==================== alu_sched
alu_sched, M1 wires:
Scale bar: 50 µm. Cells faint in the background.
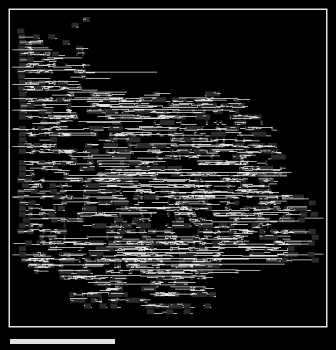
alu_sched, metal 2:
Cells faint in the background.
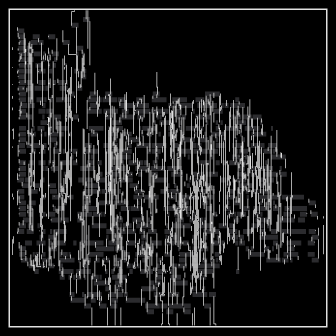
### config.mk
export PLATFORM = sky130hd
export DESIGN_NAME = alu_sched
export DESIGN_NICKNAME = d
export VERILOG_FILES = /design/src/rtl/alu_sched_pkg.sv /design/src/rtl/alu_sched_fu.sv /design/src/rtl/alu_sched.sv
export SDC_FILE = /design/constraint.sdc
export NUM_CORES = 1
export LEC_CHECK = 0
export ABC_CLOCK_PERIOD_IN_PS = 6980
export CAP_MARGIN = 20
export CORE_MARGIN = 3
export CORE_UTILIZATION = 25
export DETAILED_ROUTE_END_ITERATION = 7
export GPL_TIMING_DRIVEN = 0
export HOLD_SLACK_MARGIN = 0.15
export PLACE_DENSITY_LB_ADDON = 0.25
export SLEW_MARGIN = 20
export SYNTH_ARGS = -nofsm -noshare
export SYNTH_HDL_FRONTEND = slang
export SYNTH_SLANG_ARGS = --single-unit
export TNS_END_PERCENT = 1
### constraint.sdc
create_clock -name clk -period 6.98 [get_ports clk]
set_input_delay 1.396 -clock clk [delete_from_list [all_inputs] [get_ports clk]]
set_output_delay 1.396 -clock clk [all_outputs]
set_load 0.005 [all_outputs]
### src/rtl/alu_sched_pkg.sv
// Shared opcodes, FSM state type and sizing helper for the ALU scheduler.
package alu_sched_pkg;

  localparam logic [1:0] OP_ADD = 2'b00;
  localparam logic [1:0] OP_SUB = 2'b01;
  localparam logic [1:0] OP_MUL = 2'b10;
  localparam logic [1:0] OP_ILL = 2'b11;

  typedef enum logic [1:0] {
    IDLE = 2'd0,
    EXEC = 2'd1,
    RESP = 2'd2
  } state_t;

  // Counter/index width that never collapses to zero bits.
  function automatic int unsigned clog2_min1(input int unsigned n);
    return (n > 1) ? $clog2(n) : 1;
  endfunction

endpackage

### src/rtl/alu_sched_fu.sv
// ALU function unit: latches operands/op on start, counts execute cycles,
// raises done_c on the last execute cycle and presents the result.
// Ports:
//   clk, rst        clock, synchronous active-low reset
//   start           load a_in/b_in/op_in (grant edge)
//   exec            scheduler is in its execute state
//   a_in, b_in      operands from the granted requester
//   op_in           2-bit opcode
//   done_c          last execute cycle (combinational)
//   result_c        result of the latched operation (combinational from latched operands)
//   ill_c           latched op is illegal (only with ALU_SCHED_ERR_EN)
// Optional feature macro: ALU_SCHED_ERR_EN
module alu_sched_fu
  import alu_sched_pkg::*;
#(
  parameter int unsigned DATA_W  = 8,
  parameter int unsigned RES_W   = 16,
  parameter int unsigned MUL_CYC = 2
) (
  input  logic              clk,
  input  logic              rst,
  input  logic              start,
  input  logic              exec,
  input  logic [DATA_W-1:0] a_in,
  input  logic [DATA_W-1:0] b_in,
  input  logic [1:0]        op_in,
  output logic              done_c,
`ifdef ALU_SCHED_ERR_EN
  output logic              ill_c,
`endif
  output logic [RES_W-1:0]  result_c
);

  localparam int unsigned CNT_W = clog2_min1(MUL_CYC);

  logic [DATA_W-1:0] a_q, a_d;
  logic [DATA_W-1:0] b_q, b_d;
  logic [1:0]        op_q, op_d;
  logic [CNT_W-1:0]  cnt_q, cnt_d;

  // Multiply is the only multi-cycle op; everything else finishes in one cycle.
  always_comb begin
    done_c = exec && ((op_q != OP_MUL) || (cnt_q == CNT_W'(MUL_CYC - 1)));
  end

`ifdef ALU_SCHED_ERR_EN
  always_comb begin
    ill_c = (op_q == OP_ILL);
  end
`endif

  // Operand capture and execute-cycle counter.
  always_comb begin
    a_d   = a_q;
    b_d   = b_q;
    op_d  = op_q;
    cnt_d = cnt_q;
    if (start) begin
      a_d   = a_in;
      b_d   = b_in;
      op_d  = op_in;
      cnt_d = '0;
    end else if (exec && !done_c) begin
      cnt_d = cnt_q + CNT_W'(1);
    end
  end

  // Datapath on zero-extended operands; sub wraps modulo 2^RES_W.
  always_comb begin
    result_c = '0;
    case (op_q)
      OP_ADD:  result_c = RES_W'(a_q) + RES_W'(b_q);
      OP_SUB:  result_c = RES_W'(a_q) - RES_W'(b_q);
      OP_MUL:  result_c = RES_W'(a_q) * RES_W'(b_q);
      default: result_c = '0;
    endcase
  end

  always_ff @(posedge clk) begin
    if (!rst) begin
      a_q   <= '0;
      b_q   <= '0;
      op_q  <= OP_ADD;
      cnt_q <= '0;
    end else begin
      a_q   <= a_d;
      b_q   <= b_d;
      op_q  <= op_d;
      cnt_q <= cnt_d;
    end
  end

endmodule

### src/rtl/alu_sched.sv
// Shares one ALU function unit between NREQ requesters: round-robin arbiter,
// IDLE->EXEC->RESP sequencer and response registers tagged with requester id.
// Ports:
//   clk, rst      clock, synchronous active-low reset
//   req_valid     per-requester valid
//   req_ready     one-hot grant (combinational, only in IDLE)
//   req_a/req_b   packed operands, requester i at [i*DATA_W +: DATA_W]
//   req_op        packed 4-bit opcodes, only [1:0] decoded
//   rsp_valid/rsp_ready  response handshake
//   rsp_id        granted requester index
//   rsp_result    result
//   rsp_err       illegal-opcode flag (only with ALU_SCHED_ERR_EN)
//   busy          not in IDLE
// Optional feature macro: ALU_SCHED_ERR_EN
module alu_sched
  import alu_sched_pkg::*;
#(
  parameter int unsigned NREQ    = 4,
  parameter int unsigned DATA_W  = 8,
  parameter int unsigned RES_W   = 16,
  parameter int unsigned MUL_CYC = 2
) (
  input  logic                     clk,
  input  logic                     rst,
  input  logic [NREQ-1:0]          req_valid,
  output logic [NREQ-1:0]          req_ready,
  input  logic [NREQ*DATA_W-1:0]   req_a,
  input  logic [NREQ*DATA_W-1:0]   req_b,
  input  logic [NREQ*4-1:0]        req_op,
  output logic                     rsp_valid,
  input  logic                     rsp_ready,
  output logic [$clog2(NREQ)-1:0]  rsp_id,
  output logic [RES_W-1:0]         rsp_result,
`ifdef ALU_SCHED_ERR_EN
  output logic                     rsp_err,
`endif
  output logic                     busy
);

  localparam int unsigned ID_W = clog2_min1(NREQ);

  state_t            state_q, state_d;
  logic [ID_W-1:0]   rr_q, rr_d;
  logic [ID_W-1:0]   id_q, id_d;
  logic              rsp_valid_q, rsp_valid_d;
  logic [ID_W-1:0]   rsp_id_q, rsp_id_d;
  logic [RES_W-1:0]  rsp_result_q, rsp_result_d;
  logic              busy_q, busy_d;
`ifdef ALU_SCHED_ERR_EN
  logic              err_q, err_d;
  logic              fu_ill_c;
`endif

  logic              gnt_any_c;
  logic [ID_W-1:0]   gnt_id_c;
  logic [NREQ-1:0]   gnt_oh_c;
  logic [DATA_W-1:0] a_sel_c, b_sel_c;
  logic [1:0]        op_sel_c;
  logic              start_c;
  logic              fu_done_c;
  logic [RES_W-1:0]  fu_result_c;
  logic              unused_op_hi;

  // Round-robin search starting at rr_q with wrap.
  always_comb begin
    int unsigned     pos;
    logic [ID_W-1:0] idx;
    gnt_any_c = 1'b0;
    gnt_id_c  = '0;
    gnt_oh_c  = '0;
    pos       = 0;
    idx       = '0;
    for (int k = 0; k < NREQ; k++) begin
      pos = int'(rr_q) + k;
      if (pos >= NREQ) pos = pos - NREQ;
      idx = ID_W'(pos);
      if (!gnt_any_c && req_valid[idx]) begin
        gnt_any_c = 1'b1;
        gnt_id_c  = idx;
      end
    end
    if (rst && (state_q == IDLE) && gnt_any_c) gnt_oh_c[gnt_id_c] = 1'b1;
  end

  // Operand mux for the granted requester; upper opcode bits are ignored.
  always_comb begin
    a_sel_c      = '0;
    b_sel_c      = '0;
    op_sel_c     = OP_ADD;
    unused_op_hi = 1'b0;
    for (int i = 0; i < NREQ; i++) begin
      unused_op_hi = unused_op_hi ^ (^req_op[i*4+2 +: 2]);
      if (gnt_id_c == ID_W'(i)) begin
        a_sel_c  = req_a[i*DATA_W +: DATA_W];
        b_sel_c  = req_b[i*DATA_W +: DATA_W];
        op_sel_c = req_op[i*4 +: 2];
      end
    end
  end

  alu_sched_fu #(
    .DATA_W  (DATA_W),
    .RES_W   (RES_W),
    .MUL_CYC (MUL_CYC)
  ) u_fu (
    .clk      (clk),
    .rst      (rst),
    .start    (start_c),
    .exec     (state_q == EXEC),
    .a_in     (a_sel_c),
    .b_in     (b_sel_c),
    .op_in    (op_sel_c),
    .done_c   (fu_done_c),
`ifdef ALU_SCHED_ERR_EN
    .ill_c    (fu_ill_c),
`endif
    .result_c (fu_result_c)
  );

  // Sequencer next-state and response registers.
  always_comb begin
    state_d      = state_q;
    rr_d         = rr_q;
    id_d         = id_q;
    rsp_valid_d  = rsp_valid_q;
    rsp_id_d     = rsp_id_q;
    rsp_result_d = rsp_result_q;
    start_c      = 1'b0;
`ifdef ALU_SCHED_ERR_EN
    err_d        = err_q;
`endif
    case (state_q)
      IDLE: begin
        if (gnt_any_c) begin
          start_c = 1'b1;
          id_d    = gnt_id_c;
          rr_d    = (gnt_id_c == ID_W'(NREQ - 1)) ? '0 : gnt_id_c + ID_W'(1);
          state_d = EXEC;
        end
      end
      EXEC: begin
        if (fu_done_c) begin
          rsp_result_d = fu_result_c;
          rsp_id_d     = id_q;
          rsp_valid_d  = 1'b1;
`ifdef ALU_SCHED_ERR_EN
          err_d        = fu_ill_c;
`endif
          state_d      = RESP;
        end
      end
      RESP: begin
        // Accept returns to IDLE; arbitration resumes the following cycle.
        if (rsp_ready) begin
          rsp_valid_d = 1'b0;
`ifdef ALU_SCHED_ERR_EN
          err_d       = 1'b0;
`endif
          state_d     = IDLE;
        end
      end
      default: state_d = IDLE;
    endcase
    busy_d = (state_d != IDLE);
  end

  always_ff @(posedge clk) begin
    if (!rst) begin
      state_q      <= IDLE;
      rr_q         <= '0;
      id_q         <= '0;
      rsp_valid_q  <= 1'b0;
      rsp_id_q     <= '0;
      rsp_result_q <= '0;
      busy_q       <= 1'b0;
`ifdef ALU_SCHED_ERR_EN
      err_q        <= 1'b0;
`endif
    end else begin
      state_q      <= state_d;
      rr_q         <= rr_d;
      id_q         <= id_d;
      rsp_valid_q  <= rsp_valid_d;
      rsp_id_q     <= rsp_id_d;
      rsp_result_q <= rsp_result_d;
      busy_q       <= busy_d;
`ifdef ALU_SCHED_ERR_EN
      err_q        <= err_d;
`endif
    end
  end

  // req_ready and busy are forced low while reset is held.
  assign req_ready  = gnt_oh_c;
  assign busy       = busy_q & rst;
  assign rsp_valid  = rsp_valid_q;
  assign rsp_id     = rsp_id_q;
  assign rsp_result = rsp_result_q;
`ifdef ALU_SCHED_ERR_EN
  assign rsp_err    = err_q;
`endif

endmodule

==> COMMIT_EDITMSG <==
Log flow metrics for this revision

- Outcome: finished clean
- The library cells used most frequently in the layout, excluding fill and tap cells, are sky130_fd_sc_hd__clkdlybuf4s50_1 (101), sky130_fd_sc_hd__inv_1 (69), sky130_fd_sc_hd__nand2_1 (58), sky130_fd_sc_hd__ha_1 (56), sky130_fd_sc_hd__nor2_1 (48).
- Post-layout worst setup margin: 1340 ps
* Area of the die: 22500 µm²
- Top area cells in the synthesized netlist: sky130_fd_sc_hd__dfxtp_1 (17%), sky130_fd_sc_hd__fa_1 (15%), sky130_fd_sc_hd__ha_1 (14%)
* Via density per instance: 4.65
- XOR/XNOR Area Share: 2.70%
- The timing report shows that the slowest cell on the worst path is sky130_fd_sc_hd__clkdlybuf4s50_1.
- 111 I/O pins were placed.
- RSZ-0062 raised after global routing: no
* Utilization after layout: 33.0%
* Yosys Instances: 629
- Top power group: combinational cells
* Clock insertion delay at the later pin of the skew report: 300 ps
- Sequential Power: 0.398 mW
* Clock Pin Slew Worst Setup and Hold Paths: 70 ps
* Share of power burned in registers: 24.3%
- Per the layout area report, the combinational gate area comes to 3890 µm².
- Fraction of layout instances using a drive strength above 1: 4.74%
- In the layout the tool counted multi-input logic cells amounting to 481.
- According to the floorplan report, the die width is 150 µm.
- Entering global routing, the biggest net connects 16 pins.
- Headroom to the max-slew limit: 48.8%
- The cell-mix breakdown from Yosys lists the adder-cell area share as 28.2%.
- Per the run report, area growth between synthesis and finish was 29.0%.
- Fill cells in the final layout number 2233.
- Fraction of registers with async set/reset: 0%
* Internal power contribution: 0.895 mW
- The synthesized netlist occupies a cell area of 5190 µm².
* Hold Path Class: register to register
About 'M1 wires' of alu_sched:
longest straight run: 52.4 µm
main direction: horizontal
share of all routed wire: 49%
wire length on this layer: 7330 µm

About 'metal 2' of alu_sched:
nets with wire on the layer: 699
main direction: vertical
share of all routed wire: 45%
routed wire length: 15000 µm
met2 usage: 22.1%

registers in the layout, indices dropped and copies added (netlist names):
| name | flops |
|---|---|
| u_fu.cnt_q | 1 |
| rsp_id | 2 |
| rsp_valid | 1 |
| u_fu.b_q | 8 |
| state_q | 2 |
| rr_q | 2 |
| busy_q | 1 |
| id_q | 2 |
| u_fu.op_q | 2 |
| u_fu.a_q | 8 |
| rsp_result | 16 |
metal layers:
metal / share of wire, % / vias up / global-route usage (%)
li1: - / 2385 / -
met1: 49 / 2171 / 18.3
met2: 45 / 125 / 22.1
met3: 5.7 / 7 / 3.15
met4: 0.41 / 0 / 1.37
met5: 0 / - / 0

==================== prog_loader
==> src/rtl/prog_loader_pkg.sv <==
// Shared definitions for the serial program loader.
//   state_t           : loader FSM states
//   SYNC_BYTE_DEFAULT : default frame start marker
//   csum_add          : 8-bit modular checksum accumulate
package prog_loader_pkg;

   typedef enum logic [2:0] {
      IDLE,
      LEN_LO,
      LEN_HI,
      DATA,
      CSUM,
      CHECK,
      DONE,
      ERR
   } state_t;

   localparam logic [7:0] SYNC_BYTE_DEFAULT = 8'hA5;

   function automatic logic [7:0] csum_add(input logic [7:0] acc, input logic [7:0] b);
      return acc + b;
   endfunction

endpackage

==> src/rtl/prog_loader.sv <==
// Byte-stream program loader: receives a framed program image and writes it
// byte by byte into instruction memory, holding the CPU in reset until a
// frame with a correct checksum has been loaded.
//
// Frame: SYNC_BYTE, LEN_LO, LEN_HI, LEN payload bytes, CSUM (sum mod 256).
//
// Ports
//   clock, reset             : rising-edge clock, synchronous active-high reset
//   in_valid/in_data/in_ready: byte stream, transfer on valid & ready
//   insMemEn                 : one-cycle byte write strobe
//   insMemAddr/insMemData    : byte address / zero-extended write byte
//   cpu_reset                : high while no valid program is loaded
//   done / error             : outcome of the last frame
//
// state  | meaning
// -------+-----------------------------------------------------------
// IDLE   | waiting for sync byte, nothing loaded since reset
// LEN_LO | expecting low length byte
// LEN_HI | expecting high length byte, length range check
// DATA   | receiving payload, one memory write per byte
// CSUM   | expecting checksum byte
// CHECK  | comparing checksum, stream stalled for this one cycle
// DONE   | program loaded, CPU released; new sync restarts loading
// ERR    | frame rejected, CPU held in reset; new sync restarts loading
module prog_loader
   import prog_loader_pkg::*;
#(
   parameter int         WIDTH      = 32,
   parameter int         IMEM_DEPTH = 4096,
   parameter logic [7:0] SYNC_BYTE  = SYNC_BYTE_DEFAULT
) (
   input  logic             clock,
   input  logic             reset,
   input  logic             in_valid,
   input  logic [7:0]       in_data,
   output logic             in_ready,
   output logic             insMemEn,
   output logic [WIDTH-1:0] insMemAddr,
   output logic [WIDTH-1:0] insMemData,
   output logic             cpu_reset,
   output logic             done,
   output logic             error
);

   state_t state_q, state_d;

   logic [15:0]      len_q, len_d;
   logic [15:0]      cnt_q, cnt_d;
   logic [7:0]       sum_q, sum_d;
   logic [7:0]       csum_q, csum_d;

   logic             in_ready_q, in_ready_d;
   logic             mem_en_q, mem_en_d;
   logic [WIDTH-1:0] mem_addr_q, mem_addr_d;
   logic [WIDTH-1:0] mem_data_q, mem_data_d;
   logic             cpu_reset_q, cpu_reset_d;
   logic             done_q, done_d;
   logic             error_q, error_d;

   logic             accept;
   logic [16:0]      len_full;

   assign accept   = in_valid & in_ready_q;
   // Extra bit so the range check cannot wrap for any IMEM_DEPTH up to 64 KiB.
   assign len_full = {1'b0, in_data, len_q[7:0]};

   always_comb begin
      state_d     = state_q;
      len_d       = len_q;
      cnt_d       = cnt_q;
      sum_d       = sum_q;
      csum_d      = csum_q;
      mem_en_d    = 1'b0;
      mem_addr_d  = mem_addr_q;
      mem_data_d  = mem_data_q;
      cpu_reset_d = cpu_reset_q;
      done_d      = done_q;
      error_d     = error_q;

      case (state_q)
         IDLE, DONE, ERR: begin
            if (accept && in_data == SYNC_BYTE) begin
               state_d     = LEN_LO;
               done_d      = 1'b0;
               error_d     = 1'b0;
               cpu_reset_d = 1'b1;
               len_d       = '0;
               cnt_d       = '0;
               sum_d       = '0;
               csum_d      = '0;
            end
         end
         LEN_LO: begin
            if (accept) begin
               len_d   = {8'h00, in_data};
               state_d = LEN_HI;
            end
         end
         LEN_HI: begin
            if (accept) begin
               len_d = len_full[15:0];
               if (len_full == '0) begin
                  state_d = CSUM;
               end else if (len_full > 17'(IMEM_DEPTH)) begin
                  state_d     = ERR;
                  error_d     = 1'b1;
                  cpu_reset_d = 1'b1;
               end else begin
                  state_d = DATA;
               end
            end
         end
         DATA: begin
            if (accept) begin
               mem_en_d   = 1'b1;
               mem_addr_d = WIDTH'(cnt_q);
               mem_data_d = WIDTH'(in_data);
               sum_d      = csum_add(sum_q, in_data);
               cnt_d      = cnt_q + 16'd1;
               if (cnt_q + 16'd1 == len_q) begin
                  state_d = CSUM;
               end
            end
         end
         CSUM: begin
            if (accept) begin
               csum_d  = in_data;
               state_d = CHECK;
            end
         end
         CHECK: begin
            if (csum_q == sum_q) begin
               state_d     = DONE;
               done_d      = 1'b1;
               cpu_reset_d = 1'b0;
            end else begin
               state_d     = ERR;
               error_d     = 1'b1;
               cpu_reset_d = 1'b1;
            end
         end
         default: state_d = IDLE;
      endcase

      // Registered ready follows the state being entered, so it is low
      // exactly for the single cycle spent in CHECK.
      in_ready_d = (state_d != CHECK);
   end

   always_ff @(posedge clock) begin
      if (reset) begin
         state_q     <= IDLE;
         len_q       <= '0;
         cnt_q       <= '0;
         sum_q       <= '0;
         csum_q      <= '0;
         in_ready_q  <= 1'b1;
         mem_en_q    <= 1'b0;
         mem_addr_q  <= '0;
         mem_data_q  <= '0;
         cpu_reset_q <= 1'b1;
         done_q      <= 1'b0;
         error_q     <= 1'b0;
      end else begin
         state_q     <= state_d;
         len_q       <= len_d;
         cnt_q       <= cnt_d;
         sum_q       <= sum_d;
         csum_q      <= csum_d;
         in_ready_q  <= in_ready_d;
         mem_en_q    <= mem_en_d;
         mem_addr_q  <= mem_addr_d;
         mem_data_q  <= mem_data_d;
         cpu_reset_q <= cpu_reset_d;
         done_q      <= done_d;
         error_q     <= error_d;
      end
   end

   assign in_ready   = in_ready_q;
   assign insMemEn   = mem_en_q;
   assign insMemAddr = mem_addr_q;
   assign insMemData = mem_data_q;
   assign cpu_reset  = cpu_reset_q;
   assign done       = done_q;
   assign error      = error_q;

endmodule

==> config.mk <==
export PLATFORM = sky130hd
export DESIGN_NAME = prog_loader
export DESIGN_NICKNAME = d
export VERILOG_FILES = /design/src/rtl/prog_loader_pkg.sv /design/src/rtl/prog_loader.sv
export SDC_FILE = /design/constraint.sdc
export NUM_CORES = 1
export LEC_CHECK = 0
export CAP_MARGIN = 30
export CORE_ASPECT_RATIO = 0.75
export CORE_UTILIZATION = 48
export CTS_CLUSTER_SIZE = 16
export DETAILED_ROUTE_END_ITERATION = 16
export HOLD_SLACK_MARGIN = 0.12
export PLACE_DENSITY_LB_ADDON = 0.25
export SLEW_MARGIN = 40
export SYNTH_ARGS = -nofsm -noshare
export SYNTH_HDL_FRONTEND = slang
export SYNTH_SLANG_ARGS = --single-unit
export TNS_END_PERCENT = 10
==> constraint.sdc <==
create_clock -name clock -period 2.9 [get_ports clock]
set_input_delay 0.58 -clock clock [delete_from_list [all_inputs] [get_ports clock]]
set_output_delay 0.58 -clock clock [all_outputs]
set_load 0.005 [all_outputs]
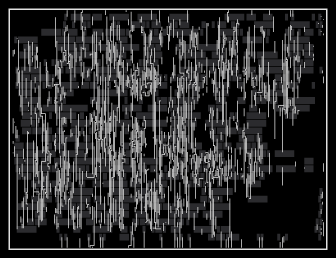
prog_loader: metal 2
Cells faint in the background.
longest straight run: 32.6 µm
share of all routed wire: 43%
met2 usage: 35.4%
routed wire length: 11400 µm
via count: 4178

==> COMMIT_EDITMSG <==
Log flow metrics for this revision

- Highest net fanout along the worst path: 6
- The finished cells cover 5320 µm².
- The post-placement cell area is 4980 µm².
* Share of power burned in registers: 45.3%
* Top cell types by occurrence after synthesis: sky130_fd_sc_hd__nand2_1 (84), sky130_fd_sc_hd__dfxtp_1 (80), sky130_fd_sc_hd__a21oi_1 (66)
- The count of buffers added on input and output ports is 39.
- The first detailed-routing pass ran for 5 iterations.
* Pre-placement core utilization: 49.3%
- Arr. time, crit path: 3080 ps
- Looking at the cell usage after synthesis, the top flip-flop cell is sky130_fd_sc_hd__dfxtp_1.
- The flow ran to the end, and the final reports show no timing, DRC or antenna violations.
* Tally of unique sky130hd cells used after synthesis: 59
* Total grt overflow: 0
- Cell type with the highest aggregate area in the netlist: sky130_fd_sc_hd__dfxtp_1
- Root buf cell: sky130_fd_sc_hd__clkbuf_16
* Fraction of registers with async set/reset: 0%
* Type of destination of the critical path: register
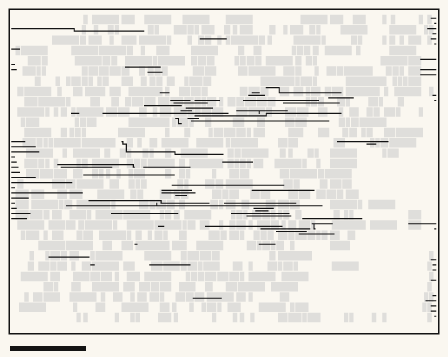
prog_loader: metal 3
Scale bar: 20 µm. Cells faint in the background.
nets with wire on the layer: 87
share of all routed wire: 7.7%
main direction: horizontal
wire length on this layer: 881 µm
GR Layer Usage met3: 5.30%

[cells by family (layout without fill, tap and decap cells)]
| logic type | after synthesis | count (layout) |
|---|---|---|
| and+or+nand+nor | 215 | 215 |
| AOI/OAI and AO/OA | 148 | 148 |
| buffers and inverters | 89 | 100 |
| DFF | 80 | 80 |
| xor gates and xnor gates | 33 | 33 |
| adders and majority gates | 9 | 9 |
| other | 1 | 40 |
| muxes | 1 | 1 |
[stage by stage]
stage	worst slack, ps	power, mW
after floorplan	158	1.22
after detailed placement	-92.7	1.23
after CTS	22.5	2.45
after global routing	0.506	2.51
final	52.9	2.43
after global placement	9.84	1.23

==================== sent_rx_data_reg
sent_rx_data_reg, M1 wires:
Scale bar: 20 µm. Cells faint in the background.
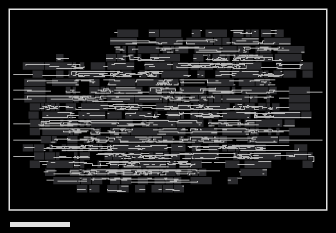
sent_rx_data_reg, metal 2:
Cells faint in the background.
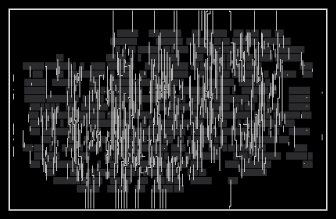
<file path="src/rtl/sent_rx_data_reg.sv">
// SENT RX data register: unpacks a CRC-good fast-channel frame into one or two
// 12-bit words and writes them to the RX FIFO with a strobe handshake.
module sent_rx_data_reg #(
    parameter int GAP_CYCLES = 1,
    parameter int CNT_W      = 8
) (
    input  logic             clk_rx,
    input  logic             reset_rx,
    input  logic [2:0]       load_bit,
    input  logic [15:0]      data_f1,
    input  logic [11:0]      data_f2,
    input  logic             frame_valid,
    input  logic             fifo_rx_full,
    output logic [11:0]      data_out,
    output logic             write_enable_rx,
    output logic             busy,
    output logic             overflow,
    output logic [CNT_W-1:0] drop_count
);

    typedef enum logic [1:0] {IDLE, WR0, GAP, WR1} state_t;

    localparam logic [2:0] GAP_LAST = (GAP_CYCLES > 0) ? 3'(GAP_CYCLES - 1) : 3'd0;

    state_t           state_q, state_d;
    logic [11:0]      word0_q, word0_d;
    logic [11:0]      word1_q, word1_d;
    logic             two_q, two_d;
    logic [2:0]       gap_q, gap_d;
    logic [11:0]      last_q, last_d;
    logic             ovf_q, ovf_d;
    logic [CNT_W-1:0] cnt_q, cnt_d;

    logic [11:0]      unp0, unp1;
    logic             unp_two;

    always_comb begin
        unp0    = data_f1[11:0];
        unp1    = '0;
        unp_two = 1'b0;
        case (load_bit)
            3'b001: begin
                unp1    = data_f2;
                unp_two = 1'b1;
            end
            3'b110: begin
                unp0    = data_f1[13:2];
                unp1    = {4'b0, data_f1[1:0], data_f2[5:0]};
                unp_two = 1'b1;
            end
            3'b111: begin
                unp0    = data_f1[15:4];
                unp1    = {4'b0, data_f1[3:0], data_f2[3:0]};
                unp_two = 1'b1;
            end
            default: ;
        endcase
    end

    // The strobe is combinational on fifo_rx_full so a write lands in the
    // first cycle after capture; data_out holds the last written word.
    always_comb begin
        state_d         = state_q;
        word0_d         = word0_q;
        word1_d         = word1_q;
        two_d           = two_q;
        gap_d           = gap_q;
        last_d          = last_q;
        ovf_d           = 1'b0;
        cnt_d           = cnt_q;
        write_enable_rx = 1'b0;
        data_out        = last_q;

        if (frame_valid && (state_q != IDLE)) begin
            ovf_d = 1'b1;
            if (cnt_q != '1) cnt_d = cnt_q + 1'b1;
        end

        case (state_q)
            IDLE: begin
                if (frame_valid && (load_bit != 3'b000)) begin
                    word0_d = unp0;
                    word1_d = unp1;
                    two_d   = unp_two;
                    state_d = WR0;
                end
            end
            WR0: begin
                if (!fifo_rx_full) begin
                    write_enable_rx = 1'b1;
                    data_out        = word0_q;
                    last_d          = word0_q;
                    if (!two_q)               state_d = IDLE;
                    else if (GAP_CYCLES == 0) state_d = WR1;
                    else begin
                        state_d = GAP;
                        gap_d   = '0;
                    end
                end
            end
            GAP: begin
                if (gap_q == GAP_LAST) state_d = WR1;
                else                   gap_d   = gap_q + 3'd1;
            end
            WR1: begin
                if (!fifo_rx_full) begin
                    write_enable_rx = 1'b1;
                    data_out        = word1_q;
                    last_d          = word1_q;
                    state_d         = IDLE;
                end
            end
            default: state_d = IDLE;
        endcase
    end

    always_ff @(posedge clk_rx or negedge reset_rx) begin
        if (!reset_rx) begin
            state_q <= IDLE;
            word0_q <= '0;
            word1_q <= '0;
            two_q   <= 1'b0;
            gap_q   <= '0;
            last_q  <= '0;
            ovf_q   <= 1'b0;
            cnt_q   <= '0;
        end else begin
            state_q <= state_d;
            word0_q <= word0_d;
            word1_q <= word1_d;
            two_q   <= two_d;
            gap_q   <= gap_d;
            last_q  <= last_d;
            ovf_q   <= ovf_d;
            cnt_q   <= cnt_d;
        end
    end

    assign busy       = (state_q != IDLE);
    assign overflow   = ovf_q;
    assign drop_count = cnt_q;

endmodule

</file>
<file path="config.mk">
export PLATFORM = sky130hd
export DESIGN_NAME = sent_rx_data_reg
export DESIGN_NICKNAME = d
export VERILOG_FILES = /design/src/rtl/sent_rx_data_reg.sv
export SDC_FILE = /design/constraint.sdc
export NUM_CORES = 1
export LEC_CHECK = 0
export CAP_MARGIN = 20
export CORE_ASPECT_RATIO = 0.6
export CORE_MARGIN = 4
export CORE_UTILIZATION = 45
export CTS_CLUSTER_SIZE = 14
export DETAILED_ROUTE_END_ITERATION = 10
export PLACE_DENSITY = 0.81
export SLEW_MARGIN = 20
export SYNTH_ARGS = -nofsm -noshare
export SYNTH_HDL_FRONTEND = slang
export SYNTH_SLANG_ARGS = --single-unit
</file>
<file path="constraint.sdc">
create_clock -name clk_rx -period 2 [get_ports clk_rx]
set_clock_uncertainty 0.1 [all_clocks]
set_input_delay 0.3 -clock clk_rx [delete_from_list [all_inputs] [get_ports clk_rx]]
set_output_delay 0.3 -clock clk_rx [all_outputs]
set_load 0.05 [all_outputs]
</file>
==> COMMIT_EDITMSG <==
Log flow metrics for this revision

- The clock reaches the later pin of the worst-skew pair after 310 ps.
- Setup repair after global routing left no endpoint under its margin.
- IR analysis of the VDD net gives a maximum drop of 0.000926 V.
- In the final layout, the fill cell count is 389.
* Non-clock buffer share of cell area: 26.3%
* Final Total Pwr: 5.25 mW
- The synthesized netlist contains 42 unique library cells.
- Total instance count after detailed placement: 379
* Logic Gate Count: 175
- The repair_antennas step left the layout with diodes totalling 0.
- GP Congestion: 0.810
- Dpl cell area: 3460 µm²
- The run finished with clean final reports.
- Wire length of the first global-routing pass: 9700 µm
- Summing over the stages, the warning tally comes to 28.
* Switching part of the total: 41.8%
- Counting flops with an async set or reset pin after synthesis yields a share of 100%.
- Net switching power: 2.19 mW
* Hold Vio Cnt, Final: 0
* Router iterations before antenna repair: 4
- Footprint of the multi-input gates: 1160 µm²
- The run reported a max-capacitance violation count of 0.
- The script reports the combined buffer and inverter count of the critical path as 1.
* Most frequent logic cell in the layout: sky130_fd_sc_hd__dfrtp_1
## Picture notes: 'M1 wires' of sent_rx_data_reg
main direction: horizontal
longest straight run: 39.6 µm
wire length on this layer: 2760 µm
share of all routed wire: 46%
nets with wire on the layer: 322
routed wire length: 5960 µm
via count: 2090
global routing met1 resource utilization: 24.8%

## Picture notes: 'metal 2' of sent_rx_data_reg
main direction: vertical
nets with wire on the layer: 307
longest straight run: 27.5 µm
share of all routed wire: 47%

## cell families after synthesis
logic type | count (synthesis) | synth area share (%)
XOR/XNOR | 5 | 1.72
multiplexers | 27 | 10.9
adder cells (fa/ha/maj) | 3 | 1.48
AND-OR/OR-AND | 68 | 17.1
AND/OR/NAND/NOR | 72 | 14.3
buffers and inverters | 20 | 4.19
flip-flops | 51 | 50.2
## tightest hold or removal path: cells and delay by family
family	cells	cell delay [ps]
buf+inv	1	130
simple gates	1	70
compound gates	1	60

==================== ap_host_seq
ap_host_seq, M1 wires:
Scale bar: 20 µm. Cells faint in the background.
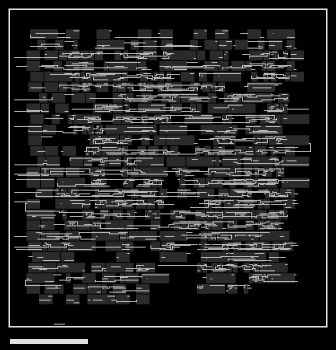
ap_host_seq, metal 2:
Cells faint in the background.
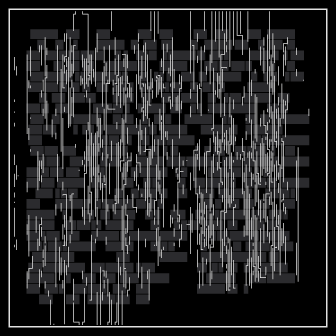
==> config.mk <==
export PLATFORM = sky130hd
export DESIGN_NAME = ap_host_seq
export DESIGN_NICKNAME = d
export VERILOG_FILES = /design/src/rtl/ap_pkg.sv /design/src/rtl/ap_rd_capture.sv /design/src/rtl/ap_host_seq.sv
export SDC_FILE = /design/constraint.sdc
export NUM_CORES = 1
export LEC_CHECK = 0
export ABC_CLOCK_PERIOD_IN_PS = 4000
export CAP_MARGIN = 20
export CORE_MARGIN = 4
export CORE_UTILIZATION = 49
export DETAILED_ROUTE_END_ITERATION = 8
export GPL_ROUTABILITY_DRIVEN = 0
export PLACE_DENSITY_LB_ADDON = 0.08
export SYNTH_ARGS = -nofsm -noshare
export SYNTH_HDL_FRONTEND = slang
export SYNTH_SLANG_ARGS = --single-unit
==> constraint.sdc <==
create_clock -name CLK100MHZ -period 4 [get_ports CLK100MHZ]
set_clock_uncertainty 0.2 [all_clocks]
set_input_delay 1 -clock CLK100MHZ [delete_from_list [all_inputs] [get_ports CLK100MHZ]]
set_output_delay 1 -clock CLK100MHZ [all_outputs]
set_load 0.01 [all_outputs]
==> src/rtl/ap_pkg.sv <==
// Shared types and helpers for the AP_s host sequencer: opcode, column and
// sequencer-state encodings plus a ceil(log2) helper for sizing counters.
package ap_pkg;

    typedef enum logic [2:0] {
        OP_OR   = 3'd0,
        OP_XOR  = 3'd1,
        OP_AND  = 3'd2,
        OP_NOT  = 3'd3,
        OP_ADD  = 3'd4,
        OP_SUB  = 3'd5,
        OP_MULT = 3'd6
    } ap_op_t;

    typedef enum logic [1:0] {
        COL_A = 2'd0,
        COL_B = 2'd1,
        COL_C = 2'd2
    } ap_col_t;

    typedef enum logic [3:0] {
        S_IDLE,
        S_CLR0,
        S_CLR1,
        S_LOAD_B,
        S_LOAD_A,
        S_COMPUTE,
        S_WAIT_IRQ,
        S_READ,
        S_HOLD
    } seq_state_t;

    // Smallest r with 2**r >= value, never less than 1.
    function automatic int clogb2(input int unsigned value);
        int r;
        r = 0;
        while ((64'd1 << r) < 64'(value)) r++;
        return (r < 1) ? 1 : r;
    endfunction

endpackage

==> src/rtl/ap_rd_capture.sv <==
// Readback capture for AP_s column C: delays the read strobe by the AP read
// latency, latches the word and holds it under a valid/ready handshake.
module ap_rd_capture #(
    parameter int WORD_SIZE    = 8,
    parameter int READ_LATENCY = 1
) (
    input  logic                 clk,
    input  logic                 rst,
    input  logic                 rd_en_i,
    input  logic [WORD_SIZE-1:0] rd_data_i,
    input  logic                 out_ready_i,
    output logic                 out_valid_o,
    output logic [WORD_SIZE-1:0] out_data_o
);

    logic [READ_LATENCY-1:0] lat_q;
    logic [READ_LATENCY:0]   lat_ext;
    logic                    valid_q;
    logic [WORD_SIZE-1:0]    data_q;

    assign lat_ext = {lat_q, rd_en_i};

    always_ff @(posedge clk) begin
        // NOTE: non-blocking assignments so every register samples pre-edge values.
        if (rst) begin
            lat_q   <= '0;
            valid_q <= 1'b0;
            // NOTE: the holding register is reset as well so out_data reads 0 after reset.
            data_q  <= '0;
        end else begin
            lat_q <= lat_ext[READ_LATENCY-1:0];
            // Only one word is ever in flight, so capture never meets a pending word.
            if (lat_q[READ_LATENCY-1]) begin
                data_q  <= rd_data_i;
                valid_q <= 1'b1;
            end else if (valid_q && out_ready_i) begin
                valid_q <= 1'b0;
            end
        end
    end

    assign out_valid_o = valid_q;
    assign out_data_o  = data_q;

endmodule

==> src/rtl/ap_host_seq.sv <==
// Host-side sequencer for one AP_s instance: clears cols A/B, streams B then A,
// launches the op, waits for a fresh irq rise (with timeout) and streams col C out.
module ap_host_seq
    import ap_pkg::*;
#(
    parameter int WORD_SIZE      = 8,
    parameter int CELL_QUANT     = 512,
    parameter int ADDR_W         = clogb2(CELL_QUANT),
    parameter int READ_LATENCY   = 1,
    parameter int TIMEOUT_CYCLES = 65535
) (
    input  logic                 CLK100MHZ,
    input  logic                 rst,
    input  logic                 cmd_valid,
    output logic                 cmd_ready,
    input  logic [2:0]           cmd_op,
    input  logic                 in_valid,
    output logic                 in_ready,
    input  logic [WORD_SIZE-1:0] in_data,
    output logic                 out_valid,
    input  logic                 out_ready,
    output logic [WORD_SIZE-1:0] out_data,
    output logic                 out_last,
    output logic                 busy,
    output logic                 err,
    output logic [ADDR_W-1:0]    ap_addr,
    output logic [WORD_SIZE-1:0] ap_data,
    output logic [2:0]           ap_cmd,
    output logic [1:0]           ap_sel_col,
    output logic                 ap_rst,
    output logic                 ap_mode,
    output logic                 ap_sel_internal_col,
    output logic                 ap_write_en,
    output logic                 ap_read_en,
    input  logic [WORD_SIZE-1:0] ap_data_out,
    input  logic                 ap_state_irq
);

    localparam int                TO_W     = clogb2(TIMEOUT_CYCLES + 1);
    localparam logic [ADDR_W:0]   LAST_IDX = (ADDR_W + 1)'(CELL_QUANT - 1);
    localparam logic [TO_W-1:0]   TO_MAX   = TO_W'(TIMEOUT_CYCLES);

    seq_state_t        state_q, state_d;
    logic [ADDR_W:0]   idx_q, idx_d;
    logic [TO_W-1:0]   cnt_q, cnt_d;
    ap_op_t            op_q, op_d;
    logic              err_q, err_d;
    logic              irq_prev_q;

    logic              irq_rise;
    logic [TO_W-1:0]   cnt_inc;
    logic              timeout;
    logic              idx_last;
    logic              rd_valid;

    assign irq_rise = ap_state_irq && !irq_prev_q;
    assign cnt_inc  = (cnt_q == TO_MAX) ? cnt_q : cnt_q + TO_W'(1);
    assign timeout  = (cnt_inc == TO_MAX);
    assign idx_last = (idx_q == LAST_IDX);

    always_ff @(posedge CLK100MHZ) begin
        if (rst) begin
            state_q    <= S_IDLE;
            idx_q      <= '0;
            cnt_q      <= '0;
            op_q       <= OP_OR;
            err_q      <= 1'b0;
            irq_prev_q <= 1'b0;
        end else begin
            state_q    <= state_d;
            idx_q      <= idx_d;
            cnt_q      <= cnt_d;
            op_q       <= op_d;
            err_q      <= err_d;
            irq_prev_q <= ap_state_irq;
        end
    end

    always_comb begin
        // NOTE: every signal gets a default first so no path infers a latch.
        state_d = state_q;
        idx_d   = idx_q;
        cnt_d   = cnt_q;
        op_d    = op_q;
        err_d   = err_q;
        case (state_q)
            S_IDLE: begin
                if (cmd_valid) begin
                    op_d    = ap_op_t'(cmd_op);
                    err_d   = 1'b0;
                    idx_d   = '0;
                    state_d = S_CLR0;
                end
            end
            S_CLR0: state_d = S_CLR1;
            S_CLR1: state_d = S_LOAD_B;
            S_LOAD_B, S_LOAD_A: begin
                if (in_valid) begin
                    if (idx_last) begin
                        idx_d   = '0;
                        state_d = (state_q == S_LOAD_B) ? S_LOAD_A : S_COMPUTE;
                    end else begin
                        idx_d = idx_q + (ADDR_W + 1)'(1);
                    end
                end
            end
            S_COMPUTE: begin
                cnt_d   = '0;
                state_d = S_WAIT_IRQ;
            end
            S_WAIT_IRQ: begin
                cnt_d = cnt_inc;
                if (irq_rise) begin
                    state_d = S_READ;
                end else if (timeout) begin
                    err_d   = 1'b1;
                    state_d = S_IDLE;
                end
            end
            S_READ: state_d = S_HOLD;
            S_HOLD: begin
                // HOLD also covers the read-latency wait before the word is valid.
                if (rd_valid && out_ready) begin
                    if (idx_last) begin
                        idx_d   = '0;
                        state_d = S_IDLE;
                    end else begin
                        idx_d   = idx_q + (ADDR_W + 1)'(1);
                        state_d = S_READ;
                    end
                end
            end
            default: state_d = S_IDLE;
        endcase
    end

    always_comb begin
        cmd_ready           = (state_q == S_IDLE);
        busy                = (state_q != S_IDLE);
        in_ready            = 1'b0;
        ap_rst              = 1'b0;
        ap_sel_internal_col = 1'b0;
        ap_write_en         = 1'b0;
        ap_read_en          = 1'b0;
        ap_mode             = 1'b0;
        ap_addr             = '0;
        ap_data             = '0;
        ap_cmd              = '0;
        ap_sel_col          = COL_A;
        case (state_q)
            S_CLR0: ap_rst = 1'b1;
            S_CLR1: begin
                ap_rst              = 1'b1;
                ap_sel_internal_col = 1'b1;
            end
            S_LOAD_B, S_LOAD_A: begin
                in_ready    = 1'b1;
                ap_write_en = in_valid;
                ap_addr     = idx_q[ADDR_W-1:0];
                ap_data     = in_data;
                ap_sel_col  = (state_q == S_LOAD_B) ? COL_B : COL_A;
            end
            S_COMPUTE: begin
                ap_mode = 1'b1;
                ap_cmd  = op_q;
            end
            S_WAIT_IRQ: begin
                // Mode drops in the same cycle the wait ends, on irq or timeout.
                ap_mode = !irq_rise && !timeout;
                ap_cmd  = op_q;
            end
            S_READ: begin
                ap_read_en = 1'b1;
                ap_addr    = idx_q[ADDR_W-1:0];
                ap_sel_col = COL_C;
            end
            default: ;
        endcase
    end

    ap_rd_capture #(
        .WORD_SIZE    (WORD_SIZE),
        .READ_LATENCY (READ_LATENCY)
    ) u_rd_capture (
        .clk         (CLK100MHZ),
        .rst         (rst),
        .rd_en_i     (ap_read_en),
        .rd_data_i   (ap_data_out),
        .out_ready_i (out_ready),
        .out_valid_o (rd_valid),
        .out_data_o  (out_data)
    );

    assign out_valid = rd_valid;
    assign out_last  = rd_valid && idx_last && (state_q == S_HOLD);
    assign err       = err_q;

endmodule
==> COMMIT_EDITMSG <==
Log flow metrics for this revision

- The main area contributors are sky130_fd_sc_hd__dfxtp_1 (35%), sky130_fd_sc_hd__nor2_1 (5.6%), sky130_fd_sc_hd__and2_1 (5.3%).
- Yosys stat counts 332 cells in the synthesized netlist.
- Total grt overflow: 0
* Final nets: 425
- STA lists the endpoint of the worst register-to-register path as state_q[2]$_SDFFE_PP0P_.
- Detailed-route wire length per cell: 14.3 µm
- Fraction of layout instances using a drive strength above 1: 9.80%
- Number of synthesized flops with an enable pin: 0
* Most instantiated logic cells after routing: sky130_fd_sc_hd__clkdlybuf4s50_1 (64), sky130_fd_sc_hd__dfxtp_1 (41), sky130_fd_sc_hd__nor2_1 (39), sky130_fd_sc_hd__nand2_1 (26), sky130_fd_sc_hd__a21oi_1 (23)
- Chip area from the yosys synthesis statistics: 2610 µm²
- Outcome: finished clean
* R2r startpoint: cnt_q[0]$_SDFFE_PP0N_
- Stages on the worst setup path: 8
- After the flow finishes, the layout carries non-filler instances totaling 468.
- Entering global routing, the biggest net connects 18 pins.
- After layout the clock buffers and inverters come to 2.94% of cell area.
- Global-route total usage across every layer: 22.0%
- Buffers outside the clock tree occupy 21.5% of the routed design's cell area.
- The via count of the first global-routing pass was 2591.
* Worst hold slack after final layout: 261 ps
- FMAX: 265 MHz
- After legalization and detailed placement, the total HPWL measured 4990 µm.
## Picture notes: 'M1 wires' of ap_host_seq
share of all routed wire: 46%
main direction: horizontal
wire length on this layer: 3050 µm
nets with wire on the layer: 377
longest straight run: 24.4 µm

## Picture notes: 'metal 2' of ap_host_seq
longest straight run: 36.1 µm
nets with wire on the layer: 361
main direction: vertical

[stage by stage]
step,setup WS (ps),util (%)
6_report,226,68.6
4_1_cts,43.2,68.1
5_1_grt,61.7,68.6
3_3_place_gp,202,65.4
3_5_place_dp,186,65.4
2_1_floorplan,651,-
[timing repair]
item / 4_1_cts / 5_1_grt
buffers inserted: 1 / 0
pin swaps: 1 / 1
endpoints found under the hold margin: 0 / 0
resized: 6 / 6
setup endpoints to repair: 1 / 1
[report_power, final]
group / internal (mW) / switching, mW
Sequential: 0.473 / 0.0535
Clock: 0.182 / 0.157
Combinational: 0.287 / 0.307

==================== xsr_rxq
xsr_rxq, M1 wires:
Scale bar: 50 µm. Cells faint in the background.
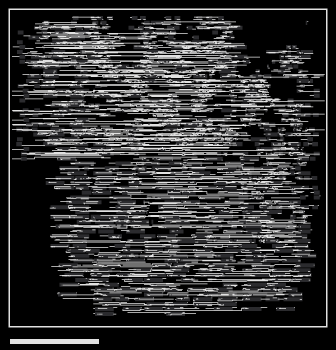
`src/rtl/xsr_pkg.sv`:
```
// xsr_pkg: parity mode constants, queue-entry field offsets and frame length helper
package xsr_pkg;
  localparam logic [1:0] PAR_NONE = 2'b00;
  localparam logic [1:0] PAR_ODD  = 2'b01;
  localparam logic [1:0] PAR_EVEN = 2'b10;
  // entry fields sit directly above the DATA_W-bit data field
  localparam int ENT_PERR = 0;
  localparam int ENT_FERR = 1;
  localparam int ENT_BRK  = 2;
  function automatic logic par_en(input logic [1:0] par);
    return par == PAR_ODD || par == PAR_EVEN;
  endfunction
  function automatic logic [6:0] frame_len(input logic [3:0] dbits, input logic [1:0] par);
    return 7'(dbits) + 7'(par_en(par)) + 7'd2;
  endfunction
endpackage

```
`src/rtl/xsr_rxq_fifo.sv`:
```
// xsr_rxq_fifo: synchronous FIFO with wrap-around pointers and a registered head entry
//   clk_i, reset_ni : clock, synchronous active-low reset
//   push, din       : write din (caller guarantees not full, or popping)
//   pop             : drop the head entry (caller guarantees not empty)
//   dout            : registered head entry
//   full, empty     : occupancy flags; count : occupancy 0..DEPTH
module xsr_rxq_fifo #(
  parameter int W = 10,
  parameter int DEPTH = 16,
  localparam int AW = $clog2(DEPTH)
) (
  input  logic         clk_i,
  input  logic         reset_ni,
  input  logic         push,
  input  logic         pop,
  input  logic [W-1:0] din,
  output logic [W-1:0] dout,
  output logic         full,
  output logic         empty,
  output logic [AW:0]  count
);
  logic [W-1:0] mem [DEPTH];
  logic [AW:0] wp, rp, rp_n;
  assign rp_n = rp + {{AW{1'b0}}, pop};
  assign count = wp - rp;
  assign full = count[AW];
  assign empty = wp == rp;
  always_ff @(posedge clk_i)
    if (push) mem[wp[AW-1:0]] <= din;
  // the next head is either already stored or is the entry arriving this cycle
  always_ff @(posedge clk_i)
    if (!reset_ni) begin
      wp <= '0;
      rp <= '0;
      dout <= '0;
    end else begin
      wp <= wp + {{AW{1'b0}}, push};
      rp <= rp_n;
      if (push || pop) dout <= (push && wp == rp_n) ? din : mem[rp_n[AW-1:0]];
    end
endmodule

```
`src/rtl/xsr_rxq.sv`:
```
// xsr_rxq: decode characters captured from xsr on each idle rising edge and queue them
//   clk_i, reset_ni        : clock, synchronous active-low reset
//   idle_i, sr_i           : xsr idle flag and 64-bit receive shift register (newest bit at [63])
//   dbits_i, par_i         : data bits (clamped to 5..DATA_W) and parity mode, sampled at the strobe
//   dat_o/perr_o/ferr_o/brk_o, valid_o, ready_i : head entry and valid/ready pop port
//   count_o, ovr_o, ovr_clr_i : occupancy, sticky overrun and its clear
//   XSR_RXQ_BREAK_EN       : when defined, all-zero frames are flagged as break
module xsr_rxq
  import xsr_pkg::*;
#(
  parameter int DATA_W = 8,
  parameter int DEPTH = 16,
  localparam int CW = $clog2(DEPTH) + 1
) (
  input  logic              clk_i,
  input  logic              reset_ni,
  input  logic              idle_i,
  input  logic [63:0]       sr_i,
  input  logic [3:0]        dbits_i,
  input  logic [1:0]        par_i,
  output logic [DATA_W-1:0] dat_o,
  output logic              perr_o,
  output logic              ferr_o,
  output logic              brk_o,
  output logic              valid_o,
  input  logic              ready_i,
  output logic [CW-1:0]     count_o,
  output logic              ovr_o,
  input  logic              ovr_clr_i
);
`ifdef XSR_RXQ_BREAK_EN
  localparam int EW = DATA_W + 3;
`else
  localparam int EW = DATA_W + 2;
`endif
  logic idle_q, stb, pop, push, full, empty, x, p, perr, ferr;
  logic [3:0] d;
  logic [6:0] b;
  logic [DATA_W-1:0] data;
  logic [EW-1:0] ent, head;
  assign stb = idle_i & ~idle_q;
  assign d = dbits_i < 4'd5 ? 4'd5 : dbits_i > 4'(DATA_W) ? 4'(DATA_W) : dbits_i;
  assign b = 7'd64 - frame_len(d, par_i);
  assign data = DATA_W'(sr_i >> (b + 7'd1)) & ~({DATA_W{1'b1}} << d);
  // the parity bit follows the data, so it lands at 63 - par_en
  assign p = sr_i[6'(b + 7'd1 + 7'(d))];
  assign x = ^data ^ p;
  assign perr = par_en(par_i) & (par_i == PAR_ODD ? ~x : x);
  assign ferr = sr_i[b[5:0]] | ~sr_i[63];
`ifdef XSR_RXQ_BREAK_EN
  assign ent = {(sr_i >> b) == 64'd0, ferr, perr, data};
  assign brk_o = head[DATA_W+ENT_BRK];
`else
  assign ent = {ferr, perr, data};
  assign brk_o = 1'b0;
`endif
  assign dat_o = head[DATA_W-1:0];
  assign perr_o = head[DATA_W+ENT_PERR];
  assign ferr_o = head[DATA_W+ENT_FERR];
  assign valid_o = ~empty;
  assign pop = valid_o & ready_i;
  assign push = stb & (~full | pop);
  xsr_rxq_fifo #(.W(EW), .DEPTH(DEPTH)) fifo (
    .clk_i(clk_i),
    .reset_ni(reset_ni),
    .push(push),
    .pop(pop),
    .din(ent),
    .dout(head),
    .full(full),
    .empty(empty),
    .count(count_o)
  );
  always_ff @(posedge clk_i)
    if (!reset_ni) begin
      idle_q <= 1'b1;
      ovr_o <= 1'b0;
    end else begin
      idle_q <= idle_i;
      ovr_o <= (stb & ~push) | (ovr_o & ~ovr_clr_i);
    end
endmodule

```
`config.mk`:
```
export PLATFORM = sky130hd
export DESIGN_NAME = xsr_rxq
export DESIGN_NICKNAME = d
export VERILOG_FILES = /design/src/rtl/xsr_pkg.sv /design/src/rtl/xsr_rxq_fifo.sv /design/src/rtl/xsr_rxq.sv
export SDC_FILE = /design/constraint.sdc
export NUM_CORES = 1
export LEC_CHECK = 0
export CAP_MARGIN = 5
export CORE_MARGIN = 3
export CORE_UTILIZATION = 40
export CTS_CLUSTER_DIAMETER = 100
export DETAILED_ROUTE_END_ITERATION = 8
export PLACE_DENSITY_LB_ADDON = 0.08
export SKIP_LAST_GASP = 1
export SYNTH_ARGS = -nofsm -noshare
export SYNTH_HDL_FRONTEND = slang
export SYNTH_SLANG_ARGS = --single-unit
export TNS_END_PERCENT = 1
```
`constraint.sdc`:
```
create_clock -name clk_i -period 17.6 [get_ports clk_i]
set_input_delay 2.64 -clock clk_i [delete_from_list [all_inputs] [get_ports clk_i]]
set_output_delay 2.64 -clock clk_i [all_outputs]
set_load 0.05 [all_outputs]
```
==> COMMIT_EDITMSG <==
Log flow metrics for this revision

- Per the GRT log, the top usage layer is met2.
- In the detailed route, the total length drawn on met3 is 2680 µm.
* Utilization after layout: 47.5%
* Startpoint type of the worst setup path: input port
- Per the synthesis report, the number of distinct cell types is 66.
- DRT met1 WL: 15600 µm
* FMAX: 100 MHz
* Hold Vio Cnt, Final: 0
* Clock insertion delay at the later pin of the skew report: 440 ps
* Worst path bufs/invs: 4
* RSZ-0062 raised after global routing: no
* Endpoint of the worst register-to-register path: fifo.dout[0]$_SDFFE_PN0P_
- Per the timing report, the most critical flop-to-flop path originates at fifo.wp[0]$_SDFF_PN0_.
* Cell area after technology mapping: 11700 µm²
- Mapped Avg Cell Area: 14.2 µm²
- Once the clock tree was built, the setup fixing pass inserted 0 buffers.
- Outcome: finished clean
- Depth of the worst register-to-register path: 13
* Final HPWL from detailed placement: 24600 µm
- Router iterations before antenna repair: 5
* Switching part of the total: 35.5%
- The via count of the first global-routing pass was 7956.
- Total met2 wirelength after detailed routing: 16400 µm
* Detailed-route wire length per cell: 27.0 µm
- Maximum number of pins on one net before global-route repair: 65
- Sequential cells consume a total of 0.536 mW.
* Max Cap Viol: 0
About 'M1 wires' of xsr_rxq:
nets with wire on the layer: 919
wire length on this layer: 15600 µm
main direction: horizontal
longest straight run: 81.0 µm

## logic make-up (layout without fill, tap and decap cells)
logic type | count (synthesis) | in the layout | synth area share [%]
flip-flops | 182 | 182 | 44.7
other | 1 | 2 | 0.0320
adder cells (fa/ha/maj) | 22 | 22 | 2.48
AND-OR/OR-AND | 116 | 116 | 7.08
multiplexers | 210 | 210 | 32.5
buffers and inverters | 90 | 179 | 3.73
XOR/XNOR | 32 | 32 | 2.91
AND/OR/NAND/NOR | 172 | 172 | 6.54

==================== rgb_pwm
rgb_pwm, M1 wires:
Scale bar: 50 µm. Cells faint in the background.
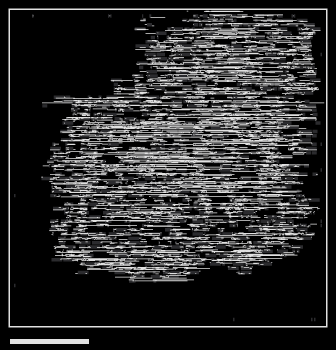
## config.mk

```make
export PLATFORM = sky130hd
export DESIGN_NAME = rgb_pwm
export DESIGN_NICKNAME = d
export VERILOG_FILES = /design/src/rtl/rgb_pwm.sv
export SDC_FILE = /design/constraint.sdc
export NUM_CORES = 1
export LEC_CHECK = 0
export CORE_MARGIN = 2
export CORE_UTILIZATION = 35
export DETAILED_ROUTE_END_ITERATION = 12
export SYNTH_ARGS = -nofsm -noshare
export SYNTH_HDL_FRONTEND = slang
export SYNTH_SLANG_ARGS = --single-unit
```

## constraint.sdc

```tcl
create_clock -name clk -period 11.3 [get_ports clk]
set_input_delay 1.695 -clock clk [delete_from_list [all_inputs] [get_ports clk]]
set_output_delay 1.695 -clock clk [all_outputs]
set_load 0.02 [all_outputs]
```

## src/rtl/rgb_pwm.sv

```systemverilog
// Three-channel LED PWM generator with a bus register file and an optional
// hardware breathing fade that scales every channel's duty by a triangle-wave level.
module rgb_pwm #(
  parameter logic [15:0] PRE_RST   = 16'd0,
  parameter logic [15:0] BSTEP_RST = 16'd0
) (
  input  logic        clk,
  input  logic        reset_n,
  input  logic        cs,
  input  logic        we,
  input  logic [2:0]  addr,
  input  logic [31:0] din,
  output logic [31:0] dout,
  output logic [2:0]  pwm
);

  typedef enum logic {DIR_UP = 1'b0, DIR_DOWN = 1'b1} dir_t;

  logic            en;
  logic            breathe;
  logic [15:0]     pre;
  logic [15:0]     bstep;
  logic [2:0][7:0] duty;
  logic [2:0][7:0] eff;

  logic [15:0]     pre_cnt;
  logic [7:0]      cnt;
  logic [15:0]     bcnt;
  logic [7:0]      level;
  dir_t            dir;
  logic            pflag;

  logic            wr;
  logic            rd;
  logic            tick;
  logic            pstart;
  logic            en_rise;
  logic            bstep_hit;
  logic            breathe_now;
  logic [7:0]      level_nx;
  dir_t            dir_nx;
  logic [2:0][7:0] eff_nx;
  logic [15:0]     prod;
  logic [31:0]     rdata;
  logic            unused_din;

  assign unused_din = ^din[31:16];

  assign wr        = cs & we;
  assign rd        = cs & ~we;
  assign tick      = en && (pre_cnt == pre);
  assign pstart    = tick && (cnt == 8'hFF);
  assign en_rise   = wr && (addr == 3'd0) && din[0] && !en;
  assign bstep_hit = pstart && breathe && (bcnt == bstep);
  // A CTRL write that enables the block also decides whether the first period is scaled.
  assign breathe_now = en_rise ? din[1] : breathe;

  always_comb begin
    level_nx = level;
    dir_nx   = dir;
    if (bstep_hit) begin
      if (dir == DIR_UP) begin
        level_nx = level + 8'd1;
        if (level == 8'd254) dir_nx = DIR_DOWN;
      end else begin
        level_nx = level - 8'd1;
        if (level == 8'd1) dir_nx = DIR_UP;
      end
    end
  end

  // Effective duty uses the level that will be current during the period being latched.
  always_comb begin
    eff_nx = '0;
    prod   = '0;
    for (int c = 0; c < 3; c++) begin
      prod = 16'(duty[c]) * 16'(level_nx);
      eff_nx[c] = breathe_now ? prod[15:8] : duty[c];
    end
  end

  always_comb begin
    rdata = '0;
    case (addr)
      3'd0:    rdata = {30'd0, breathe, en};
      3'd1:    rdata = {16'd0, pre};
      3'd2:    rdata = {24'd0, duty[0]};
      3'd3:    rdata = {24'd0, duty[1]};
      3'd4:    rdata = {24'd0, duty[2]};
      3'd5:    rdata = {16'd0, bstep};
      3'd6:    rdata = {22'd0, pflag, dir, level};
      default: rdata = '0;
    endcase
  end

  always_ff @(posedge clk) begin
    if (!reset_n) begin
      en      <= 1'b0;
      breathe <= 1'b0;
      pre     <= PRE_RST;
      bstep   <= BSTEP_RST;
      duty    <= '0;
      eff     <= '0;
      pre_cnt <= '0;
      cnt     <= '0;
      bcnt    <= '0;
      level   <= '0;
      dir     <= DIR_UP;
      pflag   <= 1'b0;
      dout    <= '0;
      pwm     <= '0;
    end else begin
      if (wr) begin
        case (addr)
          3'd0:    begin en <= din[0]; breathe <= din[1]; end
          3'd1:    pre     <= din[15:0];
          3'd2:    duty[0] <= din[7:0];
          3'd3:    duty[1] <= din[7:0];
          3'd4:    duty[2] <= din[7:0];
          3'd5:    bstep   <= din[15:0];
          default: ;
        endcase
      end
      if (rd) dout <= rdata;

      if (!en) begin
        pre_cnt <= '0;
        cnt     <= '0;
        bcnt    <= '0;
      end else begin
        pre_cnt <= tick ? 16'd0 : pre_cnt + 16'd1;
        if (tick) cnt <= cnt + 8'd1;
        if (pstart && breathe) bcnt <= (bcnt == bstep) ? 16'd0 : bcnt + 16'd1;
      end

      level <= level_nx;
      dir   <= dir_nx;
      if (pstart || en_rise) eff <= eff_nx;

      // A period start in the same cycle as a STATUS read keeps the flag set.
      if (pstart)                   pflag <= 1'b1;
      else if (rd && addr == 3'd6)  pflag <= 1'b0;

      for (int c = 0; c < 3; c++) pwm[c] <= en && (cnt < eff[c]);
    end
  end

endmodule

```

==> COMMIT_EDITMSG <==
Log flow metrics for this revision

* Number of DRC violations after detailed routing: 0
* Power consumed by combinational cells: 0.0631 mW
- Total grt overflow: 0
- The run finished with clean final reports.
* Clock tree from TritonCTS: done
- The critical path in the final layout is reported with a setup slack of 4070 ps.
- Clock network power for this build is 0.592 mW.
* # port buffers: 41
- Number of tap instances: 518
- The finished design was reported to have a net count of 1837.
- Setup TNS: 0 ps
- Per the synth stats, the proportion of register bits with asynchronous set or reset is 0%.
- Setup slack, reg-to-reg: 4070 ps
- Peak per-stage delay on the critical path: 720 ps
- Post-layout period usage: 64.0%
- Worst path bufs/invs: 3
- Static Leak: 6.37 nW
- Mux contribution to synthesized area: 4.69%
- Fraction of layout instances using a drive strength above 1: 5.07%
- Synthesis instantiated 63 different standard cells from the library.
* Sequential cell area fraction in the yosys report: 22.2%
* Type of destination of the critical path: register
- The wire length recorded after detailed routing is 34700 µm.
- Logic Gate Count: 1184
- Number of sequential cells in the layout: 151
Notes on 'M1 wires' of rgb_pwm above:
wire length on this layer: 16300 µm
nets with wire on the layer: 1678

-- per-layer routing --
layer / share of wire, % / up-vias / global-route usage (%) / routed length [µm]
met1: 47 / 5211 / 24.6 / 16300
met3: 4.8 / 39 / 2.97 / 1650
li1: - / 5095 / - / -
met4: 1.8 / 2 / 4.13 / 637
met2: 46 / 236 / 29.4 / 16100
met5: 0.037 / - / 0 / 13

==================== wave_capture
<file path="config.mk">
export PLATFORM = sky130hd
export DESIGN_NAME = wave_capture
export DESIGN_NICKNAME = d
export VERILOG_FILES = /design/src/rtl/wave_pkg.sv /design/src/rtl/wave_trigger_detect.sv /design/src/rtl/wave_capture.sv
export SDC_FILE = /design/constraint.sdc
export NUM_CORES = 1
export LEC_CHECK = 0
export CORE_MARGIN = 1
export CORE_UTILIZATION = 30
export DETAILED_ROUTE_END_ITERATION = 12
export HOLD_SLACK_MARGIN = 0.08
export PLACE_DENSITY_LB_ADDON = 0.05
export SETUP_SLACK_MARGIN = 0.4
export SLEW_MARGIN = 25
export SYNTH_ARGS = -nofsm -noshare
export SYNTH_HDL_FRONTEND = slang
export SYNTH_SLANG_ARGS = --single-unit
</file>
<file path="constraint.sdc">
create_clock -name clk -period 2.3 [get_ports clk]
set_input_delay 0.345 -clock clk [delete_from_list [all_inputs] [get_ports clk]]
set_output_delay 0.345 -clock clk [all_outputs]
set_load 0.02 [all_outputs]
</file>
<file path="src/rtl/wave_pkg.sv">
// wave_pkg: shared constants and state encodings for the wave capture path.
// Revision: 1.0
`default_nettype none

package wave_pkg;

    localparam int SAMPLE_W         = 16;
    localparam int DISP_W           = 8;
    localparam int DEF_SAMPLES_LOG2 = 8;

    localparam logic [1:0] ST_ARMED  = 2'd0;
    localparam logic [1:0] ST_ACTIVE = 2'd1;
    localparam logic [1:0] ST_WAIT   = 2'd2;

    // Offset-binary display byte: top byte with the sign bit inverted.
    function automatic logic [DISP_W-1:0] to_disp(input logic [SAMPLE_W-1:0] s);
        return {~s[SAMPLE_W-1], s[SAMPLE_W-2:SAMPLE_W-DISP_W]};
    endfunction

endpackage

`default_nettype wire

</file>
<file path="src/rtl/wave_trigger_detect.sv">
// wave_trigger_detect: rising zero-crossing detector; hysteresis when WAVE_CAPTURE_HYST_EN is defined.
// Revision: 1.0
`default_nettype none

module wave_trigger_detect
    import wave_pkg::*;
#(
    parameter logic [SAMPLE_W-1:0] HYST = 16'd256
) (
    input  logic [SAMPLE_W-1:0] prev,
    input  logic [SAMPLE_W-1:0] cur,
    output logic                trigger
);

    // Only the sign of the current sample matters for the crossing.
    logic w_unused_cur;
    assign w_unused_cur = ^cur[SAMPLE_W-2:0];

`ifdef WAVE_CAPTURE_HYST_EN
    assign trigger = ($signed(prev) <= -$signed(HYST)) && !cur[SAMPLE_W-1];
`else
    logic w_unused_hyst;
    assign w_unused_hyst = ^{prev[SAMPLE_W-2:0], HYST};
    assign trigger = prev[SAMPLE_W-1] && !cur[SAMPLE_W-1];
`endif

endmodule

`default_nettype wire

</file>
<file path="src/rtl/wave_capture.sv">
// wave_capture: triggered capture of one screen of samples into the back half of the display RAM.
// Optional macro WAVE_CAPTURE_HYST_EN enables trigger hysteresis. Revision: 1.0
`default_nettype none

module wave_capture
    import wave_pkg::*;
#(
    parameter int                  SAMPLES_LOG2 = DEF_SAMPLES_LOG2,
    parameter logic [SAMPLE_W-1:0] HYST         = 16'd256
) (
    input  logic                  clk,
    input  logic                  reset,
    input  logic                  new_sample_ready,
    input  logic [SAMPLE_W-1:0]   new_sample_in,
    input  logic                  wave_display_idle,
    output logic [SAMPLES_LOG2:0] write_address,
    output logic                  write_enable,
    output logic [DISP_W-1:0]     write_sample,
    output logic                  read_index
);

    logic [1:0]              state_q,  state_d;
    logic [SAMPLES_LOG2-1:0] index_q,  index_d;
    logic [SAMPLE_W-1:0]     prev_q,   prev_d;
    logic                    rdidx_q,  rdidx_d;
    logic                    we_q,     we_d;
    logic [SAMPLES_LOG2:0]   waddr_q,  waddr_d;
    logic [DISP_W-1:0]       wdata_q,  wdata_d;
    logic                    w_trigger;

    wave_trigger_detect #(
        .HYST    (HYST)
    ) u_trig (
        .prev    (prev_q),
        .cur     (new_sample_in),
        .trigger (w_trigger)
    );

    always_comb begin
        state_d = state_q;
        index_d = index_q;
        rdidx_d = rdidx_q;
        we_d    = 1'b0;
        waddr_d = waddr_q;
        wdata_d = wdata_q;
        prev_d  = new_sample_ready ? new_sample_in : prev_q;

        case (state_q)
            ST_ARMED: begin
                if (new_sample_ready && w_trigger) begin
                    we_d    = 1'b1;
                    waddr_d = {~rdidx_q, {SAMPLES_LOG2{1'b0}}};
                    wdata_d = to_disp(new_sample_in);
                    index_d = {{(SAMPLES_LOG2-1){1'b0}}, 1'b1};
                    state_d = ST_ACTIVE;
                end
            end
            ST_ACTIVE: begin
                if (new_sample_ready) begin
                    we_d    = 1'b1;
                    waddr_d = {~rdidx_q, index_q};
                    wdata_d = to_disp(new_sample_in);
                    index_d = index_q + 1'b1;
                    if (index_q == {SAMPLES_LOG2{1'b1}}) begin
                        state_d = ST_WAIT;
                    end
                end
            end
            ST_WAIT: begin
                // Flip only while the display is blanked so a frame never tears.
                if (wave_display_idle) begin
                    rdidx_d = ~rdidx_q;
                    state_d = ST_ARMED;
                end
            end
            default: state_d = ST_ARMED;
        endcase
    end

    always_ff @(posedge clk) begin
        if (reset) begin
            state_q <= ST_ARMED;
            index_q <= '0;
            prev_q  <= '0;
            rdidx_q <= 1'b0;
            we_q    <= 1'b0;
            waddr_q <= '0;
            wdata_q <= '0;
        end else begin
            state_q <= state_d;
            index_q <= index_d;
            prev_q  <= prev_d;
            rdidx_q <= rdidx_d;
            we_q    <= we_d;
            waddr_q <= waddr_d;
            wdata_q <= wdata_d;
        end
    end

    assign write_address = waddr_q;
    assign write_enable  = we_q;
    assign write_sample  = wdata_q;
    assign read_index    = rdidx_q;

endmodule

`default_nettype wire

</file>
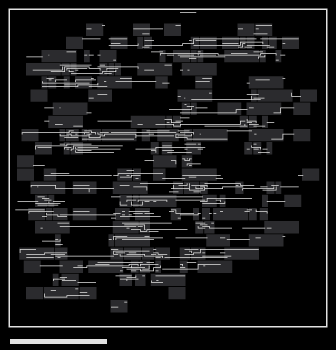
wave_capture: M1 wires
Scale bar: 20 µm. Cells faint in the background.
share of all routed wire: 47%
main direction: horizontal
longest straight run: 15.6 µm
via count: 1008
global routing met1 resource utilization: 17.0%
routed wire length: 2620 µm

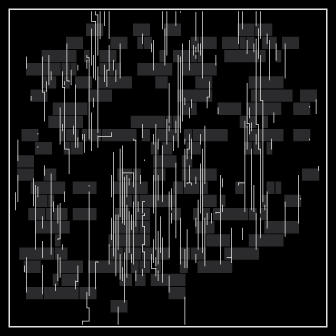
wave_capture: metal 2
Cells faint in the background.
main direction: vertical
longest straight run: 25.8 µm
nets with wire on the layer: 139
share of all routed wire: 47%
wire length on this layer: 1230 µm
met2 usage: 21.6%

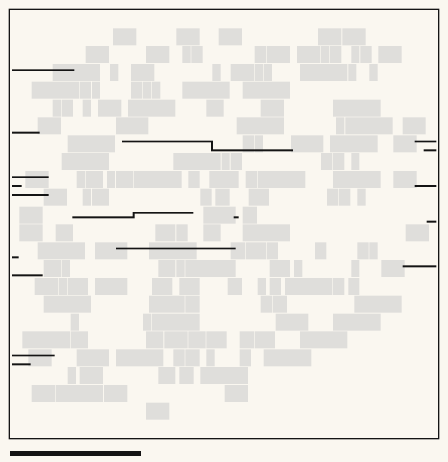
wave_capture: metal 3
Scale bar: 20 µm. Cells faint in the background.
share of all routed wire: 4.4%
nets with wire on the layer: 15
wire length on this layer: 116 µm
longest straight run: 17.9 µm
main direction: horizontal

==> COMMIT_EDITMSG <==
Log flow metrics for this revision

- Once detail routing completed, the nets flagged for antenna violations numbered 0.
* Required time of the critical path: 1960 ps
- Total instance count after detailed placement: 203
- Type of destination of the critical path: output pin
- Number of CTS-inserted buffers: 5
* Width of the chip: 65.3 µm
- Cell area after technology mapping: 1200 µm²
- Dpl cell area: 1520 µm²
- Synth Area in Simple Gates: 21.5%
- The clock network burns 40.1% of the power.
- Stages on the worst setup path: 1
- Area fraction of the dominant cell type after synthesis: 50.0%
- Area growth from synthesis to layout: 33.6%
- Biggest combinational cell group after synthesis: simple AND/OR/NAND/NOR gates
- Internal power contribution: 0.795 mW
- Per the post-synthesis report, the number of cells in the design is 132.
- Switching power as a fraction of the total was reported as 21.9%.
- Top power group: registers
- The flow ran to the end, and the final reports show no timing, DRC or antenna violations.
* Share of total power in combinational logic: 7.5%
- Arr. time, crit path: 1260 ps
* Share of power burned in registers: 52.3%
- The power report puts the net switching power at 0.223 mW.
- The via count of the first global-routing pass came to 956.
* Most instantiated logic cells after routing: sky130_fd_sc_hd__dfxtp_1 (30), sky130_fd_sc_hd__clkdlybuf4s50_1 (30), sky130_fd_sc_hd__nand2_1 (22), sky130_fd_sc_hd__a21oi_1 (18), sky130_fd_sc_hd__nor2_1 (11)
[cell usage after synthesis, drive strengths merged, types with 2 or more instances]
master / n
a211oi: 3
a21oi: 19
a22oi: 2
a311oi: 3
and2b: 2
and3: 4
buf: 5
clkbuf: 4
dfxtp: 30
nand2: 22
nand3: 6
nor2: 11
o21ai: 3
or3: 3
xor2: 2
[final cells by class]
cell class	count	area [µm²]	area share (%)
Timing Repair Buffer	32	315	19.6
Tap cell	48	60.1	3.74
Clock buffer	6	82.6	5.14
Sequential cell	30	601	37.4
Multi-Input combinational cell	93	547	34.1

==================== cavlc_scan_ctrl
cavlc_scan_ctrl, M1 wires:
Scale bar: 10 µm. Cells faint in the background.
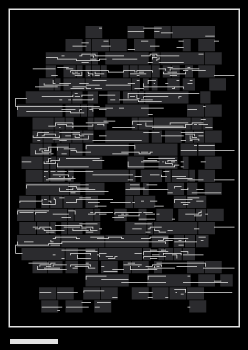
cavlc_scan_ctrl, metal 2:
Cells faint in the background.
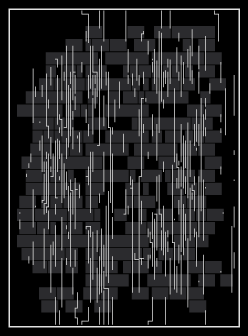
cavlc_scan_ctrl, metal 3:
Scale bar: 10 µm. Cells faint in the background.
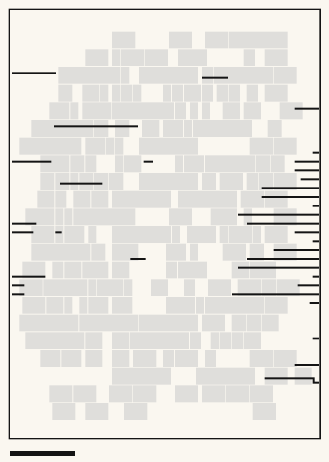
## config.mk

```make
export PLATFORM = sky130hd
export DESIGN_NAME = cavlc_scan_ctrl
export DESIGN_NICKNAME = d
export VERILOG_FILES = /design/src/rtl/cavlc_scan_ctrl.sv
export SDC_FILE = /design/constraint.sdc
export NUM_CORES = 1
export LEC_CHECK = 0
export ABC_CLOCK_PERIOD_IN_PS = 1900
export CAP_MARGIN = 20
export CORE_ASPECT_RATIO = 1.4
export CORE_UTILIZATION = 44
export DETAILED_ROUTE_END_ITERATION = 10
export PLACE_DENSITY_LB_ADDON = 0.1
export SYNTH_ARGS = -nofsm -noshare
export SYNTH_HDL_FRONTEND = slang
export SYNTH_SLANG_ARGS = --single-unit
```

## constraint.sdc

```tcl
create_clock -name clk -period 1.9 [get_ports clk]
set_input_delay 0.19 -clock clk [delete_from_list [all_inputs] [get_ports clk]]
set_output_delay 0.19 -clock clk [all_outputs]
set_load 0.005 [all_outputs]
```

## src/rtl/cavlc_scan_ctrl.sv

```systemverilog
// CAVLC block scan controller: reads a 4x4 coefficient block in reverse zigzag order,
// streams it to the external total-zero counter and derives total_coeff / trailing-ones info.
module cavlc_scan_ctrl (
  input  logic       clk,
  input  logic       rst_n,
  input  logic       blk_valid,
  output logic       blk_ready,
  output logic       rd_en,
  output logic [3:0] rd_addr,
  input  logic [7:0] rd_data,
  output logic [7:0] coeff_o,
  output logic       coeff_vld,
  output logic       cnt_rst,
  input  logic [3:0] total_zero_cnt,
  output logic [4:0] total_coeff,
  output logic [1:0] trailing_ones,
  output logic [2:0] t1_signs,
  output logic [3:0] total_zeros,
  output logic       res_valid,
  input  logic       res_ready
);

  // state   | meaning
  // IDLE    | waiting for a block, counter held clear
  // SCAN    | issuing reads idx 15 down to 0
  // DRAIN   | last read's data (idx 0) on coeff_o
  // CAPTURE | latch the zero count
  // OUT     | result presented until res_ready
  typedef enum logic [2:0] {IDLE, SCAN, DRAIN, CAPTURE, OUT} state_t;

  state_t     state, state_nxt;
  logic [3:0] idx;
  logic       accept;
  logic       t1_active;
  logic       nonzero;
  logic       is_t1;

  always_ff @(posedge clk or negedge rst_n) begin
    if (!rst_n) state <= IDLE;
    else        state <= state_nxt;
  end

  always_comb begin
    state_nxt = state;
    blk_ready = 1'b0;
    cnt_rst   = 1'b1;
    rd_en     = 1'b0;
    rd_addr   = 4'd0;
    res_valid = 1'b0;
    accept    = 1'b0;
    case (state)
      IDLE: begin
        blk_ready = 1'b1;
        if (blk_valid) begin
          accept    = 1'b1;
          state_nxt = SCAN;
        end
      end
      SCAN: begin
        cnt_rst = 1'b0;
        rd_en   = 1'b1;
        rd_addr = idx;
        if (idx == 4'd0) state_nxt = DRAIN;
      end
      DRAIN: begin
        cnt_rst   = 1'b0;
        state_nxt = CAPTURE;
      end
      CAPTURE: state_nxt = OUT;
      OUT: begin
        res_valid = 1'b1;
        if (res_ready) state_nxt = IDLE;
      end
      default: state_nxt = IDLE;
    endcase
  end

  always_ff @(posedge clk or negedge rst_n) begin
    if (!rst_n) begin
      idx       <= 4'd15;
      coeff_vld <= 1'b0;
    end else begin
      coeff_vld <= rd_en;
      if (accept)              idx <= 4'd15;
      else if (state == SCAN)  idx <= idx - 4'd1;
    end
  end

  // Gate the stream so the counter sees zero whenever no read data is due.
  assign coeff_o = coeff_vld ? rd_data : 8'h00;
  assign nonzero = coeff_vld && (coeff_o != 8'h00);
  assign is_t1   = (coeff_o == 8'h01) || (coeff_o == 8'hFF);

  always_ff @(posedge clk or negedge rst_n) begin
    if (!rst_n) begin
      total_coeff   <= 5'd0;
      trailing_ones <= 2'd0;
      t1_signs      <= 3'd0;
      total_zeros   <= 4'd0;
      t1_active     <= 1'b0;
    end else begin
      if (accept) begin
        total_coeff   <= 5'd0;
        trailing_ones <= 2'd0;
        t1_signs      <= 3'd0;
        total_zeros   <= 4'd0;
        t1_active     <= 1'b1;
      end else if (nonzero) begin
        total_coeff <= total_coeff + 5'd1;
        // Tracking ends for good at the first non-unit coefficient or the third trailing one.
        if (t1_active) begin
          if (is_t1) begin
            case (trailing_ones)
              2'd0:    t1_signs[0] <= coeff_o[7];
              2'd1:    t1_signs[1] <= coeff_o[7];
              default: t1_signs[2] <= coeff_o[7];
            endcase
            trailing_ones <= trailing_ones + 2'd1;
            if (trailing_ones == 2'd2) t1_active <= 1'b0;
          end else begin
            t1_active <= 1'b0;
          end
        end
      end
      if (state == CAPTURE) total_zeros <= total_zero_cnt;
    end
  end

endmodule

```

==> COMMIT_EDITMSG <==
Log flow metrics for this revision

- RSZ-0062 raised after global routing: yes
- Worst path bufs/invs: 2
- The flow ran to the end, and the final reports show no timing, DRC or antenna violations.
- Hold Path Class: input port to asynchronous set/reset pin
* Largest cell class: logic gates
- Metal3 WL: 172 µm
- Tally of nets with antenna violations remaining after routing: 0
- In this run the layout overhead on the synthesized area is reported as 45.9%.
* Sequential cell area fraction in the yosys report: 45.4%
- Total clock sinks: 23
- GP Congestion: 0.778
- During placement, the flow inserted port buffers numbering 46.
- After floorplanning, the core was sized to cover 2700 µm².
- In the log, the iteration count for the first detailed-route pass is 4.
* Fraction of power consumed by the clock network: 9.9%
## Picture notes: 'M1 wires' of cavlc_scan_ctrl
share of all routed wire: 41%
main direction: horizontal
longest straight run: 21.6 µm
nets with wire on the layer: 174
wire length on this layer: 1110 µm

## Picture notes: 'metal 2' of cavlc_scan_ctrl
share of all routed wire: 52%
longest straight run: 23.5 µm
main direction: vertical
routed wire length: 2750 µm
via count: 1143
met2 usage: 34.6%

## Picture notes: 'metal 3' of cavlc_scan_ctrl
main direction: horizontal
nets with wire on the layer: 32
GR Layer Usage met3: 2.73%

## cell usage after synthesis (all sizes together), types with 2 or more instances
| master | number |
|---|---|
| a21oi | 5 |
| and3 | 2 |
| nand2b | 3 |
| dfrtp | 19 |
| o22a | 4 |
| nand2 | 8 |
| xor2 | 2 |
| clkbuf | 3 |
| ha | 5 |
| o21a | 4 |
| o21ai | 5 |
| nor2 | 15 |
| inv | 9 |
| a21bo | 3 |
| and2 | 9 |
| o211ai | 2 |
| o31ai | 3 |
| xnor2 | 3 |
| nand3 | 9 |
| dfstp | 4 |
| or3 | 3 |
| a21o | 2 |
| buf | 2 |

==================== register_bank
===== src/rtl/register_bank_pkg.sv =====
`default_nettype none
// ============================================================================
//  Module   : Utilities (package)
//  Purpose  : Shared constants for the register bank: NZCV flag bit indices
//             and the flag vector width.
//  Ports    : n/a
//  Revision : 1.0 - initial release
// ============================================================================
package Utilities;

    localparam int NFLAGS = 4;

    // Bit positions inside the 4-bit NZCV vector.
    localparam int FLAG_N = 3;
    localparam int FLAG_Z = 2;
    localparam int FLAG_C = 1;
    localparam int FLAG_V = 0;

endpackage : Utilities
`default_nettype wire


===== src/rtl/register_bank_scoreboard.sv =====
`default_nettype none
// ============================================================================
//  Module   : reg_scoreboard
//  Purpose  : Per-register "pending load" bits. A claim sets a bit. A port-B
//             (load return) write clears it. A port-A write also clears it.
//             A claim in the same cycle always wins over either clear.
//  Ports    : clock, reset (sync, active-high), hold (freeze)
//             claim_en/claim_sel  - mark register pending
//             clra_en/clra_sel    - clear from write port A
//             clrb_en/clrb_sel    - clear from write port B
//             busy_vec            - registered scoreboard
//             busy_next           - post-update scoreboard (current cycle)
//  Revision : 1.0 - initial release
// ============================================================================
module reg_scoreboard #(
    parameter  int NREGS = 16,
    localparam int AW    = $clog2(NREGS)
) (
    input  logic             clock,
    input  logic             reset,
    input  logic             hold,
    input  logic             claim_en,
    input  logic [AW-1:0]    claim_sel,
    input  logic             clra_en,
    input  logic [AW-1:0]    clra_sel,
    input  logic             clrb_en,
    input  logic [AW-1:0]    clrb_sel,
    output logic [NREGS-1:0] busy_vec,
    output logic [NREGS-1:0] busy_next
);

    logic [NREGS-1:0] busy_q;
    logic [NREGS-1:0] busy_d;

    // Clears are applied first and the claim last, so a claim of the same
    // register in the same cycle leaves the bit set.
    always_comb begin
        busy_d = busy_q;
        if (clrb_en) begin
            busy_d[clrb_sel] = 1'b0;
        end
        if (clra_en) begin
            busy_d[clra_sel] = 1'b0;
        end
        if (claim_en) begin
            busy_d[claim_sel] = 1'b1;
        end
    end

    always_ff @(posedge clock) begin
        if (reset) begin
            busy_q <= '0;
        end else if (!hold) begin
            busy_q <= busy_d;
        end
    end

    assign busy_vec  = busy_q;
    assign busy_next = hold ? busy_q : busy_d;

endmodule : reg_scoreboard
`default_nettype wire


===== src/rtl/register_bank.sv =====
`default_nettype none
// ============================================================================
//  Module   : register_bank
//  Purpose  : Multi-read, dual-write register file with write-to-read bypass,
//             NZCV flag register and load scoreboard. It has no opcode
//             knowledge; decode gates the enables.
//  Ports    : clock, reset (sync, active-high), hold (freeze everything)
//             rd_sel[NRD] -> rd_data[NRD], rd_busy[NRD]  (1-cycle latency)
//             wa_en/wa_sel/wa_data  - write port A (ALU result, priority)
//             wb_en/wb_sel/wb_data  - write port B (load return)
//             claim_en/claim_sel    - mark register pending a load
//             flags_in/flags_we -> flags (masked NZCV update)
//             busy_vec              - full scoreboard
//  Revision : 1.0 - initial release
// ============================================================================
module register_bank
    import Utilities::*;
#(
    parameter  int DATA_W = 32,
    parameter  int NREGS  = 16,
    parameter  int NRD    = 3,
    localparam int AW     = $clog2(NREGS)
) (
    input  logic              clock,
    input  logic              reset,
    input  logic              hold,
    input  logic [AW-1:0]     rd_sel   [NRD],
    output logic [DATA_W-1:0] rd_data  [NRD],
    output logic              rd_busy  [NRD],
    input  logic              wa_en,
    input  logic [AW-1:0]     wa_sel,
    input  logic [DATA_W-1:0] wa_data,
    input  logic              wb_en,
    input  logic [AW-1:0]     wb_sel,
    input  logic [DATA_W-1:0] wb_data,
    input  logic              claim_en,
    input  logic [AW-1:0]     claim_sel,
    input  logic [NFLAGS-1:0] flags_in,
    input  logic [NFLAGS-1:0] flags_we,
    output logic [NFLAGS-1:0] flags,
    output logic [NREGS-1:0]  busy_vec
);

    logic [DATA_W-1:0] regs_q [NREGS];
    logic [NFLAGS-1:0] flags_q;
    logic [NFLAGS-1:0] flags_d;
    logic [NREGS-1:0]  busy_next;

    // ------------------------------------------------------------------
    // Register array. Port B is written first and port A last, so on a
    // same-register collision the ALU result is what lands.
    // ------------------------------------------------------------------
    always_ff @(posedge clock) begin
        if (reset) begin
            for (int r = 0; r < NREGS; r++) begin
                regs_q[r] <= '0;
            end
        end else if (!hold) begin
            if (wb_en) begin
                regs_q[wb_sel] <= wb_data;
            end
            if (wa_en) begin
                regs_q[wa_sel] <= wa_data;
            end
        end
    end

    // ------------------------------------------------------------------
    // Flags: each NZCV bit takes the new value only when its mask bit is set.
    // ------------------------------------------------------------------
    always_comb begin
        flags_d         = flags_q;
        flags_d[FLAG_N] = flags_we[FLAG_N] ? flags_in[FLAG_N] : flags_q[FLAG_N];
        flags_d[FLAG_Z] = flags_we[FLAG_Z] ? flags_in[FLAG_Z] : flags_q[FLAG_Z];
        flags_d[FLAG_C] = flags_we[FLAG_C] ? flags_in[FLAG_C] : flags_q[FLAG_C];
        flags_d[FLAG_V] = flags_we[FLAG_V] ? flags_in[FLAG_V] : flags_q[FLAG_V];
    end

    always_ff @(posedge clock) begin
        if (reset) begin
            flags_q <= '0;
        end else if (!hold) begin
            flags_q <= flags_d;
        end
    end

    assign flags = flags_q;

    // ------------------------------------------------------------------
    // Scoreboard. Hold gating lives inside the sub-module.
    // ------------------------------------------------------------------
    reg_scoreboard #(
        .NREGS (NREGS)
    ) u_scoreboard (
        .clock     (clock),
        .reset     (reset),
        .hold      (hold),
        .claim_en  (claim_en),
        .claim_sel (claim_sel),
        .clra_en   (wa_en),
        .clra_sel  (wa_sel),
        .clrb_en   (wb_en),
        .clrb_sel  (wb_sel),
        .busy_vec  (busy_vec),
        .busy_next (busy_next)
    );

    // ------------------------------------------------------------------
    // Read ports. The bypass mux uses the same A-over-B priority as the
    // array write, and rd_busy reads the post-update scoreboard, so a read
    // always sees the state as it will be after this edge.
    // ------------------------------------------------------------------
    for (genvar p = 0; p < NRD; p++) begin : g_rd
        logic [DATA_W-1:0] data_q;
        logic [DATA_W-1:0] data_d;
        logic              busy_q;

        always_comb begin
            if (wa_en && (wa_sel == rd_sel[p])) begin
                data_d = wa_data;
            end else if (wb_en && (wb_sel == rd_sel[p])) begin
                data_d = wb_data;
            end else begin
                data_d = regs_q[rd_sel[p]];
            end
        end

        always_ff @(posedge clock) begin
            if (reset) begin
                data_q <= '0;
                busy_q <= 1'b0;
            end else if (!hold) begin
                data_q <= data_d;
                busy_q <= busy_next[rd_sel[p]];
            end
        end

        assign rd_data[p] = data_q;
        assign rd_busy[p] = busy_q;
    end

endmodule : register_bank
`default_nettype wire


===== config.mk =====
export PLATFORM = sky130hd
export DESIGN_NAME = register_bank
export DESIGN_NICKNAME = d
export VERILOG_FILES = /design/src/rtl/register_bank_pkg.sv /design/src/rtl/register_bank_scoreboard.sv /design/src/rtl/register_bank.sv
export SDC_FILE = /design/constraint.sdc
export NUM_CORES = 2
export LEC_CHECK = 0
export CORE_AREA = 2 2 251 351
export DETAILED_ROUTE_END_ITERATION = 8
export DIE_AREA = 0 0 253 353
export PLACE_DENSITY_LB_ADDON = 0.05
export SYNTH_ARGS = -nofsm -noshare
export SYNTH_HDL_FRONTEND = slang
export SYNTH_SLANG_ARGS = --single-unit

===== constraint.sdc =====
create_clock -name clock -period 4.65 [get_ports clock]
set_input_delay 0.93 -clock clock [delete_from_list [all_inputs] [get_ports clock]]
set_output_delay 0.93 -clock clock [all_outputs]
set_load 0.005 [all_outputs]

==> COMMIT_EDITMSG <==
Log flow metrics for this revision

- Outcome: finished clean
* Top power group: registers
- The design draws 15.0 mW.
- Grouping stages by cell kind, the critical path spends the most delay in AND-OR/OR-AND gates.
- For reference, the most critical setup path is categorized as input port to register.
- The power report attributes to the combinational group a share of 16.7%.
* Number of DRC violations after detailed routing: 0
- Dpl cell area: 42200 µm²
- The synthesized design devotes to its leading area cell type 40.0% of total area.
- By count the netlist is led by sky130_fd_sc_hd__a22o_1 (512), sky130_fd_sc_hd__edfxtp_1 (512), sky130_fd_sc_hd__mux4_2 (384).
- In this run the worst path has a maximum fanout of 13.
- Per the OpenROAD power report, leakage power amounts to 14.4 nW.
* Maximum number of pins on one net before global-route repair: 97
- Metal3 WL: 17500 µm
* Layout Cell Area excl Fill: 44600 µm²
- Adding up every negative setup slack in the final design gives 0 ps.
* Arr. time, crit path: 3980 ps
- Slew of the pin with the lowest slew margin: 1100 ps
* DRT met1 WL: 57200 µm
- Cell type with the highest aggregate area in the netlist: sky130_fd_sc_hd__edfxtp_1
- The tightest min-delay check is of the register to register type.
- Once iteration 0 of detailed routing completed, the report listed 4620 DRC markers.
* Final tally of setup violations: 0
* Clock insertion delay at the later pin of the skew report: 650 ps
- At the worst endpoint, the required time is 5130 ps.
- Pre-placement core utilization: 44.5%
* Top area cells in the synthesized netlist: sky130_fd_sc_hd__edfxtp_1 (40%), sky130_fd_sc_hd__mux4_2 (22%), sky130_fd_sc_hd__a22o_1 (12%)
- The highest layer touched by signal routing is met5.
-- sequential cells by signal, summed over array words and instances, names as in the netlist --
register / flops
regs_q: 512
g_rd.data_q: 96
flags: 4
g_rd.busy_q: 3
u_scoreboard.busy_vec: 16
-- layout make-up --
| cell class | instances | area (µm²) |
|---|---|---|
| Tap cell | 1105 | 1380 |
| Clock inverter | 30 | 245 |
| Inverter | 14 | 52.6 |
| Clock buffer | 100 | 2060 |
| Multi-Input combinational cell | 1827 | 19400 |
| Antenna cell | 5 | 12.5 |
| Timing Repair Buffer | 350 | 3630 |
| Sequential cell | 631 | 17800 |
| Fill cell | 7351 | 41900 |
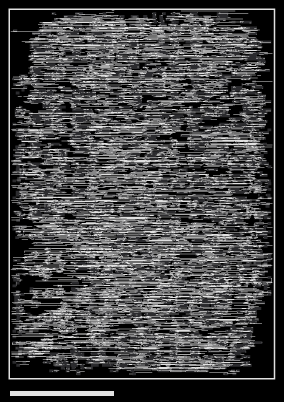
register_bank: M1 wires
Scale bar: 100 µm. Cells faint in the background.
longest straight run: 81.0 µm
main direction: horizontal
nets with wire on the layer: 2843
via count: 31600
global routing met1 resource utilization: 44.5%

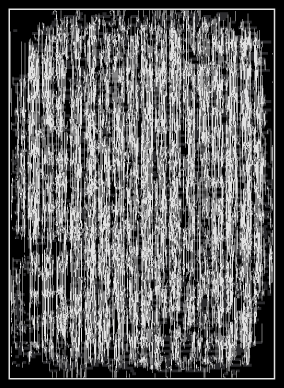
register_bank: metal 2
Cells faint in the background.
share of all routed wire: 48%
longest straight run: 132 µm
wire length on this layer: 80.9 mm
nets with wire on the layer: 2580
routed wire length: 169000 µm
met2 usage: 61.4%


==================== lsu_mem_request
**src/rtl/lsu_pkg.sv**
```systemverilog
// Shared types and constants for the load/store request stage.
package lsu_pkg;

    typedef enum logic [1:0] {
        IDLE      = 2'd0,
        REQ       = 2'd1,
        WAIT_RESP = 2'd2,
        DONE      = 2'd3
    } lsu_state_t;

    localparam logic [2:0] F3_LB  = 3'b000;
    localparam logic [2:0] F3_LH  = 3'b001;
    localparam logic [2:0] F3_LW  = 3'b010;
    localparam logic [2:0] F3_LBU = 3'b100;
    localparam logic [2:0] F3_LHU = 3'b101;

    localparam logic [2:0] F3_SB  = 3'b000;
    localparam logic [2:0] F3_SH  = 3'b001;
    localparam logic [2:0] F3_SW  = 3'b010;

    localparam logic [3:0] BE_NONE = 4'b0000;

endpackage

```
**src/rtl/lsu_align_decode.sv**
```systemverilog
// Combinational access decode: byte enables, lane-replicated store data and
// alignment/legality checks derived from the low address bits and funct3.
module lsu_align_decode
    import lsu_pkg::*;
(
    input  logic [1:0]  addr_lo,
    input  logic [2:0]  f3,
    input  logic        is_store,
    input  logic [31:0] wdata,
    output logic [3:0]  be,
    output logic [31:0] lane_wdata,
    output logic        misaligned,
    output logic        illegal
);

    always_comb begin
        be         = BE_NONE;
        lane_wdata = wdata;
        misaligned = 1'b0;
        illegal    = 1'b0;

        case (f3)
            F3_LB, F3_LBU: begin
                be         = 4'b0001 << addr_lo;
                lane_wdata = {4{wdata[7:0]}};
            end
            F3_LH, F3_LHU: begin
                be         = 4'b0011 << addr_lo;
                lane_wdata = {2{wdata[15:0]}};
                misaligned = addr_lo[0];
            end
            F3_LW: begin
                be         = 4'b1111;
                lane_wdata = wdata;
                misaligned = (addr_lo != 2'b00);
            end
            default: illegal = 1'b1;
        endcase

        // Stores have no unsigned variants; an illegal op never reports misalignment.
        if (is_store && f3[2]) begin
            illegal = 1'b1;
        end
        if (illegal) begin
            misaligned = 1'b0;
        end
    end

endmodule

```
**src/rtl/lsu_mem_request.sv**
```systemverilog
// Load/store request stage: accepts one op, issues the aligned bus request,
// waits for the response with a timeout and hands the raw word downstream.
module lsu_mem_request
    import lsu_pkg::*;
#(
    parameter int TIMEOUT_CYCLES = 255,
    parameter int CNT_W          = 8
) (
    input  logic        clk,
    input  logic        rst_n,

    input  logic        in_valid,
    output logic        in_ready,
    input  logic [31:0] in_addr,
    input  logic [31:0] in_wdata,
    input  logic [2:0]  in_f3,
    input  logic        in_is_store,
    input  logic [4:0]  in_rd,

    output logic        bus_req_valid,
    input  logic        bus_req_ready,
    output logic [31:0] bus_addr,
    output logic        bus_we,
    output logic [3:0]  bus_be,
    output logic [31:0] bus_wdata,
    input  logic        bus_resp_valid,
    input  logic [31:0] bus_rdata,

    output logic        out_valid,
    input  logic        out_ready,
    output logic [31:0] memory_data,
    output logic [3:0]  byte_enable_mask,
    output logic [2:0]  f3,
    output logic [4:0]  out_rd,
    output logic        out_is_store,
    output logic        misaligned,
    output logic        illegal,
    output logic        bus_error
);

    localparam logic [CNT_W-1:0] CNT_LAST = CNT_W'(TIMEOUT_CYCLES - 1);

    lsu_state_t  state_q, state_d;
    logic        bus_req_valid_q, bus_req_valid_d;
    logic [31:0] bus_addr_q, bus_addr_d;
    logic        bus_we_q, bus_we_d;
    logic [3:0]  bus_be_q, bus_be_d;
    logic [31:0] bus_wdata_q, bus_wdata_d;
    logic [CNT_W-1:0] cnt_q, cnt_d;
    logic        out_valid_q, out_valid_d;
    logic [31:0] memory_data_q, memory_data_d;
    logic [3:0]  mask_q, mask_d;
    logic [2:0]  f3_q, f3_d;
    logic [4:0]  rd_q, rd_d;
    logic        is_store_q, is_store_d;
    logic        misaligned_q, misaligned_d;
    logic        illegal_q, illegal_d;
    logic        bus_error_q, bus_error_d;

    logic [3:0]  dec_be;
    logic [31:0] dec_wdata;
    logic        dec_misaligned;
    logic        dec_illegal;

    lsu_align_decode u_decode (
        .addr_lo    (in_addr[1:0]),
        .f3         (in_f3),
        .is_store   (in_is_store),
        .wdata      (in_wdata),
        .be         (dec_be),
        .lane_wdata (dec_wdata),
        .misaligned (dec_misaligned),
        .illegal    (dec_illegal)
    );

    always_comb begin
        state_d         = state_q;
        bus_req_valid_d = bus_req_valid_q;
        bus_addr_d      = bus_addr_q;
        bus_we_d        = bus_we_q;
        bus_be_d        = bus_be_q;
        bus_wdata_d     = bus_wdata_q;
        cnt_d           = cnt_q;
        out_valid_d     = out_valid_q;
        memory_data_d   = memory_data_q;
        mask_d          = mask_q;
        f3_d            = f3_q;
        rd_d            = rd_q;
        is_store_d      = is_store_q;
        misaligned_d    = misaligned_q;
        illegal_d       = illegal_q;
        bus_error_d     = bus_error_q;

        case (state_q)
            IDLE: begin
                if (in_valid) begin
                    f3_d          = in_f3;
                    rd_d          = in_rd;
                    is_store_d    = in_is_store;
                    memory_data_d = 32'd0;
                    bus_addr_d    = {in_addr[31:2], 2'b00};
                    bus_we_d      = in_is_store;
                    bus_be_d      = dec_be;
                    bus_wdata_d   = dec_wdata;
                    cnt_d         = '0;
                    // Faulting ops skip the bus entirely and report straight away.
                    if (dec_illegal || dec_misaligned) begin
                        mask_d       = BE_NONE;
                        illegal_d    = dec_illegal;
                        misaligned_d = dec_misaligned;
                        out_valid_d  = 1'b1;
                        state_d      = DONE;
                    end else begin
                        mask_d          = dec_be;
                        bus_req_valid_d = 1'b1;
                        state_d         = REQ;
                    end
                end
            end
            REQ: begin
                if (bus_req_ready) begin
                    bus_req_valid_d = 1'b0;
                    cnt_d           = '0;
                    state_d         = WAIT_RESP;
                end
            end
            WAIT_RESP: begin
                if (bus_resp_valid) begin
                    memory_data_d = is_store_q ? 32'd0 : bus_rdata;
                    out_valid_d   = 1'b1;
                    state_d       = DONE;
                end else if (cnt_q == CNT_LAST) begin
                    bus_error_d   = 1'b1;
                    mask_d        = BE_NONE;
                    memory_data_d = 32'd0;
                    out_valid_d   = 1'b1;
                    state_d       = DONE;
                end else begin
                    cnt_d = cnt_q + CNT_W'(1);
                end
            end
            DONE: begin
                if (out_ready) begin
                    out_valid_d  = 1'b0;
                    misaligned_d = 1'b0;
                    illegal_d    = 1'b0;
                    bus_error_d  = 1'b0;
                    state_d      = IDLE;
                end
            end
            default: state_d = IDLE;
        endcase
    end

    always_ff @(posedge clk or negedge rst_n) begin
        if (!rst_n) begin
            state_q         <= IDLE;
            bus_req_valid_q <= 1'b0;
            bus_addr_q      <= 32'd0;
            bus_we_q        <= 1'b0;
            bus_be_q        <= BE_NONE;
            bus_wdata_q     <= 32'd0;
            cnt_q           <= '0;
            out_valid_q     <= 1'b0;
            memory_data_q   <= 32'd0;
            mask_q          <= BE_NONE;
            f3_q            <= 3'd0;
            rd_q            <= 5'd0;
            is_store_q      <= 1'b0;
            misaligned_q    <= 1'b0;
            illegal_q       <= 1'b0;
            bus_error_q     <= 1'b0;
        end else begin
            state_q         <= state_d;
            bus_req_valid_q <= bus_req_valid_d;
            bus_addr_q      <= bus_addr_d;
            bus_we_q        <= bus_we_d;
            bus_be_q        <= bus_be_d;
            bus_wdata_q     <= bus_wdata_d;
            cnt_q           <= cnt_d;
            out_valid_q     <= out_valid_d;
            memory_data_q   <= memory_data_d;
            mask_q          <= mask_d;
            f3_q            <= f3_d;
            rd_q            <= rd_d;
            is_store_q      <= is_store_d;
            misaligned_q    <= misaligned_d;
            illegal_q       <= illegal_d;
            bus_error_q     <= bus_error_d;
        end
    end

    assign in_ready         = (state_q == IDLE);
    assign bus_req_valid    = bus_req_valid_q;
    assign bus_addr         = bus_addr_q;
    assign bus_we           = bus_we_q;
    assign bus_be           = bus_be_q;
    assign bus_wdata        = bus_wdata_q;
    assign out_valid        = out_valid_q;
    assign memory_data      = memory_data_q;
    assign byte_enable_mask = mask_q;
    assign f3               = f3_q;
    assign out_rd           = rd_q;
    assign out_is_store     = is_store_q;
    assign misaligned       = misaligned_q;
    assign illegal          = illegal_q;
    assign bus_error        = bus_error_q;

endmodule

```
**config.mk**
```make
export PLATFORM = sky130hd
export DESIGN_NAME = lsu_mem_request
export DESIGN_NICKNAME = d
export VERILOG_FILES = /design/src/rtl/lsu_pkg.sv /design/src/rtl/lsu_align_decode.sv /design/src/rtl/lsu_mem_request.sv
export SDC_FILE = /design/constraint.sdc
export NUM_CORES = 1
export LEC_CHECK = 0
export ABC_AREA = 1
export CELL_PAD_IN_SITES_DETAIL_PLACEMENT = 2
export CELL_PAD_IN_SITES_GLOBAL_PLACEMENT = 2
export CORE_UTILIZATION = 22
export CTS_BUF_LIST = sky130_fd_sc_hd__clkbuf_8
export CTS_CLUSTER_DIAMETER = 150
export DETAILED_ROUTE_END_ITERATION = 16
export MAX_ROUTING_LAYER = met4
export PLACE_DENSITY = 0.87
export SLEW_MARGIN = 10
export SYNTH_ARGS = -nofsm -noshare
export SYNTH_HDL_FRONTEND = slang
export SYNTH_HIERARCHICAL = 1
export SYNTH_SLANG_ARGS = --single-unit
```
**constraint.sdc**
```tcl
create_clock -name clk -period 1.8 [get_ports clk]
set_clock_uncertainty 0.2 [all_clocks]
set_input_delay 0.36 -clock clk [delete_from_list [all_inputs] [get_ports clk]]
set_output_delay 0.36 -clock clk [all_outputs]
set_load 0.02 [all_outputs]
```
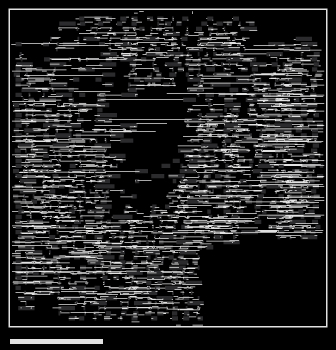
lsu_mem_request: M1 wires
Scale bar: 50 µm. Cells faint in the background.
nets with wire on the layer: 1050
share of all routed wire: 40%
main direction: horizontal
longest straight run: 46.5 µm
wire length on this layer: 10100 µm
routed wire length: 25100 µm
global routing met1 resource utilization: 19.9%
via count: 6244

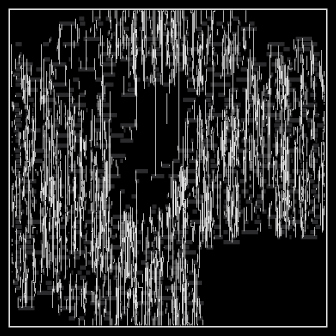
lsu_mem_request: metal 2
Cells faint in the background.
share of all routed wire: 52%
longest straight run: 79.7 µm
wire length on this layer: 13000 µm
main direction: vertical
met2 usage: 32.0%

==> COMMIT_EDITMSG <==
Log flow metrics for this revision

- Area fraction in compound gates after synthesis: 2.91%
- The checks that failed: negative setup slack.
- Mux contribution to synthesized area: 0%
- Max Cap Viol: 0
- The clock passes through at most 2 buffers.
- Sequential cell area fraction in the yosys report: 51.3%
- Worst hold slack after final layout: 148 ps
- Startpoint type of the worst setup path: register
- Pre-placement core utilization: 22.6%
- Post-CTS Setup Repair Bufs: 8
- Hold Path Class: input port to register
- Total instance count after detailed placement: 1404
- Fraction of registers with async set/reset: 100%
* Worst path bufs/invs: 2
- In the post-route analysis, the smallest setup slack over all paths is -19.7 ps.
- Each instance of the synthesized netlist takes up on average 7.72 µm².
- Depth of the worst register-to-register path: 8
* Final tally of setup violations: 4
* Outcome: finished, violations left
[state kept, by name (all words and copies together) (netlist names)]
signal,flops
bus_addr,30
bus_req_valid,1
f3,3
out_is_store,1
byte_enable_mask,4
out_valid,1
bus_error,1
out_rd,5
cnt_q,8
bus_wdata,32
state_q,2
misaligned,1
illegal,1
bus_be,4
memory_data,32
[where the power goes]
part / switching [mW] / leakage, nW / internal (mW)
registers: 0.630 / 1.63 / 3.92
clock network: 1.29 / 0.216 / 1.55
logic: 4.86 / 3.42 / 3.14
total: 6.79 / 5.27 / 8.61

==================== fp32_uart_rx
fp32_uart_rx, M1 wires:
Scale bar: 50 µm. Cells faint in the background.
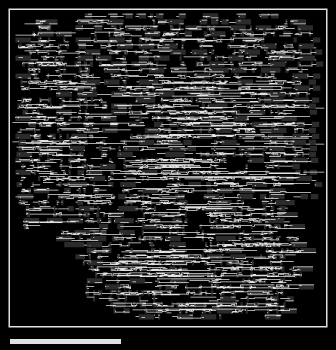
`src/rtl/fp32_uart_rx.sv`:
```
// 8N1 UART receiver that flags each good byte and packs every four good bytes
// (least-significant byte first) into a 32-bit word, discarding stale partial words.
module fp32_uart_rx #(
    parameter int unsigned CLK_FREQ     = 32'd50_000_000,
    parameter int unsigned BAUD_RATE    = 32'd115_200,
    parameter int unsigned CLKS_PER_BIT = CLK_FREQ / BAUD_RATE,
    parameter int unsigned TIMEOUT_BITS = 20
) (
    input  logic        clk_i,
    input  logic        rst_ni,
    input  logic        uart_rx_i,
    output logic [7:0]  byte_o,
    output logic        byte_valid_o,
    output logic [31:0] word_o,
    output logic        word_valid_o,
    output logic        frame_err_o,
    output logic        word_drop_o
);

    localparam int unsigned HALF_BIT  = CLKS_PER_BIT / 2;
    localparam logic [31:0] HALF_LAST = 32'(HALF_BIT - 1);
    localparam logic [31:0] BIT_LAST  = 32'(CLKS_PER_BIT - 1);
    localparam logic [31:0] IDLE_LAST = 32'(TIMEOUT_BITS * CLKS_PER_BIT - 1);

    typedef enum logic [1:0] {
        IDLE,
        START,
        DATA,
        STOP
    } state_t;

    state_t      state, state_d;
    logic        sync1, rx, rx_prev;
    logic [31:0] cnt, cnt_d;
    logic [31:0] idle_cnt, idle_cnt_d;
    logic [2:0]  idx, idx_d;
    logic [1:0]  bcnt, bcnt_d;
    logic [7:0]  shreg, shreg_d;
    logic [31:0] acc, acc_d;
    logic [7:0]  byte_d;
    logic [31:0] word_d;
    logic        byte_valid_d, word_valid_d, frame_err_d, word_drop_d;

    always_ff @(posedge clk_i) begin
        if (!rst_ni) begin
            sync1   <= 1'b1;
            rx      <= 1'b1;
            rx_prev <= 1'b1;
        end else begin
            sync1   <= uart_rx_i;
            rx      <= sync1;
            rx_prev <= rx;
        end
    end

    always_ff @(posedge clk_i) begin
        if (!rst_ni) begin
            state        <= IDLE;
            cnt          <= '0;
            idle_cnt     <= '0;
            idx          <= '0;
            bcnt         <= '0;
            shreg        <= '0;
            acc          <= '0;
            byte_o       <= '0;
            word_o       <= '0;
            byte_valid_o <= 1'b0;
            word_valid_o <= 1'b0;
            frame_err_o  <= 1'b0;
            word_drop_o  <= 1'b0;
        end else begin
            state        <= state_d;
            cnt          <= cnt_d;
            idle_cnt     <= idle_cnt_d;
            idx          <= idx_d;
            bcnt         <= bcnt_d;
            shreg        <= shreg_d;
            acc          <= acc_d;
            byte_o       <= byte_d;
            word_o       <= word_d;
            byte_valid_o <= byte_valid_d;
            word_valid_o <= word_valid_d;
            frame_err_o  <= frame_err_d;
            word_drop_o  <= word_drop_d;
        end
    end

    always_comb begin
        state_d      = state;
        cnt_d        = cnt + 32'd1;
        idle_cnt_d   = '0;
        idx_d        = idx;
        bcnt_d       = bcnt;
        shreg_d      = shreg;
        acc_d        = acc;
        byte_d       = byte_o;
        word_d       = word_o;
        byte_valid_d = 1'b0;
        word_valid_d = 1'b0;
        frame_err_d  = 1'b0;
        word_drop_d  = 1'b0;

        case (state)
            IDLE: begin
                cnt_d = '0;
                // Timeout is evaluated alongside edge detection so a coincident
                // start edge still begins a frame, landing in lane 0.
                if (bcnt != 2'd0) begin
                    if (idle_cnt == IDLE_LAST) begin
                        bcnt_d      = '0;
                        word_drop_d = 1'b1;
                    end else begin
                        idle_cnt_d = idle_cnt + 32'd1;
                    end
                end
                if (rx_prev && !rx) begin
                    state_d = START;
                end
            end
            START: begin
                if (cnt == HALF_LAST) begin
                    cnt_d = '0;
                    if (rx) begin
                        state_d = IDLE;
                    end else begin
                        state_d = DATA;
                        idx_d   = '0;
                    end
                end
            end
            DATA: begin
                if (cnt == BIT_LAST) begin
                    cnt_d        = '0;
                    shreg_d[idx] = rx;
                    idx_d        = idx + 3'd1;
                    if (idx == 3'd7) begin
                        state_d = STOP;
                    end
                end
            end
            STOP: begin
                if (cnt == BIT_LAST) begin
                    cnt_d   = '0;
                    state_d = IDLE;
                    if (rx) begin
                        byte_d       = shreg;
                        byte_valid_d = 1'b1;
                        acc_d[{bcnt, 3'b000} +: 8] = shreg;
                        if (bcnt == 2'd3) begin
                            word_d       = {shreg, acc[23:0]};
                            word_valid_d = 1'b1;
                            bcnt_d       = '0;
                        end else begin
                            bcnt_d = bcnt + 2'd1;
                        end
                    end else begin
                        frame_err_d = 1'b1;
                        if (bcnt != 2'd0) begin
                            bcnt_d      = '0;
                            word_drop_d = 1'b1;
                        end
                    end
                end
            end
            default: state_d = IDLE;
        endcase
    end

endmodule

```
`config.mk`:
```
export PLATFORM = sky130hd
export DESIGN_NAME = fp32_uart_rx
export DESIGN_NICKNAME = d
export VERILOG_FILES = /design/src/rtl/fp32_uart_rx.sv
export SDC_FILE = /design/constraint.sdc
export NUM_CORES = 1
export LEC_CHECK = 0
export ABC_AREA = 1
export CELL_PAD_IN_SITES_DETAIL_PLACEMENT = 1
export CELL_PAD_IN_SITES_GLOBAL_PLACEMENT = 2
export CORE_UTILIZATION = 36
export DETAILED_ROUTE_END_ITERATION = 8
export PLACE_DENSITY = 0.85
export SKIP_LAST_GASP = 1
export SLEW_MARGIN = 20
export SYNTH_ARGS = -nofsm -noshare
export SYNTH_HDL_FRONTEND = slang
export SYNTH_SLANG_ARGS = --single-unit
```
`constraint.sdc`:
```
create_clock -name clk_i -period 5.8 [get_ports clk_i]
set_clock_uncertainty 0.1 [all_clocks]
set_input_delay 1.16 -clock clk_i [delete_from_list [all_inputs] [get_ports clk_i]]
set_output_delay 1.16 -clock clk_i [all_outputs]
set_load 0.02 [all_outputs]
```
==> COMMIT_EDITMSG <==
Log flow metrics for this revision

- The flow ran to the end, and the final reports show no timing, DRC or antenna violations.
- Cell area after technology mapping: 7130 µm²
- The worst-case IR drop observed on VDD is 0.000192 V.
- Area of the die: 20400 µm²
- The top cell type in the final layout, fill and taps aside, is sky130_fd_sc_hd__nor2_1.
- At the placement stage, the worst setup path has a slack of 2830 ps.
- Footprint of the multi-input gates: 3450 µm²
* Dpl cell area: 7780 µm²
- On met2, the global router reports a usage of 32.8%.
- Maximum number of pins on one net before global-route repair: 65
- The worst setup path is captured at a register.
- Once detailed placement completed, the half-perimeter wirelength came to 13800 µm.
- Post-layout period usage: 46.9%
- The global routing stage identified its most utilized layer as met2.
* Number of DRC markers after the initial detailed-route iteration: 236
- CTS saw 150 sinks.
* Share of total power in combinational logic: 6.4%
- After its last routability iteration, the placer logged a weighted congestion of 0.840.
* Cell with the largest stage delay on the worst path: sky130_fd_sc_hd__nor3_4
- Summed over all layers, the routed wires come to 18500 µm.
- The critical path in the final layout is reported with a setup slack of 3080 ps.
* Detailed-route wire length per cell: 13.8 µm
About 'M1 wires' of fp32_uart_rx:
share of all routed wire: 50%
wire length on this layer: 9200 µm

==> worst max-delay path, delay by kind of cell, from the launching register on <==
| kind | cells | cell delay [ps] |
|---|---|---|
| adders and majority gates | 1 | 210 |
| buffers and inverters | 1 | 100 |
| AOI/OAI and AO/OA | 2 | 380 |
| and+or+nand+nor | 5 | 1430 |
| DFF | 1 | 330 |
==> state kept, by name (all words and copies together), names as in the netlist, named ones only <==
register	cells
idx	3
cnt	32
acc	24
rx	1
word_o	32
shreg	8
state	1
bcnt	2
frame_err_o	1
sync1	1
idle_cnt	32
word_drop_o	1
rx_prev	1
byte_valid_o	1
byte_o	8
word_valid_o	1

==================== slave_write_ctrl
slave_write_ctrl, M1 wires:
Scale bar: 20 µm. Cells faint in the background.
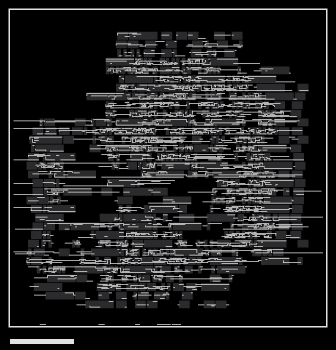
slave_write_ctrl, metal 2:
Cells faint in the background.
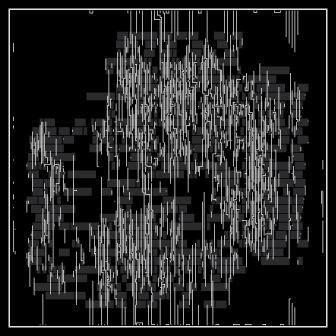
--- src/rtl/slave_write_ctrl.sv ---
// slave_write_ctrl: single-burst AXI write slave that turns W beats into memory write strobes
//   AW channel : AWID/AWADDR/AWLEN/AWSIZE/AWBURST/AWVALID in, AWREADY out
//   W channel  : WDATA/WSTRB/WLAST/WVALID in, WREADY out
//   B channel  : BID/BRESP/BVALID out, BREADY in
//   memory     : mem_we/mem_addr/mem_wdata/mem_wstrb out (mem_we is combinational)
module slave_write_ctrl #(
  parameter int          IDS_BITS = 8,
  parameter logic [31:0] ADDR_LO  = 32'h0000_0000,
  parameter logic [31:0] ADDR_HI  = 32'h0000_FFFF
) (
  input  logic                ACLK,
  input  logic                ARESETn,
  input  logic [IDS_BITS-1:0] AWID,
  input  logic [31:0]         AWADDR,
  input  logic [3:0]          AWLEN,
  input  logic [2:0]          AWSIZE,
  input  logic [1:0]          AWBURST,
  input  logic                AWVALID,
  output logic                AWREADY,
  input  logic [31:0]         WDATA,
  input  logic [3:0]          WSTRB,
  input  logic                WLAST,
  input  logic                WVALID,
  output logic                WREADY,
  output logic [IDS_BITS-1:0] BID,
  output logic [1:0]          BRESP,
  output logic                BVALID,
  input  logic                BREADY,
  output logic                mem_we,
  output logic [31:0]         mem_addr,
  output logic [31:0]         mem_wdata,
  output logic [3:0]          mem_wstrb
);
  typedef enum logic [1:0] {IDLE, DATA, RESP} state_t;
  state_t              state;
  logic [IDS_BITS-1:0] id_q;
  logic [31:0]         addr_q;
  logic [3:0]          len_q;
  logic [3:0]          cnt;
  logic                incr_q;
  logic                dec_err;
  logic                slv_err;
  logic                bad_burst;
  logic                aw_hs;
  logic                w_hs;
  logic                out_of_range;
  logic [32:0]         lo_diff;
  logic [32:0]         hi_diff;
  logic                unused;
  assign unused = ^AWSIZE;
  // range decode by borrow of 33-bit subtraction: a borrow means the address lies outside
  assign lo_diff      = {1'b0, AWADDR} - {1'b0, ADDR_LO};
  assign hi_diff      = {1'b0, ADDR_HI} - {1'b0, AWADDR};
  assign out_of_range = lo_diff[32] | hi_diff[32];
  assign AWREADY   = state == IDLE;
  assign WREADY    = state == DATA;
  assign BVALID    = state == RESP;
  assign aw_hs     = AWVALID & AWREADY;
  assign w_hs      = WVALID & WREADY;
  assign BID       = id_q;
  assign BRESP     = dec_err ? 2'b11 : slv_err ? 2'b10 : 2'b00;
  assign mem_we    = w_hs & ~dec_err & ~bad_burst;
  assign mem_addr  = addr_q;
  assign mem_wdata = WDATA;
  assign mem_wstrb = WSTRB;
  always_ff @(posedge ACLK or negedge ARESETn) begin
    if (!ARESETn) begin
      state     <= IDLE;
      id_q      <= '0;
      addr_q    <= '0;
      len_q     <= '0;
      cnt       <= '0;
      incr_q    <= 1'b0;
      dec_err   <= 1'b0;
      slv_err   <= 1'b0;
      bad_burst <= 1'b0;
    end else begin
      case (state)
        IDLE: if (aw_hs) begin
          state     <= DATA;
          id_q      <= AWID;
          addr_q    <= AWADDR;
          len_q     <= AWLEN;
          cnt       <= '0;
          incr_q    <= AWBURST == 2'b01;
          dec_err   <= out_of_range;
          slv_err   <= AWBURST[1];
          bad_burst <= AWBURST[1];
        end
        DATA: if (w_hs) begin
          cnt    <= cnt + 4'd1;
          addr_q <= incr_q ? addr_q + 32'd4 : addr_q;
          // WLAST must appear on the final beat and nowhere else
          if ((cnt == len_q) != WLAST) slv_err <= 1'b1;
          if (cnt == len_q) state <= RESP;
        end
        RESP: if (BREADY) state <= IDLE;
        default: state <= IDLE;
      endcase
    end
  end
endmodule

--- config.mk ---
export PLATFORM = sky130hd
export DESIGN_NAME = slave_write_ctrl
export DESIGN_NICKNAME = d
export VERILOG_FILES = /design/src/rtl/slave_write_ctrl.sv
export SDC_FILE = /design/constraint.sdc
export NUM_CORES = 1
export LEC_CHECK = 0
export ABC_AREA = 1
export CORE_MARGIN = 5
export CORE_UTILIZATION = 45
export CTS_CLUSTER_DIAMETER = 100
export DETAILED_ROUTE_END_ITERATION = 10
export PLACE_DENSITY = 0.95
export SLEW_MARGIN = 20
export SYNTH_ARGS = -nofsm -noshare
export SYNTH_HDL_FRONTEND = slang
export SYNTH_SLANG_ARGS = --single-unit
--- constraint.sdc ---
create_clock -name ACLK -period 3.3 [get_ports ACLK]
set_input_delay 0.66 -clock ACLK [delete_from_list [all_inputs] [get_ports ACLK]]
set_output_delay 0.66 -clock ACLK [all_outputs]
set_load 0.005 [all_outputs]
==> COMMIT_EDITMSG <==
Log flow metrics for this revision

- Outcome: finished clean
- Per the layout report, the design carries 704 filler cells.
- The report puts the cell count of the worst reg-to-reg path at 6.
* Flop share of the area: 30.3%
- Synthesized instance count: 538
* GP Congestion: 0.929
- Between clock sinks in the finished design, the worst skew comes to 11.5 ps.
- Slew of the pin with the lowest slew margin: 905 ps
- The clock period could shrink to 2590 ps.
- Internal power comes to 2.07 mW.
- For this run, the leading register cell type out of synthesis is sky130_fd_sc_hd__dfrtp_1.
* Number of buffers outside the clock class in the layout: 102
* Share of power burned in registers: 35.0%
- The number of antenna diodes in the final layout is 0.
* Yosys Instances: 538
About 'M1 wires' of slave_write_ctrl:
wire length on this layer: 3870 µm
nets with wire on the layer: 569
main direction: horizontal
global routing met1 resource utilization: 24.2%
via count: 3668

About 'metal 2' of slave_write_ctrl:
wire length on this layer: 4650 µm
main direction: vertical
routed wire length: 9950 µm
met2 usage: 33.5%

==> critical path: cells and delay by family <==
| family | cells | cell delay (ps) |
|---|---|---|
| AND/OR/NAND/NOR | 2 | 220 |
| buffers and inverters | 2 | 1050 |
==> registers in the layout, summed over array words and instances (netlist names) <==
name,cells
BID,8
dec_err,1
mem_addr,32
slv_err,1
bad_burst,1
incr_q,1
state,2
len_q,4
cnt,4

==================== buffer_scatter_decode
--- src/rtl/buffer_scatter_decode.sv ---
// Scatters up to 16 packed 8-bit entries onto the set lanes of a 16-lane mask,
// one lane per cycle in ascending lane order, then holds the lane word until it is taken.
module buffer_scatter_decode (
  input  logic         clk,
  input  logic         reset_n,
  input  logic         in_valid,
  output logic         in_ready,
  input  logic [127:0] in_data,
  input  logic [4:0]   in_count,
  input  logic [15:0]  in_lane_mask,
  output logic         out_valid,
  input  logic         out_ready,
  output logic [127:0] out_data,
  output logic [15:0]  out_valids,
  output logic         err_overflow,
  output logic [1:0]   fsm_state
);

  // Handshakes: a transfer happens on a rising edge where valid and ready are both 1;
  // the producer holds valid and payload until that edge, ready never waits on valid.
  typedef enum logic [1:0] {IDLE = 2'd0, SCATTER = 2'd1, DONE = 2'd2} state_t;

  state_t        state, next_state;
  logic [127:0]  data_q;
  logic [15:0]   mask_q;
  logic [4:0]    count_q;
  logic [4:0]    k_q;

  logic          in_fire;
  logic          step;
  logic [15:0]   sel;
  logic [7:0]    entry;
  logic [4:0]    count_clamped;

  assign fsm_state = state;

  always_ff @(posedge clk or negedge reset_n) begin
    if (!reset_n) state <= IDLE;
    else          state <= next_state;
  end

  always_comb begin
    next_state = state;
    case (state)
      IDLE:    if (in_fire)   next_state = SCATTER;
      SCATTER: if (!step)     next_state = DONE;
      DONE:    if (out_ready) next_state = IDLE;
      default:                next_state = IDLE;
    endcase
  end

  // sel is the lowest set bit of the remaining mask, i.e. the next destination lane.
  always_comb begin
    in_fire       = in_valid && in_ready && (state == IDLE);
    step          = (state == SCATTER) && (mask_q != 16'd0) && (k_q < count_q);
    sel           = step ? (mask_q & (~mask_q + 16'd1)) : 16'd0;
    entry         = data_q[{k_q[3:0], 3'b000} +: 8];
    count_clamped = (in_count > 5'd16) ? 5'd16 : in_count;
  end

  always_ff @(posedge clk or negedge reset_n) begin
    if (!reset_n) begin
      in_ready  <= 1'b0;
      out_valid <= 1'b0;
    end else begin
      in_ready  <= (next_state == IDLE);
      out_valid <= (next_state == DONE);
    end
  end

  always_ff @(posedge clk or negedge reset_n) begin
    if (!reset_n) begin
      data_q       <= '0;
      mask_q       <= '0;
      count_q      <= '0;
      k_q          <= '0;
      out_data     <= '0;
      out_valids   <= '0;
      err_overflow <= 1'b0;
    end else if (in_fire) begin
      data_q       <= in_data;
      mask_q       <= in_lane_mask;
      count_q      <= count_clamped;
      k_q          <= '0;
      out_data     <= '0;
      out_valids   <= '0;
      err_overflow <= 1'b0;
    end else if (step) begin
      for (int i = 0; i < 16; i++) begin
        if (sel[i]) out_data[8*i +: 8] <= entry;
      end
      out_valids <= out_valids | sel;
      mask_q     <= mask_q & ~sel;
      k_q        <= k_q + 5'd1;
    end else if (state == SCATTER) begin
      // Entries left over once the mask runs dry have no lane to go to.
      err_overflow <= (k_q < count_q);
    end
  end

endmodule

--- config.mk ---
export PLATFORM = sky130hd
export DESIGN_NAME = buffer_scatter_decode
export DESIGN_NICKNAME = d
export VERILOG_FILES = /design/src/rtl/buffer_scatter_decode.sv
export SDC_FILE = /design/constraint.sdc
export NUM_CORES = 1
export LEC_CHECK = 0
export ABC_AREA = 1
export CAP_MARGIN = 20
export CORE_MARGIN = 2
export CORE_UTILIZATION = 51
export DETAILED_ROUTE_END_ITERATION = 10
export GPL_TIMING_DRIVEN = 0
export PLACE_DENSITY = 0.87
export SYNTH_ARGS = -nofsm -noshare
export SYNTH_HDL_FRONTEND = slang
export SYNTH_SLANG_ARGS = --single-unit
--- constraint.sdc ---
create_clock -name clk -period 2.2 [get_ports clk]
set_input_delay 0.33 -clock clk [delete_from_list [all_inputs] [get_ports clk]]
set_output_delay 0.33 -clock clk [all_outputs]
set_load 0.005 [all_outputs]
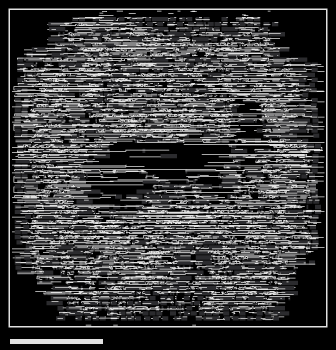
buffer_scatter_decode: M1 wires
Scale bar: 50 µm. Cells faint in the background.
nets with wire on the layer: 2009
wire length on this layer: 18200 µm
longest straight run: 61.9 µm
share of all routed wire: 40%

==> COMMIT_EDITMSG <==
Log flow metrics for this revision

* Power Clock: 5.31 mW
- The biggest slice of the area belongs to sequential cells.
- Highest net fanout along the worst path: 10
- Final Total Pwr: 25.4 mW
- Buffers inserted to repair hold after CTS numbered 1.
- Cell type with the highest aggregate area in the netlist: sky130_fd_sc_hd__dfrtp_1
- The worst register-to-register path depth is 10.
- Measured along the x axis, the die boundary spans 169 µm.
- Per the detail_route log, the uppermost layer with routed signals is met4.
- Cell area after technology mapping: 14000 µm²
* Yosys warning count: 0
- Met2 usage: 48.7%
- Outcome: finished clean
- Critical path class: register to register
- PD cells: 1360 nW/µm²
- Per the OpenROAD floorplan log, the height of the die is 169 µm.
- Wire length of the first global-routing pass: 70600 µm
- After detailed routing, the wire length on met1 is 18200 µm.
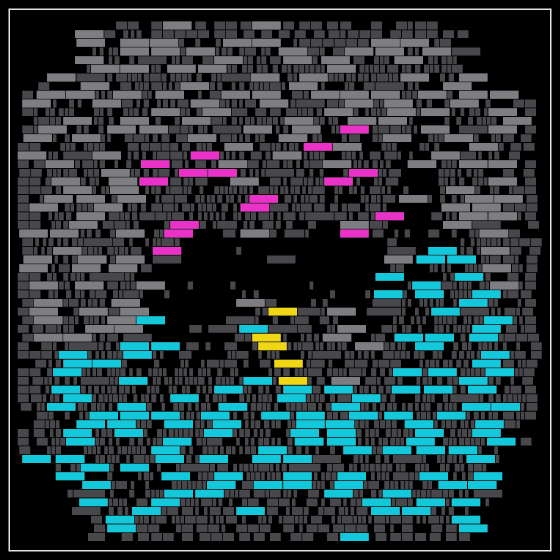
buffer_scatter_decode: where the registers sit
Other sequential cells in the stronger gray, the rest of the logic in the fainter gray.
[yellow] `count_q` | flops: 5
[cyan] `data_q` | flops: 128
[magenta] `mask_q` | flops: 16
not colored: 154

## placed cells by master (no fill, tap or decap), drive strengths merged, types with 12 or more instances in the layout
cell and n:
nand2 517, nand3 376, dfrtp 303, clkdlybuf4s50 300, inv 178, o21ai 129
nor2 87, clkbuf 87, buf 54, clkinv 14, a21oi 12
## kinds of logic after synthesis
group	count (synthesis)	share of synthesized area, %
compound gates	143	5.23
flops	303	54.3
fa+ha+maj	5	0.448
xor+xnor	3	0.188
buf+inv	276	8.12
simple gates	986	31.7


==> layout pictures side by side <==
Placed standard cells.
shot_01.png
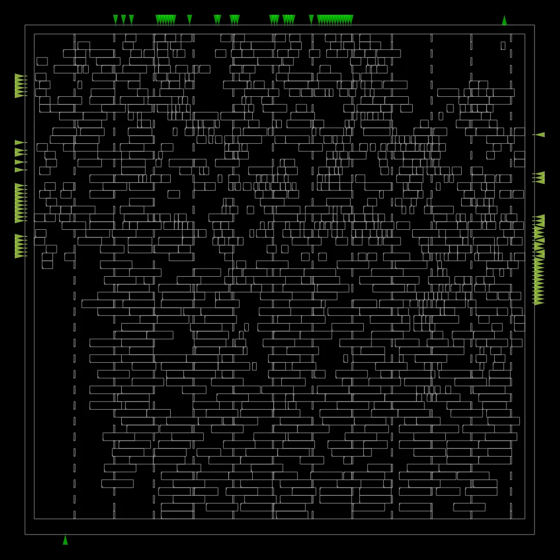
shot_02.png
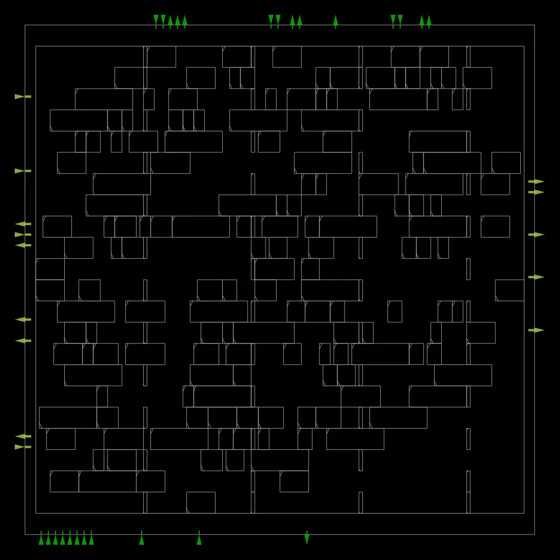
shot_03.png
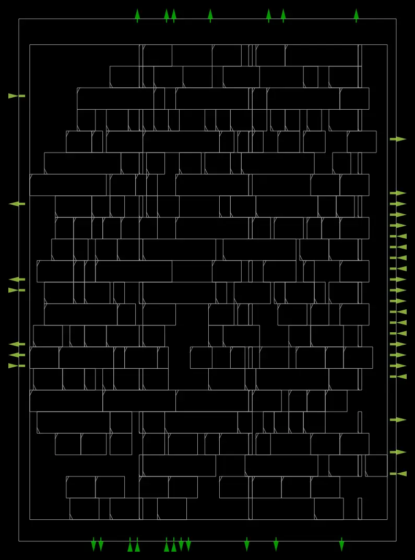
shot_04.png
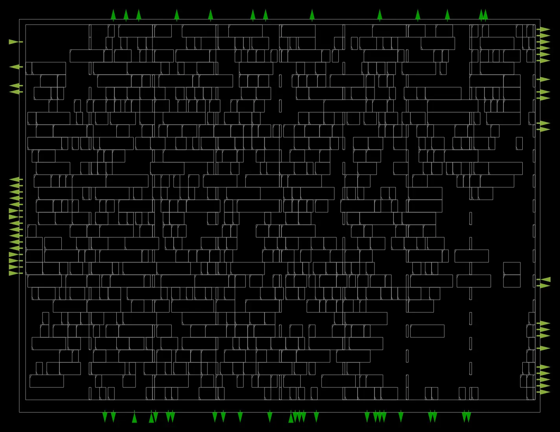
shot_05.png
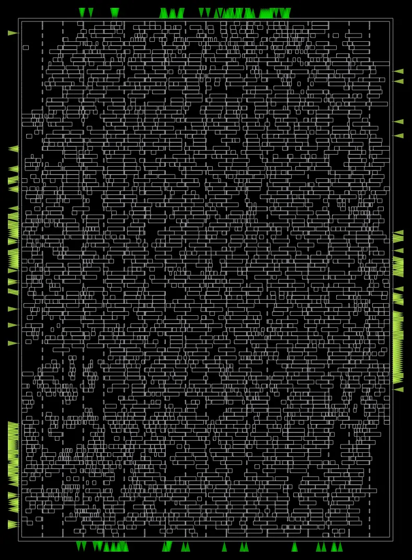
shot_06.png
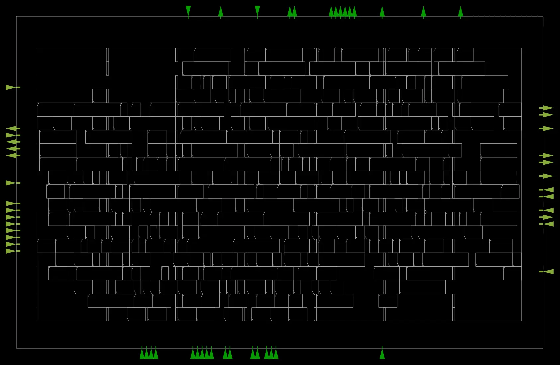
For prog_loader, see shot_04.png.
For cavlc_scan_ctrl, see shot_03.png.
For wave_capture, see shot_02.png.
For sent_rx_data_reg, see shot_06.png.
For register_bank, see shot_05.png.
For xsr_rxq, see shot_01.png.
Of these, most cells: shot_05.png
Of these, most sequential cells: shot_05.png


==> gallery <==
Metal 3.
panel A
Scale bar: 20 µm. Cells faint in the background.
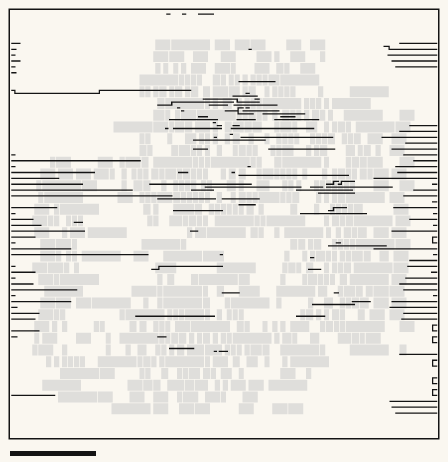
panel B
Scale bar: 50 µm. Cells faint in the background.
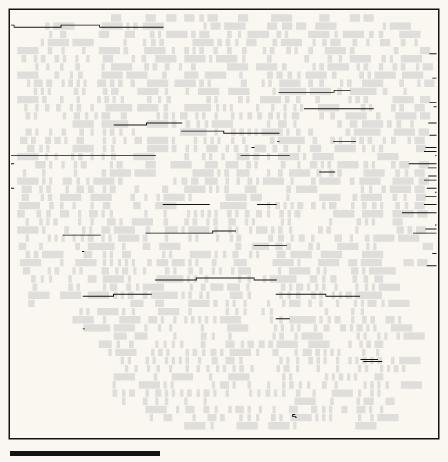
panel C
Scale bar: 20 µm. Cells faint in the background.
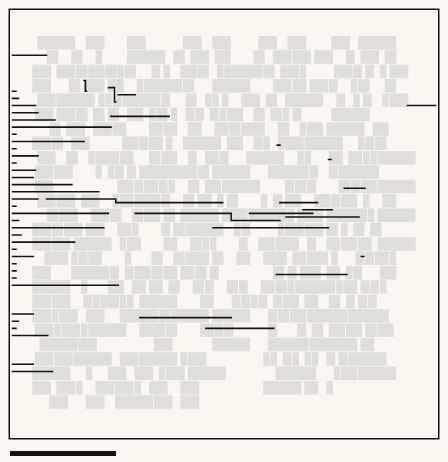
panel D
Scale bar: 100 µm. Cells faint in the background.
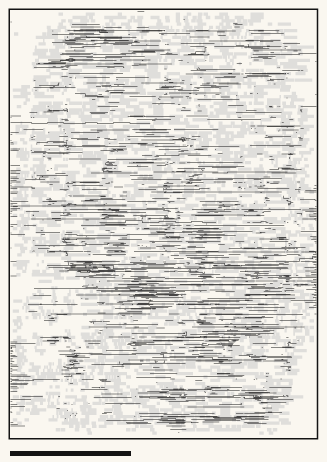
panel E
Scale bar: 50 µm. Cells faint in the background.
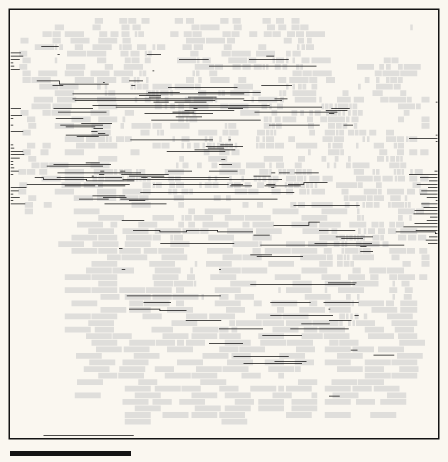
panel F
Scale bar: 50 µm. Cells faint in the background.
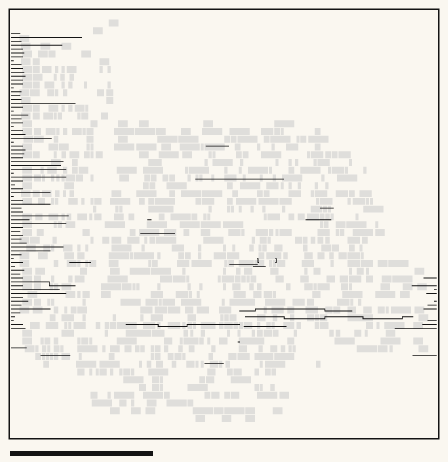
| picture | from |
|---|---|
| panel E | xsr_rxq |
| panel C | ap_host_seq |
| panel A | slave_write_ctrl |
| panel F | alu_sched |
| panel D | register_bank |
| panel B | fp32_uart_rx |

Key to panel F:
nets with wire on the layer: 103
longest straight run: 30.8 µm

Power is estimated from default activity; no workload was simulated.
